=== block 1 ===
==> config.mk <==
export PLATFORM = sky130hd
export DESIGN_NAME = dm_access_ctrl_flat
export DESIGN_NICKNAME = d
export VERILOG_FILES = /design/src/rtl/dm_pkg.sv /design/src/rtl/dm_access_ctrl_if.sv /design/src/rtl/dm_access_ctrl_lane_unit.sv /design/src/rtl/dm_access_ctrl.sv /design/src/flat_wrapper.sv
export SDC_FILE = /design/constraint.sdc
export NUM_CORES = 1
export LEC_CHECK = 0
export CORE_MARGIN = 10
export CORE_UTILIZATION = 35
export CTS_CLUSTER_SIZE = 28
export DETAILED_ROUTE_END_ITERATION = 10
export PLACE_DENSITY = 0.74
export SLEW_MARGIN = 20
export SYNTH_ARGS = -nofsm -noshare
export SYNTH_HDL_FRONTEND = slang
export SYNTH_HIERARCHICAL = 1
export SYNTH_SLANG_ARGS = --single-unit
==> constraint.sdc <==
create_clock -name clk -period 3.1 [get_ports clk]
set_input_delay 0.62 -clock clk [delete_from_list [all_inputs] [get_ports clk]]
set_output_delay 0.62 -clock clk [all_outputs]
set_load 0.01 [all_outputs]
==> src/rtl/dm_pkg.sv <==
// Shared types for the data-memory access controller.
// Op codes, FSM states and op-class helpers.
package dm_pkg;

  typedef enum logic [2:0] {
    LW  = 3'd0,
    LH  = 3'd1,
    LHU = 3'd2,
    LB  = 3'd3,
    LBU = 3'd4,
    SW  = 3'd5,
    SH  = 3'd6,
    SB  = 3'd7
  } op_e;

  typedef enum logic [1:0] {
    IDLE,
    ACCESS,
    MERGE_WR,
    RESP
  } state_e;

  // one bit per op code, indexed by op
  localparam logic [7:0] IS_STORE_M = 8'hE0;
  localparam logic [7:0] IS_HALF_M  = 8'h46;
  localparam logic [7:0] IS_BYTE_M  = 8'h98;

  function automatic logic is_store(op_e op);
    return IS_STORE_M[op];
  endfunction

  function automatic logic is_half(op_e op);
    return IS_HALF_M[op];
  endfunction

  function automatic logic is_byte(op_e op);
    return IS_BYTE_M[op];
  endfunction

  function automatic logic is_word(op_e op);
    return !IS_HALF_M[op] && !IS_BYTE_M[op];
  endfunction

endpackage

==> src/rtl/dm_access_ctrl_if.sv <==
// Request/response bus from the MEM stage and
// the word-only data memory port.
interface dm_req_if #(
  parameter int ADDR_W = 32
);
  logic              req_valid;
  logic              req_ready;
  logic [2:0]        req_op;
  logic [ADDR_W-1:0] req_addr;
  logic [31:0]       req_wdata;
  logic              resp_valid;
  logic [31:0]       resp_rdata;
  logic              resp_err;

  modport master (
    output req_valid, req_op,
    output req_addr, req_wdata,
    input  req_ready,
    input  resp_valid, resp_rdata,
    input  resp_err
  );

  modport slave (
    input  req_valid, req_op,
    input  req_addr, req_wdata,
    output req_ready,
    output resp_valid, resp_rdata,
    output resp_err
  );
endinterface

interface dm_mem_if #(
  parameter int ADDR_W = 32
);
  logic [ADDR_W-1:0] mem_addr;
  logic [31:0]       mem_wdata;
  logic              mem_we;
  logic [31:0]       mem_rdata;

  modport master (
    output mem_addr, mem_wdata,
    output mem_we,
    input  mem_rdata
  );

  modport slave (
    input  mem_addr, mem_wdata,
    input  mem_we,
    output mem_rdata
  );
endinterface

==> src/rtl/dm_access_ctrl_lane_unit.sv <==
// Lane extraction/extension for loads and
// lane merge for sub-word stores.
module dm_lane_unit
  import dm_pkg::*;
(
  input  op_e         op,
  input  logic [1:0]  lane,
  input  logic [31:0] word,
  input  logic [31:0] wdata,
  output logic [31:0] load_data,
  output logic [31:0] merged
);

  logic [7:0]  b;
  logic [15:0] h;
  logic [31:0] mask;
  logic [31:0] ins;

  always_comb begin
    b = word[{lane, 3'b000} +: 8];
    h = lane[1] ? word[31:16] : word[15:0];

    load_data = '0;
    unique case (op)
      LW:      load_data = word;
      LH:      load_data = {{16{h[15]}}, h};
      LHU:     load_data = {16'h0, h};
      LB:      load_data = {{24{b[7]}}, b};
      LBU:     load_data = {24'h0, b};
      default: load_data = '0;
    endcase

    // replicate store data over all lanes, keep only the chosen one
    mask = '1;
    ins  = wdata;
    unique case (1'b1)
      is_byte(op): begin
        mask = 32'hFF << {lane, 3'b000};
        ins  = {4{wdata[7:0]}};
      end
      is_half(op): begin
        mask = lane[1] ? 32'hFFFF_0000
                       : 32'h0000_FFFF;
        ins  = {2{wdata[15:0]}};
      end
      default: begin
        mask = '1;
        ins  = wdata;
      end
    endcase
    merged = (word & ~mask) | (ins & mask);
  end

endmodule

==> src/rtl/dm_access_ctrl.sv <==
// Data-memory access controller: sub-word RMW
// stores, extended loads, align/range errors.
module dm_access_ctrl
  import dm_pkg::*;
#(
  parameter int DM_BYTES = 12288,
  parameter int ADDR_W   = 32
) (
  input  logic  clk,
  input  logic  RESET,
  dm_req_if.slave  req,
  dm_mem_if.master mem
);

  state_e state_q, state_d;

  op_e               op_q;
  logic [ADDR_W-1:0] addr_q;
  logic [31:0]       wdata_q;
  logic [31:0]       rdata_q;
  logic [31:0]       merge_q;
  logic              err_q;

  op_e         op_in;
  logic        misal;
  logic        oor;
  logic        acc_err;
  logic        accept;
  logic [31:0] lane_word;
  logic [31:0] load_ext;
  logic [31:0] merged;

  assign op_in = op_e'(req.req_op);

  always_comb begin
    misal = (is_half(op_in) && req.req_addr[0])
         || (is_word(op_in)
             && (req.req_addr[1:0] != 2'b00));
    oor = req.req_addr > ADDR_W'(DM_BYTES - 1);
    acc_err = misal || oor;
  end

  // the merge step works on the captured word,
  // not on the live memory output
  assign lane_word = (state_q == MERGE_WR)
                   ? merge_q : mem.mem_rdata;

  dm_lane_unit u_lane (
    .op        (op_q),
    .lane      (addr_q[1:0]),
    .word      (lane_word),
    .wdata     (wdata_q),
    .load_data (load_ext),
    .merged    (merged)
  );

  assign mem.mem_addr = {addr_q[ADDR_W-1:2], 2'b00};

  always_ff @(posedge clk) begin
    if (RESET) state_q <= IDLE;
    else       state_q <= state_d;
  end

  always_comb begin
    state_d        = state_q;
    accept         = 1'b0;
    req.req_ready  = 1'b0;
    req.resp_valid = 1'b0;
    req.resp_rdata = '0;
    req.resp_err   = 1'b0;
    mem.mem_we     = 1'b0;
    mem.mem_wdata  = '0;
    unique case (state_q)
      IDLE: begin
        req.req_ready = 1'b1;
        if (req.req_valid) begin
          accept  = 1'b1;
          state_d = acc_err ? RESP : ACCESS;
        end
      end
      ACCESS: begin
        if (op_q == SW) begin
          mem.mem_we    = 1'b1;
          mem.mem_wdata = wdata_q;
          state_d       = RESP;
        end else if (is_store(op_q)) begin
          state_d = MERGE_WR;
        end else begin
          state_d = RESP;
        end
      end
      MERGE_WR: begin
        mem.mem_we    = 1'b1;
        mem.mem_wdata = merged;
        state_d       = RESP;
      end
      RESP: begin
        req.resp_valid = 1'b1;
        req.resp_rdata = rdata_q;
        req.resp_err   = err_q;
        state_d        = IDLE;
      end
      default: state_d = IDLE;
    endcase
  end

  always_ff @(posedge clk) begin
    if (RESET) begin
      op_q    <= LW;
      addr_q  <= '0;
      wdata_q <= '0;
      rdata_q <= '0;
      merge_q <= '0;
      err_q   <= 1'b0;
    end else if (accept) begin
      op_q    <= op_in;
      addr_q  <= req.req_addr;
      wdata_q <= req.req_wdata;
      rdata_q <= '0;
      err_q   <= acc_err;
    end else if (state_q == ACCESS) begin
      if (is_store(op_q)) merge_q <= mem.mem_rdata;
      else                rdata_q <= load_ext;
    end
  end

endmodule

==> src/flat_wrapper.sv <==
// flat-port wrapper written by rule: the top's interface ports become plain ports
module dm_access_ctrl_flat import dm_pkg::*;
#(
  parameter int DM_BYTES = 12288,
  parameter int ADDR_W   = 32
)
  (clk, RESET, req_req_valid, req_req_op, req_req_addr, req_req_wdata, req_req_ready, req_resp_valid, req_resp_rdata, req_resp_err, mem_mem_addr, mem_mem_wdata, mem_mem_we, mem_mem_rdata);
  dm_req_if #(.ADDR_W(ADDR_W)) req_i ();
  dm_mem_if #(.ADDR_W(ADDR_W)) mem_i ();
  input  logic clk;
  input  logic RESET;
  input wire logic [$bits(req_i.req_valid)-1:0] req_req_valid;
  input wire logic [$bits(req_i.req_op)-1:0] req_req_op;
  input wire logic [$bits(req_i.req_addr)-1:0] req_req_addr;
  input wire logic [$bits(req_i.req_wdata)-1:0] req_req_wdata;
  output wire logic [$bits(req_i.req_ready)-1:0] req_req_ready;
  output wire logic [$bits(req_i.resp_valid)-1:0] req_resp_valid;
  output wire logic [$bits(req_i.resp_rdata)-1:0] req_resp_rdata;
  output wire logic [$bits(req_i.resp_err)-1:0] req_resp_err;
  output wire logic [$bits(mem_i.mem_addr)-1:0] mem_mem_addr;
  output wire logic [$bits(mem_i.mem_wdata)-1:0] mem_mem_wdata;
  output wire logic [$bits(mem_i.mem_we)-1:0] mem_mem_we;
  input wire logic [$bits(mem_i.mem_rdata)-1:0] mem_mem_rdata;
  assign req_i.req_valid = req_req_valid;
  assign req_i.req_op = req_req_op;
  assign req_i.req_addr = req_req_addr;
  assign req_i.req_wdata = req_req_wdata;
  assign req_req_ready = req_i.req_ready;
  assign req_resp_valid = req_i.resp_valid;
  assign req_resp_rdata = req_i.resp_rdata;
  assign req_resp_err = req_i.resp_err;
  assign mem_mem_addr = mem_i.mem_addr;
  assign mem_mem_wdata = mem_i.mem_wdata;
  assign mem_mem_we = mem_i.mem_we;
  assign mem_i.mem_rdata = mem_mem_rdata;
  dm_access_ctrl #(.DM_BYTES(DM_BYTES), .ADDR_W(ADDR_W)) u_core (.clk(clk), .RESET(RESET), .req(req_i), .mem(mem_i));
endmodule
=== block 2 ===
## config.mk

```make
export PLATFORM = sky130hd
export DESIGN_NAME = rol_iter
export DESIGN_NICKNAME = d
export VERILOG_FILES = /design/src/rtl/rol_iter.sv
export SDC_FILE = /design/constraint.sdc
export NUM_CORES = 1
export LEC_CHECK = 0
export ABC_AREA = 1
export CAP_MARGIN = 20
export CORE_ASPECT_RATIO = 0.7
export CORE_MARGIN = 1.5
export CORE_UTILIZATION = 46
export CTS_CLUSTER_SIZE = 40
export DETAILED_ROUTE_END_ITERATION = 8
export PLACE_DENSITY_LB_ADDON = 0.2
export SYNTH_ARGS = -nofsm -noshare
export SYNTH_HDL_FRONTEND = slang
export SYNTH_SLANG_ARGS = --single-unit
```

## constraint.sdc

```tcl
create_clock -name clk -period 1.49 [get_ports clk]
set_input_delay 0.298 -clock clk [delete_from_list [all_inputs] [get_ports clk]]
set_output_delay 0.298 -clock clk [all_outputs]
set_load 0.01 [all_outputs]
```

## src/rtl/rol_iter.sv

```systemverilog
// Iterative rotate-left unit: one power-of-two rotate stage per clock (1, 2, 4, ...),
// with valid/ready handshakes on both operand input and result output.
module rol_iter #(
  parameter int unsigned WIDTH = 16,
  parameter int unsigned AMT_W = 4
) (
  input  logic             clk,
  input  logic             rst_n,
  input  logic [WIDTH-1:0] rol_in,
  input  logic [AMT_W-1:0] rol_val,
  input  logic             in_valid,
  output logic             in_ready,
  output logic [WIDTH-1:0] rol_out,
  output logic             out_valid,
  input  logic             out_ready,
  output logic             busy
);

  localparam int unsigned StW = (AMT_W > 1) ? $clog2(AMT_W) : 1;
  localparam logic [StW-1:0] LastStage = StW'(AMT_W - 1);

  typedef enum logic [1:0] {StIdle, StShift, StDone} state_e;

  state_e           state_q;
  logic [WIDTH-1:0] data_q;
  logic [AMT_W-1:0] amt_q;
  logic [StW-1:0]   stage_q;
  logic             idle_q;
  logic             out_valid_q;
  logic             busy_q;
  logic [WIDTH-1:0] rot;
  logic             accept;

  // Only the DONE -> SHIFT back-to-back case looks at out_ready combinationally.
  assign in_ready  = idle_q | (out_valid_q & out_ready);
  assign accept    = in_valid & in_ready;
  assign rol_out   = data_q;
  assign out_valid = out_valid_q;
  assign busy      = busy_q;

  // Rotate data_q left by 2**stage_q.
  always_comb begin
    rot = data_q;
    for (int s = 0; s < int'(AMT_W); s++) begin
      if (stage_q == StW'(s)) begin
        rot = (data_q << (1 << s)) | (data_q >> (WIDTH - (1 << s)));
      end
    end
  end

  always_ff @(posedge clk or negedge rst_n) begin
    if (!rst_n) begin
      state_q     <= StIdle;
      data_q      <= '0;
      amt_q       <= '0;
      stage_q     <= '0;
      idle_q      <= 1'b0;
      out_valid_q <= 1'b0;
      busy_q      <= 1'b0;
    end else begin
      unique case (state_q)
        StIdle: begin
          idle_q <= 1'b1;
          if (accept) begin
            data_q  <= rol_in;
            amt_q   <= rol_val;
            stage_q <= '0;
            state_q <= StShift;
            idle_q  <= 1'b0;
            busy_q  <= 1'b1;
          end
        end
        StShift: begin
          if (amt_q[stage_q]) begin
            data_q <= rot;
          end
          stage_q <= stage_q + 1'b1;
          if (stage_q == LastStage) begin
            state_q     <= StDone;
            out_valid_q <= 1'b1;
          end
        end
        StDone: begin
          if (out_ready) begin
            out_valid_q <= 1'b0;
            if (in_valid) begin
              data_q  <= rol_in;
              amt_q   <= rol_val;
              stage_q <= '0;
              state_q <= StShift;
            end else begin
              state_q <= StIdle;
              idle_q  <= 1'b1;
              busy_q  <= 1'b0;
            end
          end
        end
        default: begin
          state_q <= StIdle;
          idle_q  <= 1'b1;
          busy_q  <= 1'b0;
        end
      endcase
    end
  end

endmodule

```


==> layout pictures side by side <==
Gate families picked out.
Plate I
Drawn at 6 px/um.
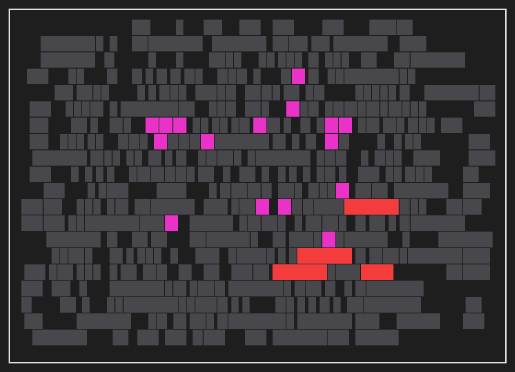
Plate II
Drawn at 3 px/um.
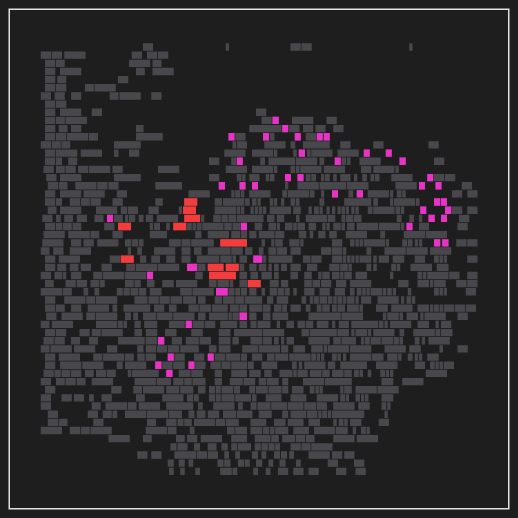
Of these, largest die: Plate II
Of these, most cells: Plate II
Plate I: block 2
Plate II: block 1

==> block_2/pinout.png <==
Drawn at 6 px/um. Pins as bars across the die edge, other pins in gray.
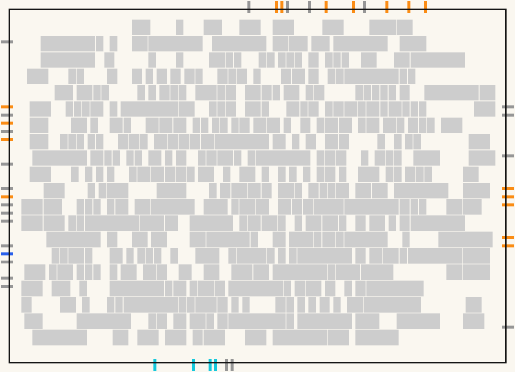
- busy: blue (pins 1; direction output; edge left)
- rol_out: orange (pins 16; direction output; edge 7 top, 5 right, 4 left)
- rol_val: cyan (pins 4; direction input; edge bottom)
- all pins by edge: 17 left, 11 top, 9 right, 6 bottom
Port Buffers: 42
chip width: 82.51 um
Die Ht: 58.66 um

==> results_dict.tcl, block 2 <==
# implementation run metrics
set metrics [dict create \
    status "finished, violations left" \
    finalWirelength_um 6796 \
    nMultiInputCombCells 255 \
    slowest_delay_ns 0.46 \
    io_pins 43 \
    slew_headroom_pct 75.80 \
    clk_latency_ns 0.29 \
    switchingPower_mw 3.814 \
    worstRegToRegCells 10 \
    ys_warn_count 0 \
    grt-ovfl-total 0 \
    dpl_cell_area_mm2 0.002800 \
    cp_num_cells 10 \
    ys_sh_xor_pct 0 \
    clkbuf_count 3 \
    clk_pin_slew_ns 0.11 \
    worstSetupEndpointType "register" \
    p_leak_nw 1.683 \
    combPwrFrac_pct 76.9 \
    diodes 0 \
    fin_ws_ns -0.1410 \
    simple_gate_area_share_pct 53.90 \
    row_count 20 \
    hold_ws_ns 0.3799 \
    violations "setup timing" \
    synth_area_mm2 0.002036 \
    pg_seq_mw 1.33 \
    cts_setup_buffers 2 \
    biggestCellCategory "combinational gates" \
    ys_async_sr_fraction_pct 100.0 \
    grt_pass1_wl_um 10490 \
    coreArea_mm2 0.004304 \
    grt_max_degree 29 \
    lay_top_cells "140 x nand2_1, 54 x nand3_1, 41 x buf_4, 23 x dfrtp_1, 23 x clkdlybuf4s50_1" \
    fin_area_mm2 0.003050 \
    synth.distinct_cells 20 \
    antenna_left 0 \
    wl_met1_um 3050 \
    use_met2_pct 43.79 \
    setup_viol 16 \
    finalHoldViolations 0 \
    num_vias 2469 \
    yosysTopAreaCell "dfrtp_1" \
    cts_buffers 3 \
    p_total_mw 7.699 \
]
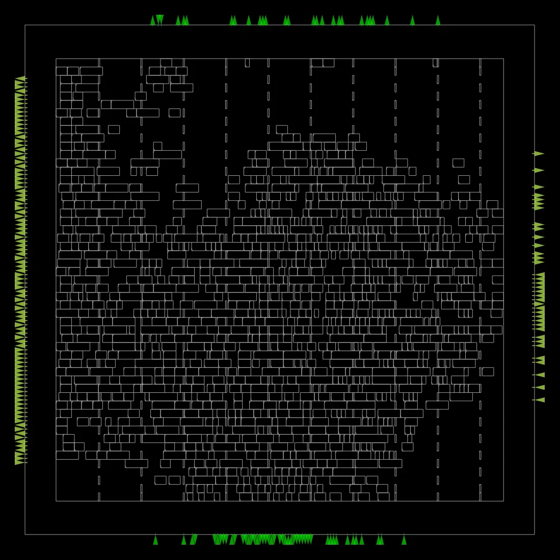
(block_1/placed.png)
Seq cells: 135
Util after Layout: 50.32%
Non-Filler Instances: 1315

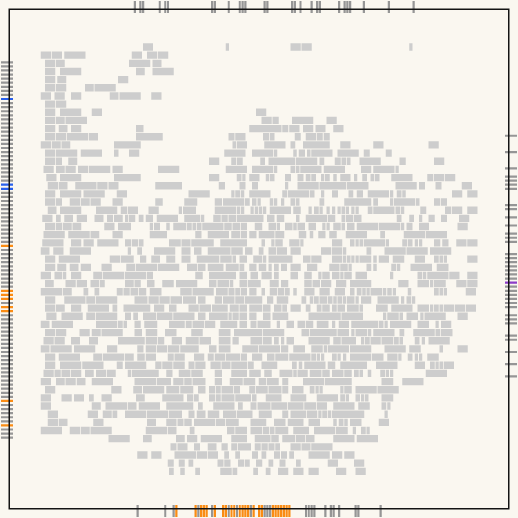
(block_1/pinout.png)
Drawn at 3 px/um. Pins as bars across the die edge, other pins in gray.
- mem_mem_wdata: orange (pins 32; direction output; edge 24 bottom, 8 left)
- req_req_op: blue (pins 3; direction input; edge left)
- mem_mem_we: purple (pins 1; direction output; edge right)
- all pins by edge: 93 left, 46 bottom, 36 right, 27 top
Die Ht: 166.0 um
Port Buffers: 199
chip width: 166.0 um

==> results_dict.tcl, block 1 <==
# implementation run metrics
set metrics [dict create \
    clk_pin_slew_ns 0.05 \
    tns_ns -4.928 \
    fin_ws_ns -0.2626 \
    p_comb_mw 3.68 \
    path_class "register to output pin" \
    worst_pin_slew_ns 0.9750 \
    peakVddDrop_mv 0.6396 \
    seq_area_mm2 0.002706 \
    start_kind "register" \
    violations "setup timing" \
    setup_viol 32 \
    floorplan.core_util_pct 35.50 \
    grt_max_degree 64 \
    use_met2_pct 28.60 \
    pg_seq_mw 2.23 \
    hold_buffers 0 \
    clock-sinks 135 \
    coreArea_mm2 0.02102 \
    wl_met1_um 11070 \
    worstSetupEndpointType "output pin" \
    cts_setup_buffers 4 \
    synth-edff-count 0 \
    finalCritPeriodShare_pct 108.5 \
    warnings 36 \
    cts_buffers 17 \
    nets 1140 \
    n_tap_cell 275 \
    synth.top_cells.by_count "139 x nand2_1, 135 x dfxtp_1, 71 x mux2_2" \
    top_area_share_pct 36.22 \
    area_delta_synth_final_pct 41.77 \
    drv_cap 0 \
    ys_warn_count 6 \
    grt-ovfl-total 0 \
    buffer_area_share_pct 23.08 \
    synth.distinct_cells 49 \
    logic_area_mm2 0.004466 \
    simple_gate_area_share_pct 16.87 \
    status "finished, violations left" \
    hp-class "register to register" \
    min_delay_path_depth 2 \
    synthTopLogicFamily "AND-OR/OR-AND gates" \
    cp_num_cells 11 \
    worstRegToRegCells 11 \
    grt_pass1_vias 7065 \
    ys_sh_xor_pct 0 \
    fill_cells 1898 \
    ys_async_sr_fraction_pct 0 \
    rsz0062_at_grt "yes" \
    ys_ff 135 \
    synthAdderAreaFrac_pct 1.844 \
    firstDrtPassIters 6 \
    clkPwrFrac_pct 25.7 \
]

=== block 3 ===
==> block_3/placed.png <==
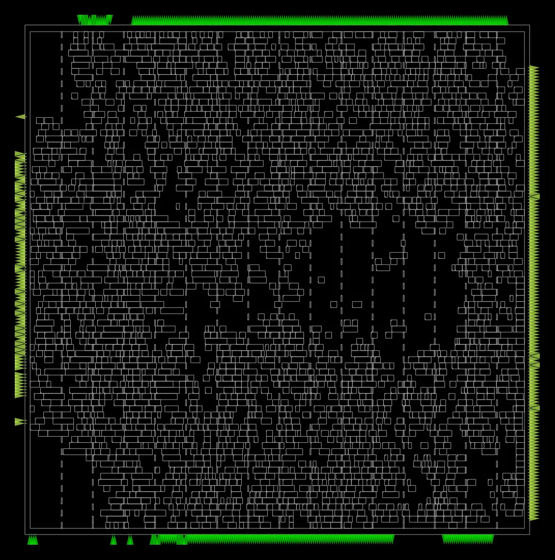

**config.mk**
```make
export PLATFORM = sky130hd
export DESIGN_NAME = mem_tg_pattern_gen
export DESIGN_NICKNAME = d
export VERILOG_FILES = /design/src/rtl/mem_tg_pattern_gen.sv
export SDC_FILE = /design/constraint.sdc
export NUM_CORES = 1
export LEC_CHECK = 0
export ABC_AREA = 0
export CAP_MARGIN = 20
export CORE_AREA = 2 2 222 224
export DETAILED_ROUTE_END_ITERATION = 16
export DIE_AREA = 0 0 224 226
export PLACE_DENSITY_LB_ADDON = 0.08
export SLEW_MARGIN = 10
export SYNTH_ARGS = -nofsm -noshare
export SYNTH_HDL_FRONTEND = slang
export SYNTH_SLANG_ARGS = --single-unit
```
**constraint.sdc**
```tcl
create_clock -name vclk -period 3.8
set_input_delay 0.57 -clock vclk [all_inputs]
set_output_delay 0.57 -clock vclk [all_outputs]
set_load 0.005 [all_outputs]
```
**src/rtl/mem_tg_pattern_gen.sv**
```systemverilog
// Deterministic beat pattern: 32-bit lane k of beat b = seed + b*lanes + k.
module mem_tg_pattern_gen #(
    parameter int DATA_W = 512
) (
    input  logic [31:0]       seed,
    input  logic [31:0]       beat,
    output logic [DATA_W-1:0] data
);

    localparam int NUM_LANES = DATA_W / 32;

    logic [NUM_LANES-1:0][31:0] lanes;
    logic [31:0]                lane0;

    assign lane0 = seed + beat * 32'(NUM_LANES);

    for (genvar k = 0; k < NUM_LANES; k++) begin : g_lane
        assign lanes[k] = lane0 + 32'(k);
    end

    assign data = lanes;

endmodule

```
=== block 4 ===
$ cat config.mk
export PLATFORM = sky130hd
export DESIGN_NAME = dcache_controller
export DESIGN_NICKNAME = d
export VERILOG_FILES = /design/src/rtl/dcache_pkg.sv /design/src/rtl/dcache_line_store.sv /design/src/rtl/dcache_controller.sv
export SDC_FILE = /design/constraint.sdc
export NUM_CORES = 2
export LEC_CHECK = 0
export ABC_CLOCK_PERIOD_IN_PS = 13400
export CORE_MARGIN = 2
export CORE_UTILIZATION = 39
export DETAILED_ROUTE_END_ITERATION = 8
export HOLD_SLACK_MARGIN = 0.03
export PLACE_DENSITY = 0.65
export SYNTH_ARGS = -nofsm -noshare
export SYNTH_HDL_FRONTEND = slang
export SYNTH_SLANG_ARGS = --single-unit
export TNS_END_PERCENT = 30
$ cat constraint.sdc
create_clock -name clock -period 13.4 [get_ports clock]
set_input_delay 2.01 -clock clock [delete_from_list [all_inputs] [get_ports clock]]
set_output_delay 2.01 -clock clock [all_outputs]
set_load 0.01 [all_outputs]
$ cat src/rtl/dcache_pkg.sv
// Shared types and constants for the direct-mapped write-back data cache.
package dcache_pkg;

  localparam int BLOCK_BYTES = 16;
  localparam int MEM_ADDR_W  = 28;

  // Controller states (legacy-compatible encoding)
  // state        | meaning
  // S_IDLE       | serve hits, detect misses, accept flush
  // S_WRITEBACK  | write the dirty victim block to memory
  // S_ALLOCATE   | read the missing block from memory
  // S_UPDATE     | install the fetched block, then retry in IDLE
  // S_FLUSH_SCAN | walk line indices looking for dirty lines
  // S_FLUSH_WB   | write back one dirty line found by the scan
  typedef logic [2:0] state_t;
  localparam state_t S_IDLE       = 3'd0;
  localparam state_t S_WRITEBACK  = 3'd1;
  localparam state_t S_ALLOCATE   = 3'd2;
  localparam state_t S_UPDATE     = 3'd3;
  localparam state_t S_FLUSH_SCAN = 3'd4;
  localparam state_t S_FLUSH_WB   = 3'd5;

  // CPU byte address split into block address, word select and byte offset.
  typedef struct packed {
    logic [MEM_ADDR_W-1:0] blk;
    logic [1:0]            word;
    logic [1:0]            byte_off;
  } cpu_addr_t;

endpackage

$ cat src/rtl/dcache_line_store.sv
// Cache line arrays: valid/dirty flags (async cleared), tags and block data.
// One full-line write port, one combinational read port.
module dcache_line_store
  import dcache_pkg::*;
#(
  parameter int NUM_LINES = 8,
  parameter int IDX_W     = 3,
  parameter int TAG_W     = 25
) (
  input  logic             clock,
  input  logic             reset,
  input  logic [IDX_W-1:0] i_rd_idx,
  output logic             o_rd_valid,
  output logic             o_rd_dirty,
  output logic [TAG_W-1:0] o_rd_tag,
  output logic [127:0]     o_rd_data,
  input  logic             i_we,
  input  logic [IDX_W-1:0] i_wr_idx,
  input  logic             i_wr_valid,
  input  logic             i_wr_dirty,
  input  logic [TAG_W-1:0] i_wr_tag,
  input  logic [127:0]     i_wr_data
);

  logic [NUM_LINES-1:0] r_valid;
  logic [NUM_LINES-1:0] r_dirty;
  logic [TAG_W-1:0]     r_tag  [NUM_LINES];
  logic [127:0]         r_data [NUM_LINES];

  // Line flags: cleared by reset so every line starts invalid and clean
  always_ff @(posedge clock or posedge reset) begin
    if (reset) begin
      r_valid <= '0;
      r_dirty <= '0;
    end else if (i_we) begin
      r_valid[i_wr_idx] <= i_wr_valid;
      r_dirty[i_wr_idx] <= i_wr_dirty;
    end
  end

  // Tag and data payload: meaningless until the valid bit is set
  always_ff @(posedge clock) begin
    if (i_we) begin
      r_tag[i_wr_idx]  <= i_wr_tag;
      r_data[i_wr_idx] <= i_wr_data;
    end
  end

  assign o_rd_valid = r_valid[i_rd_idx];
  assign o_rd_dirty = r_dirty[i_rd_idx];
  assign o_rd_tag   = r_tag[i_rd_idx];
  assign o_rd_data  = r_data[i_rd_idx];

endmodule

$ cat src/rtl/dcache_controller.sv
// Direct-mapped write-back, write-allocate data cache controller with flush.
// Memory request signals decode from state only, so they drop on the edge
// that completes a transfer.
module dcache_controller
  import dcache_pkg::*;
#(
  parameter int NUM_LINES = 8,
  parameter int IDX_W     = 3,
  parameter int TAG_W     = 25
) (
  input  logic                  clock,
  input  logic                  reset,
  input  logic                  cpu_read,
  input  logic                  cpu_write,
  input  logic [31:0]           cpu_address,
  input  logic [31:0]           cpu_writedata,
  output logic [31:0]           cpu_readdata,
  output logic                  cpu_busywait,
  input  logic                  flush,
  output logic                  flush_done,
  output logic                  mem_read,
  output logic                  mem_write,
  output logic [MEM_ADDR_W-1:0] mem_address,
  output logic [127:0]          mem_writedata,
  input  logic [127:0]          mem_readdata,
  input  logic                  mem_busywait
);

  state_t           r_state;
  logic [IDX_W-1:0] r_idx;
  logic [TAG_W-1:0] r_tag;
  logic             r_flush_pend;

  cpu_addr_t        w_addr;
  logic [IDX_W-1:0] w_cpu_idx;
  logic [TAG_W-1:0] w_cpu_tag;
  logic [IDX_W-1:0] w_rd_idx;
  logic             w_rd_valid, w_rd_dirty, w_line_dirty;
  logic [TAG_W-1:0] w_rd_tag;
  logic [127:0]     w_rd_data, w_merged;
  logic             w_req, w_idle, w_hit, w_last, w_mem_done;
  logic             w_wb_state, w_in_flush, w_flush_go;
  logic             w_we, w_wr_valid, w_wr_dirty;
  logic [IDX_W-1:0] w_wr_idx;
  logic [TAG_W-1:0] w_wr_tag;
  logic [127:0]     w_wr_data;
  logic             w_unused;

  assign w_addr     = cpu_address;
  assign w_cpu_idx  = w_addr.blk[IDX_W-1:0];
  assign w_cpu_tag  = w_addr.blk[MEM_ADDR_W-1:IDX_W];
  assign w_unused   = ^w_addr.byte_off;

  assign w_req        = cpu_read | cpu_write;
  assign w_idle       = (r_state == S_IDLE);
  // Outside IDLE the latched index addresses the victim or the flush cursor.
  assign w_rd_idx     = w_idle ? w_cpu_idx : r_idx;
  assign w_hit        = w_rd_valid && (w_rd_tag == w_cpu_tag);
  assign w_line_dirty = w_rd_valid && w_rd_dirty;
  assign w_last       = (r_idx == IDX_W'(NUM_LINES - 1));
  assign w_mem_done   = !mem_busywait;
  assign w_wb_state   = (r_state == S_WRITEBACK) || (r_state == S_FLUSH_WB);
  assign w_in_flush   = (r_state == S_FLUSH_SCAN) || (r_state == S_FLUSH_WB);
  assign w_flush_go   = w_idle && !w_req && (flush || r_flush_pend);

  assign cpu_busywait  = !reset && w_req && !(w_idle && w_hit);
  assign cpu_readdata  = (w_idle && w_hit) ? w_rd_data[{w_addr.word, 5'd0} +: 32] : '0;
  assign mem_read      = (r_state == S_ALLOCATE);
  assign mem_write     = w_wb_state;
  assign mem_address   = w_wb_state ? {w_rd_tag, r_idx} : (mem_read ? {r_tag, r_idx} : '0);
  assign mem_writedata = w_wb_state ? w_rd_data : '0;
  assign flush_done    = ((r_state == S_FLUSH_SCAN) && w_last && !w_line_dirty) ||
                         ((r_state == S_FLUSH_WB) && w_mem_done && w_last);

  // Store word merged into the current line for a write hit
  always_comb begin
    w_merged = w_rd_data;
    w_merged[{w_addr.word, 5'd0} +: 32] = cpu_writedata;
  end

  // Line-store write port: write hit, block install, or dirty clear after flush write-back
  always_comb begin
    w_we       = 1'b0;
    w_wr_idx   = r_idx;
    w_wr_valid = 1'b1;
    w_wr_dirty = 1'b0;
    w_wr_tag   = w_rd_tag;
    w_wr_data  = w_rd_data;
    case (r_state)
      S_IDLE: begin
        if (cpu_write && w_hit) begin
          w_we       = 1'b1;
          w_wr_idx   = w_cpu_idx;
          w_wr_dirty = 1'b1;
          w_wr_tag   = w_cpu_tag;
          w_wr_data  = w_merged;
        end
      end
      S_UPDATE: begin
        w_we      = 1'b1;
        w_wr_tag  = r_tag;
        w_wr_data = mem_readdata;
      end
      S_FLUSH_WB: w_we = w_mem_done;
      default: w_we = 1'b0;
    endcase
  end

  // Controller FSM plus latched miss address / flush cursor and pending flush
  always_ff @(posedge clock or posedge reset) begin
    if (reset) begin
      r_state      <= S_IDLE;
      r_idx        <= '0;
      r_tag        <= '0;
      r_flush_pend <= 1'b0;
    end else begin
      if (w_flush_go)
        r_flush_pend <= 1'b0;
      else if (flush && !w_in_flush)
        r_flush_pend <= 1'b1;

      case (r_state)
        S_IDLE: begin
          if (w_req && !w_hit) begin
            r_idx   <= w_cpu_idx;
            r_tag   <= w_cpu_tag;
            r_state <= w_line_dirty ? S_WRITEBACK : S_ALLOCATE;
          end else if (w_flush_go) begin
            r_idx   <= '0;
            r_state <= S_FLUSH_SCAN;
          end
        end
        S_WRITEBACK: if (w_mem_done) r_state <= S_ALLOCATE;
        S_ALLOCATE:  if (w_mem_done) r_state <= S_UPDATE;
        S_UPDATE:    r_state <= S_IDLE;
        S_FLUSH_SCAN: begin
          if (w_line_dirty)
            r_state <= S_FLUSH_WB;
          else if (w_last)
            r_state <= S_IDLE;
          else
            r_idx <= r_idx + 1'b1;
        end
        S_FLUSH_WB: begin
          if (w_mem_done) begin
            if (w_last) begin
              r_state <= S_IDLE;
            end else begin
              r_idx   <= r_idx + 1'b1;
              r_state <= S_FLUSH_SCAN;
            end
          end
        end
        default: r_state <= S_IDLE;
      endcase
    end
  end

  dcache_line_store #(
    .NUM_LINES (NUM_LINES),
    .IDX_W     (IDX_W),
    .TAG_W     (TAG_W)
  ) u_store (
    .clock      (clock),
    .reset      (reset),
    .i_rd_idx   (w_rd_idx),
    .o_rd_valid (w_rd_valid),
    .o_rd_dirty (w_rd_dirty),
    .o_rd_tag   (w_rd_tag),
    .o_rd_data  (w_rd_data),
    .i_we       (w_we),
    .i_wr_idx   (w_wr_idx),
    .i_wr_valid (w_wr_valid),
    .i_wr_dirty (w_wr_dirty),
    .i_wr_tag   (w_wr_tag),
    .i_wr_data  (w_wr_data)
  );

endmodule
=== block 5 ===
==> src/rtl/player_lives_if.sv <==
// Pixel-flag inputs and life/status outputs between the raster pipeline and player_lives_ctrl.
// The pickup_on flag exists only when PLAYER_LIVES_EXTRA_EN is defined.
interface player_lives_if;
    logic [9:0] x;
    logic [9:0] y;
    logic       bm_hb_on;
    logic       exp_on;
    logic       enemy_on;
    logic       restart;
`ifdef PLAYER_LIVES_EXTRA_EN
    logic       pickup_on;
`endif
    logic [2:0] lives;
    logic       gameover;
    logic       hit_pulse;
    logic       invuln;
    logic       blink;

`ifdef PLAYER_LIVES_EXTRA_EN
    modport master (output x, y, bm_hb_on, exp_on, enemy_on, restart, pickup_on,
                    input  lives, gameover, hit_pulse, invuln, blink);
    modport slave  (input  x, y, bm_hb_on, exp_on, enemy_on, restart, pickup_on,
                    output lives, gameover, hit_pulse, invuln, blink);
`else
    modport master (output x, y, bm_hb_on, exp_on, enemy_on, restart,
                    input  lives, gameover, hit_pulse, invuln, blink);
    modport slave  (input  x, y, bm_hb_on, exp_on, enemy_on, restart,
                    output lives, gameover, hit_pulse, invuln, blink);
`endif
endinterface

==> src/rtl/player_lives_ctrl.sv <==
// Per-frame player hit detection, life counter, invulnerability window and gameover.
// Optional extra-life pickups are enabled with the PLAYER_LIVES_EXTRA_EN macro.
module player_lives_ctrl #(
    parameter int MAX_LIVES     = 5,
    parameter int INVULN_FRAMES = 120,
    parameter int FRAME_Y       = 480,
    parameter int BLINK_BIT     = 3
) (
    input logic           clk,
    input logic           reset,
    player_lives_if.slave bus
);
    localparam int CW = $clog2(INVULN_FRAMES + 1);

    typedef enum logic [1:0] {ALIVE, HIT, INVULN, DEAD} state_t;

    state_t          state_reg, state_next;
    logic [2:0]      lives_reg, lives_next;
    logic [CW-1:0]   cnt_reg, cnt_next;
    logic            col_reg, col_next;
    logic            cmp_reg;
    logic            tick_reg;
    logic            hit_pulse_reg;
    logic            blink_reg;
    logic            cmp;
    logic            col_set;
`ifdef PLAYER_LIVES_EXTRA_EN
    logic            pick_reg, pick_next;
    logic            pick_set;
    logic            pickup_ok;
`endif

    // Edge of the boundary compare, so a stalled raster position still ticks only once.
    assign cmp     = (bus.x == 10'd0) && (bus.y == 10'(FRAME_Y));
    assign col_set = bus.bm_hb_on && (bus.exp_on || bus.enemy_on);
`ifdef PLAYER_LIVES_EXTRA_EN
    assign pick_set = bus.bm_hb_on && bus.pickup_on;
`endif

    always_comb begin
        state_next = state_reg;
        lives_next = lives_reg;
        cnt_next   = cnt_reg;
        // A set on the tick cycle wins, carrying the hit into the next frame.
        col_next   = col_set | (col_reg & ~tick_reg);
`ifdef PLAYER_LIVES_EXTRA_EN
        pick_next  = pick_set | (pick_reg & ~tick_reg);
        pickup_ok  = 1'b0;
`endif
        case (state_reg)
            ALIVE: begin
                if (tick_reg && col_reg) begin
                    state_next = HIT;
                end
`ifdef PLAYER_LIVES_EXTRA_EN
                else begin
                    pickup_ok = tick_reg & pick_reg;
                end
`endif
            end
            HIT: begin
                lives_next = lives_reg - 3'd1;
                if (lives_reg == 3'd1) begin
                    state_next = DEAD;
                end else begin
                    state_next = INVULN;
                    cnt_next   = '0;
                end
            end
            INVULN: begin
                if (tick_reg) begin
                    if (cnt_reg == CW'(INVULN_FRAMES - 1)) begin
                        state_next = ALIVE;
                    end else begin
                        cnt_next = cnt_reg + 1'b1;
                    end
                end
`ifdef PLAYER_LIVES_EXTRA_EN
                pickup_ok = tick_reg & pick_reg;
`endif
            end
            DEAD: begin
                if (bus.restart) begin
                    state_next = ALIVE;
                    lives_next = 3'(MAX_LIVES);
                    col_next   = col_set;
`ifdef PLAYER_LIVES_EXTRA_EN
                    pick_next  = pick_set;
`endif
                end
            end
            default: state_next = ALIVE;
        endcase
`ifdef PLAYER_LIVES_EXTRA_EN
        if (pickup_ok && (lives_reg < 3'(MAX_LIVES))) begin
            lives_next = lives_reg + 3'd1;
        end
`endif
    end

    always_ff @(posedge clk or posedge reset) begin
        if (reset) begin
            state_reg     <= ALIVE;
            lives_reg     <= 3'(MAX_LIVES);
            cnt_reg       <= '0;
            col_reg       <= 1'b0;
            cmp_reg       <= 1'b0;
            tick_reg      <= 1'b0;
            hit_pulse_reg <= 1'b0;
            blink_reg     <= 1'b1;
`ifdef PLAYER_LIVES_EXTRA_EN
            pick_reg      <= 1'b0;
`endif
        end else begin
            state_reg     <= state_next;
            lives_reg     <= lives_next;
            cnt_reg       <= cnt_next;
            col_reg       <= col_next;
            cmp_reg       <= cmp;
            tick_reg      <= cmp & ~cmp_reg;
            hit_pulse_reg <= (state_reg == HIT);
            blink_reg     <= (state_reg != INVULN) | cnt_reg[BLINK_BIT];
`ifdef PLAYER_LIVES_EXTRA_EN
            pick_reg      <= pick_next;
`endif
        end
    end

    assign bus.lives     = lives_reg;
    assign bus.gameover  = (state_reg == DEAD);
    assign bus.hit_pulse = hit_pulse_reg;
    assign bus.invuln    = (state_reg == INVULN);
    assign bus.blink     = blink_reg;
endmodule

==> src/flat_wrapper.sv <==
// flat-port wrapper written by rule: the top's interface ports become plain ports
module player_lives_ctrl_flat 
#(
    parameter int MAX_LIVES     = 5,
    parameter int INVULN_FRAMES = 120,
    parameter int FRAME_Y       = 480,
    parameter int BLINK_BIT     = 3
)
  (clk, reset, bus_x, bus_y, bus_bm_hb_on, bus_exp_on, bus_enemy_on, bus_restart, bus_lives, bus_gameover, bus_hit_pulse, bus_invuln, bus_blink);
  player_lives_if bus_i ();
  input logic clk;
  input logic reset;
  input wire logic [$bits(bus_i.x)-1:0] bus_x;
  input wire logic [$bits(bus_i.y)-1:0] bus_y;
  input wire logic [$bits(bus_i.bm_hb_on)-1:0] bus_bm_hb_on;
  input wire logic [$bits(bus_i.exp_on)-1:0] bus_exp_on;
  input wire logic [$bits(bus_i.enemy_on)-1:0] bus_enemy_on;
  input wire logic [$bits(bus_i.restart)-1:0] bus_restart;
  output wire logic [$bits(bus_i.lives)-1:0] bus_lives;
  output wire logic [$bits(bus_i.gameover)-1:0] bus_gameover;
  output wire logic [$bits(bus_i.hit_pulse)-1:0] bus_hit_pulse;
  output wire logic [$bits(bus_i.invuln)-1:0] bus_invuln;
  output wire logic [$bits(bus_i.blink)-1:0] bus_blink;
  assign bus_i.x = bus_x;
  assign bus_i.y = bus_y;
  assign bus_i.bm_hb_on = bus_bm_hb_on;
  assign bus_i.exp_on = bus_exp_on;
  assign bus_i.enemy_on = bus_enemy_on;
  assign bus_i.restart = bus_restart;
  assign bus_lives = bus_i.lives;
  assign bus_gameover = bus_i.gameover;
  assign bus_hit_pulse = bus_i.hit_pulse;
  assign bus_invuln = bus_i.invuln;
  assign bus_blink = bus_i.blink;
  player_lives_ctrl #(.MAX_LIVES(MAX_LIVES), .INVULN_FRAMES(INVULN_FRAMES), .FRAME_Y(FRAME_Y), .BLINK_BIT(BLINK_BIT)) u_core (.clk(clk), .reset(reset), .bus(bus_i));
endmodule
==> config.mk <==
export PLATFORM = sky130hd
export DESIGN_NAME = player_lives_ctrl_flat
export DESIGN_NICKNAME = d
export VERILOG_FILES = /design/src/rtl/player_lives_if.sv /design/src/rtl/player_lives_ctrl.sv /design/src/flat_wrapper.sv
export SDC_FILE = /design/constraint.sdc
export NUM_CORES = 1
export LEC_CHECK = 0
export CORE_MARGIN = 2
export CORE_UTILIZATION = 43
export DETAILED_ROUTE_END_ITERATION = 12
export GPL_TIMING_DRIVEN = 0
export PLACE_DENSITY = 0.82
export SYNTH_ARGS = -nofsm -noshare
export SYNTH_HDL_FRONTEND = slang
export SYNTH_SLANG_ARGS = --single-unit
==> constraint.sdc <==
create_clock -name clk -period 1.7 [get_ports clk]
set_input_delay 0.17 -clock clk [delete_from_list [all_inputs] [get_ports clk]]
set_output_delay 0.17 -clock clk [all_outputs]
set_load 0.05 [all_outputs]
=== block 6 ===
==> src/rtl/hub75_pkg.sv <==
//------------------------------------------------------------------------------
// hub75_pkg
//   Shared definitions for the LED-matrix scan capture block: geometry
//   defaults, the pixel type and the capture FSM state encoding.
//   Revision: 1.0 - initial release
//------------------------------------------------------------------------------
`default_nettype none

package hub75_pkg;

  // Default panel geometry: 32 pixels per row load, 8 row-pair addresses
  // (16 physical rows).
  localparam int COLS_DEFAULT      = 32;
  localparam int SCAN_ROWS_DEFAULT = 8;

  // One displayed pixel, {B,G,R}.
  typedef logic [2:0] rgb_t;

  // Capture FSM states.
  typedef enum logic [1:0] {
    ST_SYNC   = 2'd0,
    ST_SHIFT  = 2'd1,
    ST_COMMIT = 2'd2
  } cap_state_t;

endpackage : hub75_pkg

`default_nettype wire

==> src/rtl/hub75_edge_sync.sv <==
//------------------------------------------------------------------------------
// hub75_edge_sync
//   Two-stage registering of the pixel shift clock and the row latch, with
//   rising-edge detection (edge = s1 & ~s2).
//   Ports:
//     clk_i, reset_i     : system clock, synchronous active-high reset
//     outclk_i, lat_i    : raw scan-interface pins
//     outclk_rise_o      : one-cycle pulse on an outclk rising edge
//     lat_rise_o         : one-cycle pulse on a lat rising edge
//   Revision: 1.0 - initial release
//------------------------------------------------------------------------------
`default_nettype none

module hub75_edge_sync (
  input  logic clk_i,
  input  logic reset_i,
  input  logic outclk_i,
  input  logic lat_i,
  output logic outclk_rise_o,
  output logic lat_rise_o
);

  logic outclk_s1_q, outclk_s2_q;
  logic lat_s1_q, lat_s2_q;

  always_ff @(posedge clk_i) begin
    if (reset_i) begin
      outclk_s1_q <= 1'b0;
      outclk_s2_q <= 1'b0;
      lat_s1_q    <= 1'b0;
      lat_s2_q    <= 1'b0;
    end else begin
      outclk_s1_q <= outclk_i;
      outclk_s2_q <= outclk_s1_q;
      lat_s1_q    <= lat_i;
      lat_s2_q    <= lat_s1_q;
    end
  end

  assign outclk_rise_o = outclk_s1_q & ~outclk_s2_q;
  assign lat_rise_o    = lat_s1_q & ~lat_s2_q;

endmodule : hub75_edge_sync

`default_nettype wire

==> src/rtl/hub75_capture.sv <==
//------------------------------------------------------------------------------
// hub75_capture
//   Receive-side model of the LED-matrix scan interface. Samples the
//   rgb/outclk/lat/oe/abc stream produced by a display driver in the same
//   clock domain and rebuilds the frame it represents. Captured pixels are
//   exposed through a registered read port; sticky flags report protocol
//   violations.
//
//   Optional feature macro: HUB75_CAPTURE_OE_CHECK_EN
//     defined   : a lat rise seen while the display is enabled (oe low)
//                 sets oe_err_o; the commit itself proceeds normally.
//     undefined : oe_i is ignored and oe_err_o is tied low.
//
//   Ports:
//     clk_i, reset_i   : system clock, synchronous active-high reset
//     rgb_i[5:0]       : [2:0] upper-half pixel, [5:3] lower-half pixel
//     outclk_i         : pixel shift clock (data taken on its rising edge)
//     lat_i            : row latch (rising edge commits the row)
//     oe_i             : output enable, active low
//     abc_i            : row-pair address
//     rd_row_i/rd_col_i: frame read address
//     rd_rgb_o         : captured pixel {B,G,R}, one cycle read latency
//     frame_done_o     : one-cycle pulse after a complete frame
//     frame_cnt_o      : completed-frame counter, wraps
//     len_err_o        : sticky, latch with shift count != COLS
//     oe_err_o         : sticky, latch while display enabled
//   Revision: 1.0 - initial release
//------------------------------------------------------------------------------
`default_nettype none

module hub75_capture
  import hub75_pkg::*;
#(
  parameter int COLS      = COLS_DEFAULT,
  parameter int SCAN_ROWS = SCAN_ROWS_DEFAULT,
  localparam int AW = $clog2(SCAN_ROWS),
  localparam int RW = $clog2(2 * SCAN_ROWS),
  localparam int CW = $clog2(COLS),
  localparam int NW = $clog2(COLS + 2)
) (
  input  logic          clk_i,
  input  logic          reset_i,
  input  logic [5:0]    rgb_i,
  input  logic          outclk_i,
  input  logic          lat_i,
  input  logic          oe_i,
  input  logic [AW-1:0] abc_i,
  input  logic [RW-1:0] rd_row_i,
  input  logic [CW-1:0] rd_col_i,
  output logic [2:0]    rd_rgb_o,
  output logic          frame_done_o,
  output logic [15:0]   frame_cnt_o,
  output logic          len_err_o,
  output logic          oe_err_o
);

  localparam int NROWS = 2 * SCAN_ROWS;

  // --------------------------------------------------------------------------
  // Input staging: s1 copies of the data pins line up with the edge pulses.
  // --------------------------------------------------------------------------
  logic          outclk_rise, lat_rise;
  logic [5:0]    rgb_s1_q;
  logic [AW-1:0] abc_s1_q;

  hub75_edge_sync u_edge_sync (
    .clk_i         (clk_i),
    .reset_i       (reset_i),
    .outclk_i      (outclk_i),
    .lat_i         (lat_i),
    .outclk_rise_o (outclk_rise),
    .lat_rise_o    (lat_rise)
  );

  always_ff @(posedge clk_i) begin
    if (reset_i) begin
      rgb_s1_q <= '0;
      abc_s1_q <= '0;
    end else begin
      rgb_s1_q <= rgb_i;
      abc_s1_q <= abc_i;
    end
  end

  // --------------------------------------------------------------------------
  // Capture state
  // --------------------------------------------------------------------------
  cap_state_t         state_q;
  logic [5:0]         sreg_q [COLS];
  logic [NW-1:0]      cnt_q;
  logic [AW-1:0]      abc_q;        // row-pair address captured at the lat rise
  logic [SCAN_ROWS-1:0] mask_q;
  logic [SCAN_ROWS-1:0] mask_d;
  rgb_t               frame_q [NROWS][COLS];
  logic               frame_done_q;
  logic [15:0]        frame_cnt_q;
  logic               len_err_q;
  rgb_t               rd_rgb_q;

  logic [RW-1:0] row_hi_d, row_lo_d;
  logic          shift_en_d;

  always_comb begin
    mask_d     = mask_q | (SCAN_ROWS'(1) << abc_q);
    row_hi_d   = RW'(abc_q);
    row_lo_d   = RW'(abc_q) + RW'(SCAN_ROWS);
    // Pixels are ignored until the first latch has aligned us to a row.
    shift_en_d = outclk_rise && (state_q != ST_SYNC);
  end

  always_ff @(posedge clk_i) begin
    if (reset_i) begin
      state_q      <= ST_SYNC;
      cnt_q        <= '0;
      abc_q        <= '0;
      mask_q       <= '0;
      frame_done_q <= 1'b0;
      frame_cnt_q  <= '0;
      len_err_q    <= 1'b0;
      for (int c = 0; c < COLS; c++) begin
        sreg_q[c] <= '0;
      end
      for (int r = 0; r < NROWS; r++) begin
        for (int c = 0; c < COLS; c++) begin
          frame_q[r][c] <= '0;
        end
      end
    end else begin
      frame_done_q <= 1'b0;

      // New pixels enter at column 0 and move toward COLS-1, so after a
      // full row the first pixel shifted sits at the last column.
      if (shift_en_d) begin
        for (int c = COLS - 1; c > 0; c--) begin
          sreg_q[c] <= sreg_q[c-1];
        end
        sreg_q[0] <= rgb_s1_q;
      end

      unique case (state_q)
        ST_SYNC: begin
          if (lat_rise) begin
            state_q <= ST_SHIFT;
          end
        end

        ST_SHIFT: begin
          // Saturate one past COLS so an over-long row stays detectable.
          if (shift_en_d && (cnt_q != NW'(COLS + 1))) begin
            cnt_q <= cnt_q + NW'(1);
          end
          // A shift in the same cycle is already folded into sreg/cnt by
          // the time COMMIT evaluates them.
          if (lat_rise) begin
            abc_q   <= abc_s1_q;
            state_q <= ST_COMMIT;
          end
        end

        ST_COMMIT: begin
          if (cnt_q == NW'(COLS)) begin
            for (int c = 0; c < COLS; c++) begin
              frame_q[row_hi_d][c] <= sreg_q[c][2:0];
              frame_q[row_lo_d][c] <= sreg_q[c][5:3];
            end
            if (&mask_d) begin
              frame_done_q <= 1'b1;
              frame_cnt_q  <= frame_cnt_q + 16'd1;
              mask_q       <= '0;
            end else begin
              mask_q <= mask_d;
            end
          end else begin
            len_err_q <= 1'b1;
          end
          // A pixel arriving during COMMIT is the first of the next row.
          cnt_q   <= shift_en_d ? NW'(1) : NW'(0);
          state_q <= ST_SHIFT;
        end

        default: begin
          state_q <= ST_SYNC;
        end
      endcase
    end
  end

  // --------------------------------------------------------------------------
  // Registered read port. A same-cycle commit is not bypassed, so a read of
  // the row being written returns its previous contents.
  // --------------------------------------------------------------------------
  always_ff @(posedge clk_i) begin
    if (reset_i) begin
      rd_rgb_q <= '0;
    end else begin
      rd_rgb_q <= frame_q[rd_row_i][rd_col_i];
    end
  end

  // --------------------------------------------------------------------------
  // Optional latch-while-enabled check
  // --------------------------------------------------------------------------
`ifdef HUB75_CAPTURE_OE_CHECK_EN
  logic oe_s1_q;
  logic oe_err_q;

  always_ff @(posedge clk_i) begin
    if (reset_i) begin
      oe_s1_q  <= 1'b1;
      oe_err_q <= 1'b0;
    end else begin
      oe_s1_q <= oe_i;
      if (lat_rise && !oe_s1_q) begin
        oe_err_q <= 1'b1;
      end
    end
  end

  assign oe_err_o = oe_err_q;
`else
  logic unused_oe;
  assign unused_oe = oe_i;
  assign oe_err_o  = 1'b0;
`endif

  assign rd_rgb_o     = rd_rgb_q;
  assign frame_done_o = frame_done_q;
  assign frame_cnt_o  = frame_cnt_q;
  assign len_err_o    = len_err_q;

endmodule : hub75_capture

`default_nettype wire

==> config.mk <==
export PLATFORM = sky130hd
export DESIGN_NAME = hub75_capture
export DESIGN_NICKNAME = d
export VERILOG_FILES = /design/src/rtl/hub75_pkg.sv /design/src/rtl/hub75_edge_sync.sv /design/src/rtl/hub75_capture.sv
export SDC_FILE = /design/constraint.sdc
export NUM_CORES = 2
export LEC_CHECK = 0
export CORE_AREA = 2 2 564 566
export DETAILED_ROUTE_END_ITERATION = 12
export DIE_AREA = 0 0 566 568
export GPL_TIMING_DRIVEN = 0
export PLACE_DENSITY = 0.49
export SLEW_MARGIN = 10
export SYNTH_ARGS = -nofsm -noshare
export SYNTH_HDL_FRONTEND = slang
export SYNTH_SLANG_ARGS = --single-unit
export TNS_END_PERCENT = 20
==> constraint.sdc <==
create_clock -name clk_i -period 8.8 [get_ports clk_i]
set_clock_uncertainty 0.05 [all_clocks]
set_input_delay 1.76 -clock clk_i [delete_from_list [all_inputs] [get_ports clk_i]]
set_output_delay 1.76 -clock clk_i [all_outputs]
set_load 0.01 [all_outputs]
==> block_6/port_trees.png <==
Drawn at 1 px/um.
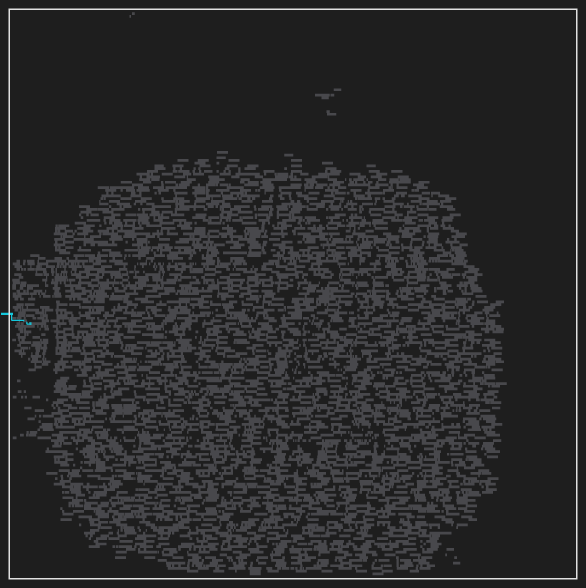
- outclk_i: cyan (bits 1; direction input; edge left; end cells 1; buffers 1; wire 25.2 um)
Top-Level Pins: 45
Port Buffers: 38

==> results_dict.tcl, block 6 <==
# implementation run metrics
set metrics [dict create \
    crit_end "rd_rgb_o[1]" \
    rsz0062_at_grt "no" \
    slew_headroom_pct 1.922 \
    clk_latency_ns 0.86 \
    status "finished clean" \
    drv_slew 0 \
    grt_pass1_vias 46800 \
    cp_max_fo 10 \
    ys_async_sr_fraction_pct 0 \
    grt_max_degree 44 \
    finalWirelength_um 325000 \
    netSwitchingFraction_pct 24.74 \
    ys_warn_count 0 \
    clkCellAreaFrac_pct 6.915 \
    postSynthSeqShare_pct 67.37 \
    finalHoldViolations 0 \
    critical_path_required_ns 9.34 \
    fin_area_mm2 0.09194 \
    n_tap_cell 4180 \
    cp_num_cells 12 \
    synth-edff-count 1728 \
    die.size.y_um 568 \
    synth_area_per_cell_um2 15.63 \
    cp.arrival_ns 8.70 \
    ctsResizeCount 0 \
    clk_pin_slew_ns 0.06 \
    wl_met3_um 31240 \
    fill_cells 31570 \
    dp.final_hpwl_um 212400 \
    clock.fmax_mhz 122.5 \
    combPwrFrac_pct 7.1 \
    setup_viol 0 \
    place.gp.congestion 0.8900 \
    drv_cap 0 \
    yosys_cells 5030 \
    routed_via_density 5.038 \
    most_common_cell "and2_1" \
    ys_sh_mux_pct 11.35 \
    powerClk_mw 8.34 \
    floorplan.core_util_pct 24.85 \
    worst_pin_slew_ns 1.471 \
    worstRegToRegCells 8 \
    firstDrtPassIters 6 \
    ff_count 1781 \
    cpLargestDelayFamily "buffers and inverters" \
    area_delta_synth_final_pct 16.98 \
    synth.top_cells.by_count "1731 x and2_1, 1728 x edfxtp_1, 302 x mux4_2" \
    coreArea_mm2 0.3162 \
    min_from "u_edge_sync.outclk_s1_q" \
    use_met2_pct 30.72 \
    synthTopLogicFamily "simple AND/OR/NAND/NOR gates" \
    area_leaders "edfxtp_1 66%, and2_1 14%, mux4_2 8.7%" \
    top_area_share_pct 66.02 \
    p_leak_nw 32.37 \
    ys_ff 1781 \
    r2r_end "frame_q[1][65]" \
    critPathBufInv 5 \
]
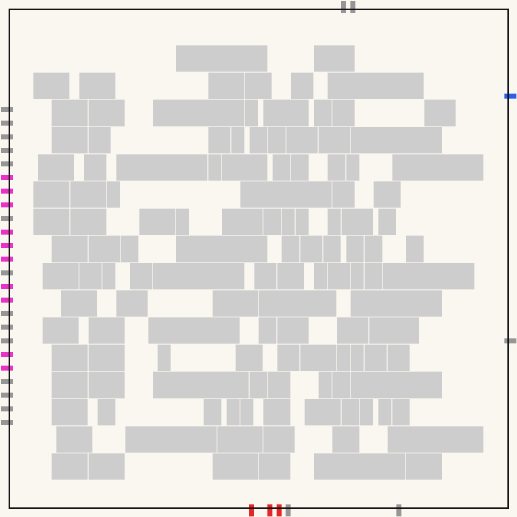
(block_5/pinout.png)
Drawn at 10 px/um. Pins as bars across the die edge, other pins in gray.
- bus_blink: blue (pins 1; direction output; edge right)
- bus_lives: red (pins 3; direction output; edge bottom)
- bus_y: magenta (pins 10; direction input; edge left)
- all pins by edge: 24 left, 5 bottom, 2 right, 2 top
Die Ht: 49.74 um
Port Buffers: 32
chip width: 49.74 um

==> results_dict.tcl, block 5 <==
# implementation run metrics
set metrics [dict create \
    status "finished clean" \
    clk_pin_slew_ns 0.09 \
    r2r_start "u_core.state_reg[0]" \
    start_kind "register" \
    critical_path_required_ns 1.53 \
    dpl_cell_area_mm2 0.001254 \
    min_period_ns 1.612 \
    top_power_group "registers" \
    cp_max_fo 9 \
    simple_gate_area_share_pct 26.70 \
    area_leaders "dfrtp_1 39%, dfstp_2 8.8%, ha_1 4.2%" \
    comb_share_pct 34.45 \
    drv_slew 0 \
    largest_reg_flops 7 \
    top_usage_layer "met2" \
]
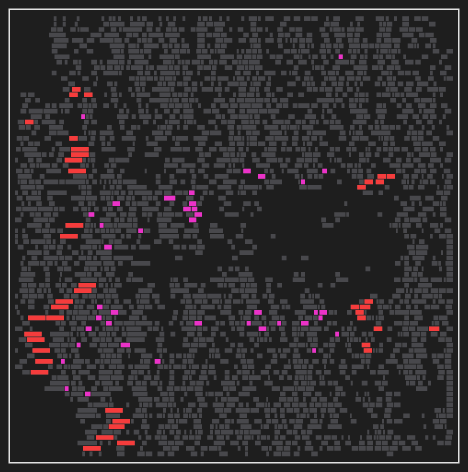
(block_3/gates.png)
Drawn at 2 px/um.
- fa/ha/maj cells: red (cells 42; where all over the die)
- and/or cells: magenta (cells 40)
Comb area share: 48.79%
Non-Filler Instances: 3143
Commonest Layout Cell: buf_4

About block_3/placed.png:
tap cells: 622
Seq cells: 0
std cell rows: 81
filler cell count: 4711

==> results_dict.tcl, block 3 <==
# implementation run metrics
set metrics [dict create \
    crit_end "data[190]" \
    crit_path_frequent_cell "buf_6" \
    fin_util_pct 51.00 \
    fp_nets 1473 \
    p_int_mw 3.291 \
    top_area_share_pct 34.10 \
    num_vias 14440 \
    pg_seq_mw 0 \
    use_met2_pct 46.21 \
    grt_max_degree 21 \
    top_layer_used "met4" \
    dp.final_hpwl_um 54740 \
    seqPwrFrac_pct 0 \
    violations "setup timing" \
    floorplan.core_util_pct 19.07 \
    cp.arrival_ns 3.68 \
    biggestCellCategory "combinational gates" \
    fin_ws_ns -0.4489 \
    powerClk_mw 0.0000000403 \
    aoi_share_pct 9.362 \
    dpl_cell_area_mm2 0.01904 \
    cp_max_fo 7 \
    grt-ovfl-total 0 \
    seq_area_share_pct 0 \
    wl_met2_um 36530 \
    grtUsageMet3_pct 2.771 \
    grt_pass1_vias 13720 \
    setup_viol 259 \
    cp_slowest_cell "a211oi_4" \
    wire_per_inst_um 22.47 \
    die_x_um 224 \
    hp-class "input port to output pin" \
    area_delta_synth_final_pct 167.3 \
    critical_path_required_ns 3.23 \
    ctsResizeCount 1047 \
    synth.top_cells.by_count "359 x xnor2_1, 166 x nand2_1, 148 x nor2_1" \
    routed_via_density 4.594 \
    firstDrtPassIters 5 \
    min_period_ns 4.249 \
    status "finished, violations left" \
    slew_headroom_pct 66.16 \
    combPwrFrac_pct 100.0 \
]
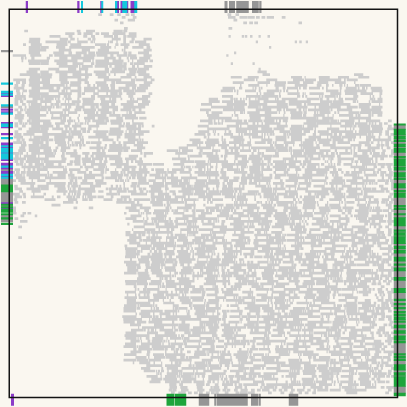
(block_4/pinout.png)
Drawn at 1 px/um. Pins as bars across the die edge, other pins in gray.
- mem_address: cyan (pins 28; direction output; edge 19 left, 9 top)
- cpu_address: purple (pins 32; direction input; edge 20 left, 10 top, 2 bottom)
- mem_readdata: green (pins 128; direction input; edge 98 right, 18 bottom, 12 left)
Die Ht: 386.9 um
chip width: 386.9 um

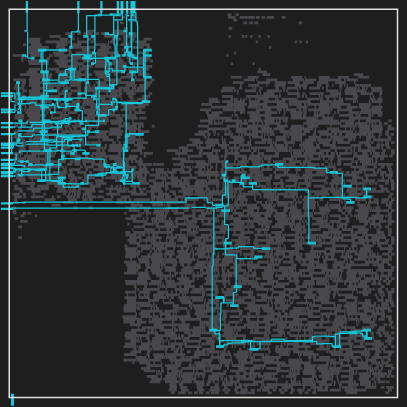
(block_4/port_trees.png)
Drawn at 1 px/um.
- cpu_address: cyan (bits 32; direction input; edge 20 left, 10 top, 2 bottom; end cells 184; buffers 34; wire 5270 um)
Port Buffers: 387
Top-Level Pins: 390

==> results_dict.tcl, block 4 <==
# implementation run metrics
set metrics [dict create \
    clkPwrFrac_pct 19.8 \
    dpl_cell_area_mm2 0.06277 \
    ys_area_mm2 0.05716 \
    cts-root-buf "clkbuf_16" \
    cts_buffers 137 \
    cp_max_fo 45 \
    yosysTopAreaCell "edfxtp_1" \
    ys_sh_xor_pct 0.3524 \
    crit_path_frequent_cell "buf_4" \
    cp_cell_sequence "buf_2 -> buf_4 -> or4b_4 -> nand2_4 -> mux4_2 -> a211oi_2 -> xnor2_1 -> a2111oi_0 -> nand3_1 -> nor3_2 -> buf_4 -> and2_1 -> clkdlybuf4s50_1" \
    synth-edff-count 1224 \
    warnings 74 \
    min_to "u_store.r_valid[0]" \
    synthesis.instances 4666 \
    h-tree-depth 4 \
    biggestCellCategory "sequential cells" \
    wire_per_inst_um 29.57 \
    wl_met2_um 88910 \
    min_from "u_store.r_valid[0]" \
    row_count 140 \
    drtIter0Drc 6847 \
    routed_via_density 6.042 \
    antenna_found_initial 40 \
    grt_max_degree 207 \
    critPathBufInv 4 \
    simple_gate_area_share_pct 20.09 \
    cp_num_cells 13 \
    finalWirelength_um 206100 \
    buffer_area_share_pct 6.813 \
    peakVddDrop_mv 0.2553 \
    clkbuf_count 182 \
    clk_pin_slew_ns 0.06 \
    hp-class "register to register" \
    grt_util_met1_pct 36.00 \
    rsz0062_at_grt "no" \
    status "finished clean" \
    ys_ff 1272 \
]

==> gallery <==
Cell placement.
image #1
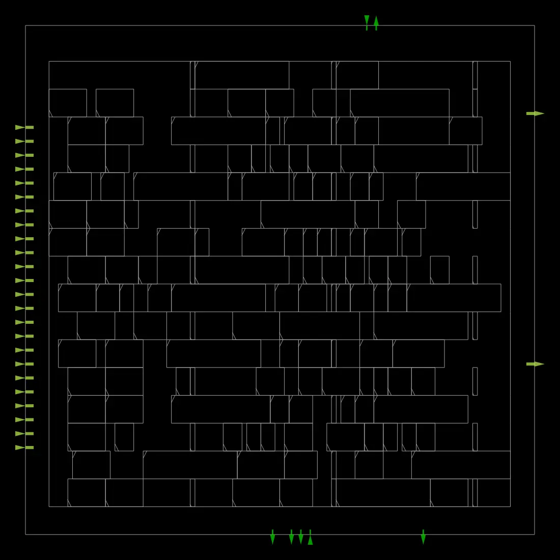
image #2
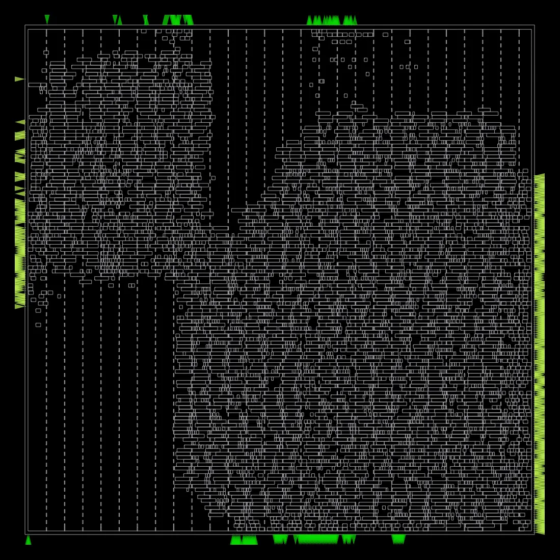
image #3
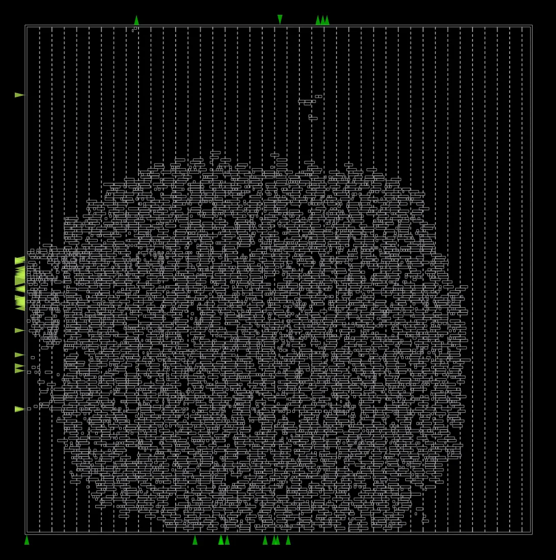
image #3 -> block 6
image #1 -> block 5
image #2 -> block 4



==> screenshots <==
Cell sizes after repair.
shot_01.png
Drawn at 3 px/um.
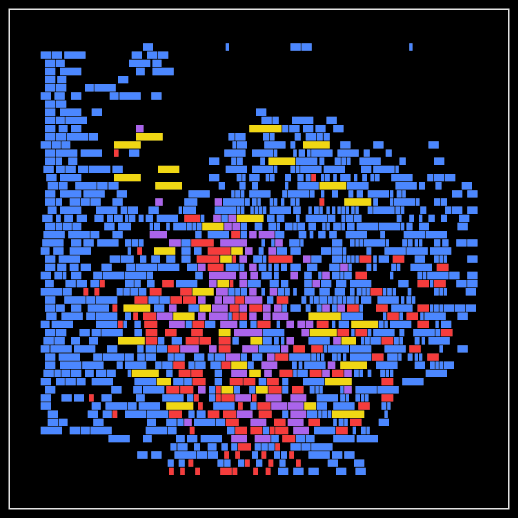
shot_02.png
Drawn at 10 px/um.
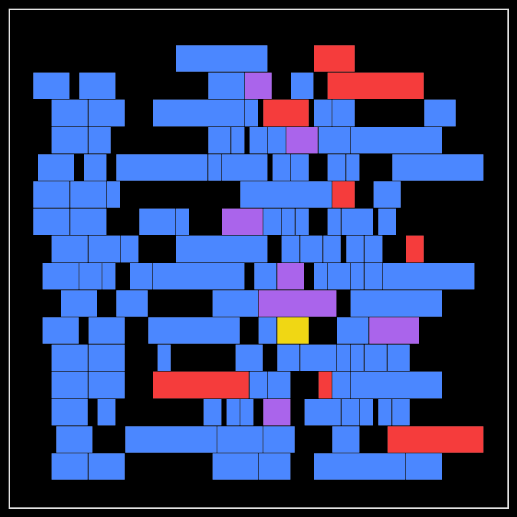
shot_03.png
Drawn at 6 px/um.
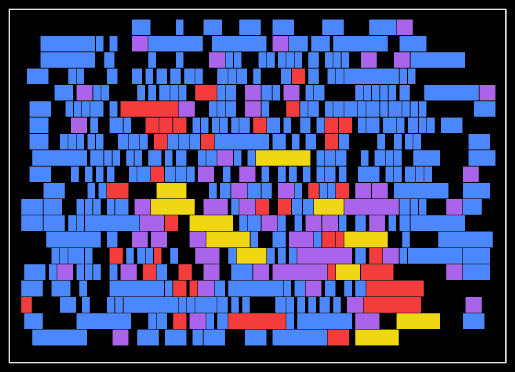
shot_04.png
Drawn at 2 px/um.
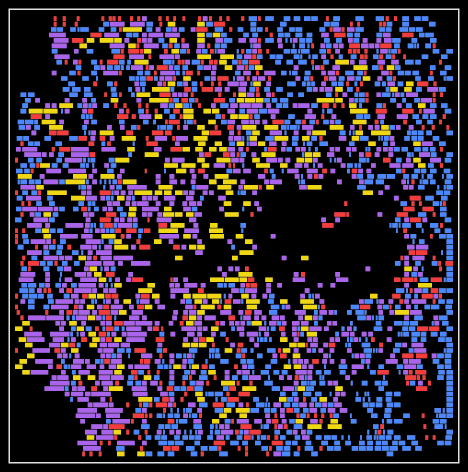
| from | picture |
|---|---|
| block 3 | shot_04.png |
| block 2 | shot_03.png |
| block 1 | shot_01.png |
| block 5 | shot_02.png |
The one with the fewest cells is shot_02.png.
The one with the largest die is shot_04.png.


## Gallery

Port wiring.
picture 1
Drawn at 1 px/um.
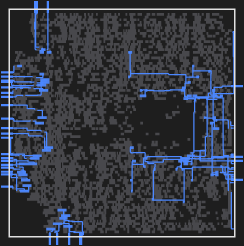
picture 2
Drawn at 3 px/um.
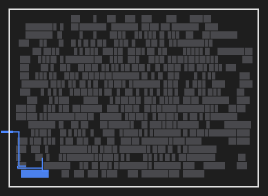
picture 3
Drawn at 6 px/um.
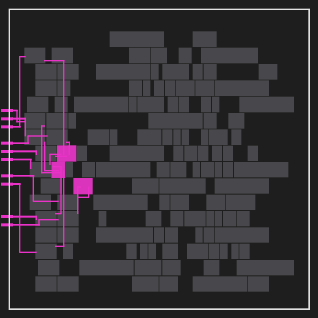
picture 4
Drawn at 1.5 px/um.
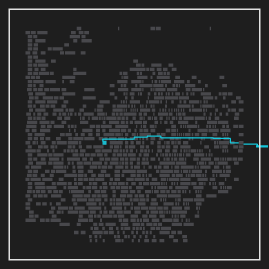
- picture 1 = block 3
- picture 4 = block 1
- picture 3 = block 5
- picture 2 = block 2

Key to picture 2:
- busy: blue (bits 1; direction output; edge left; end cells 1; buffers 1; wire 31.4 um)

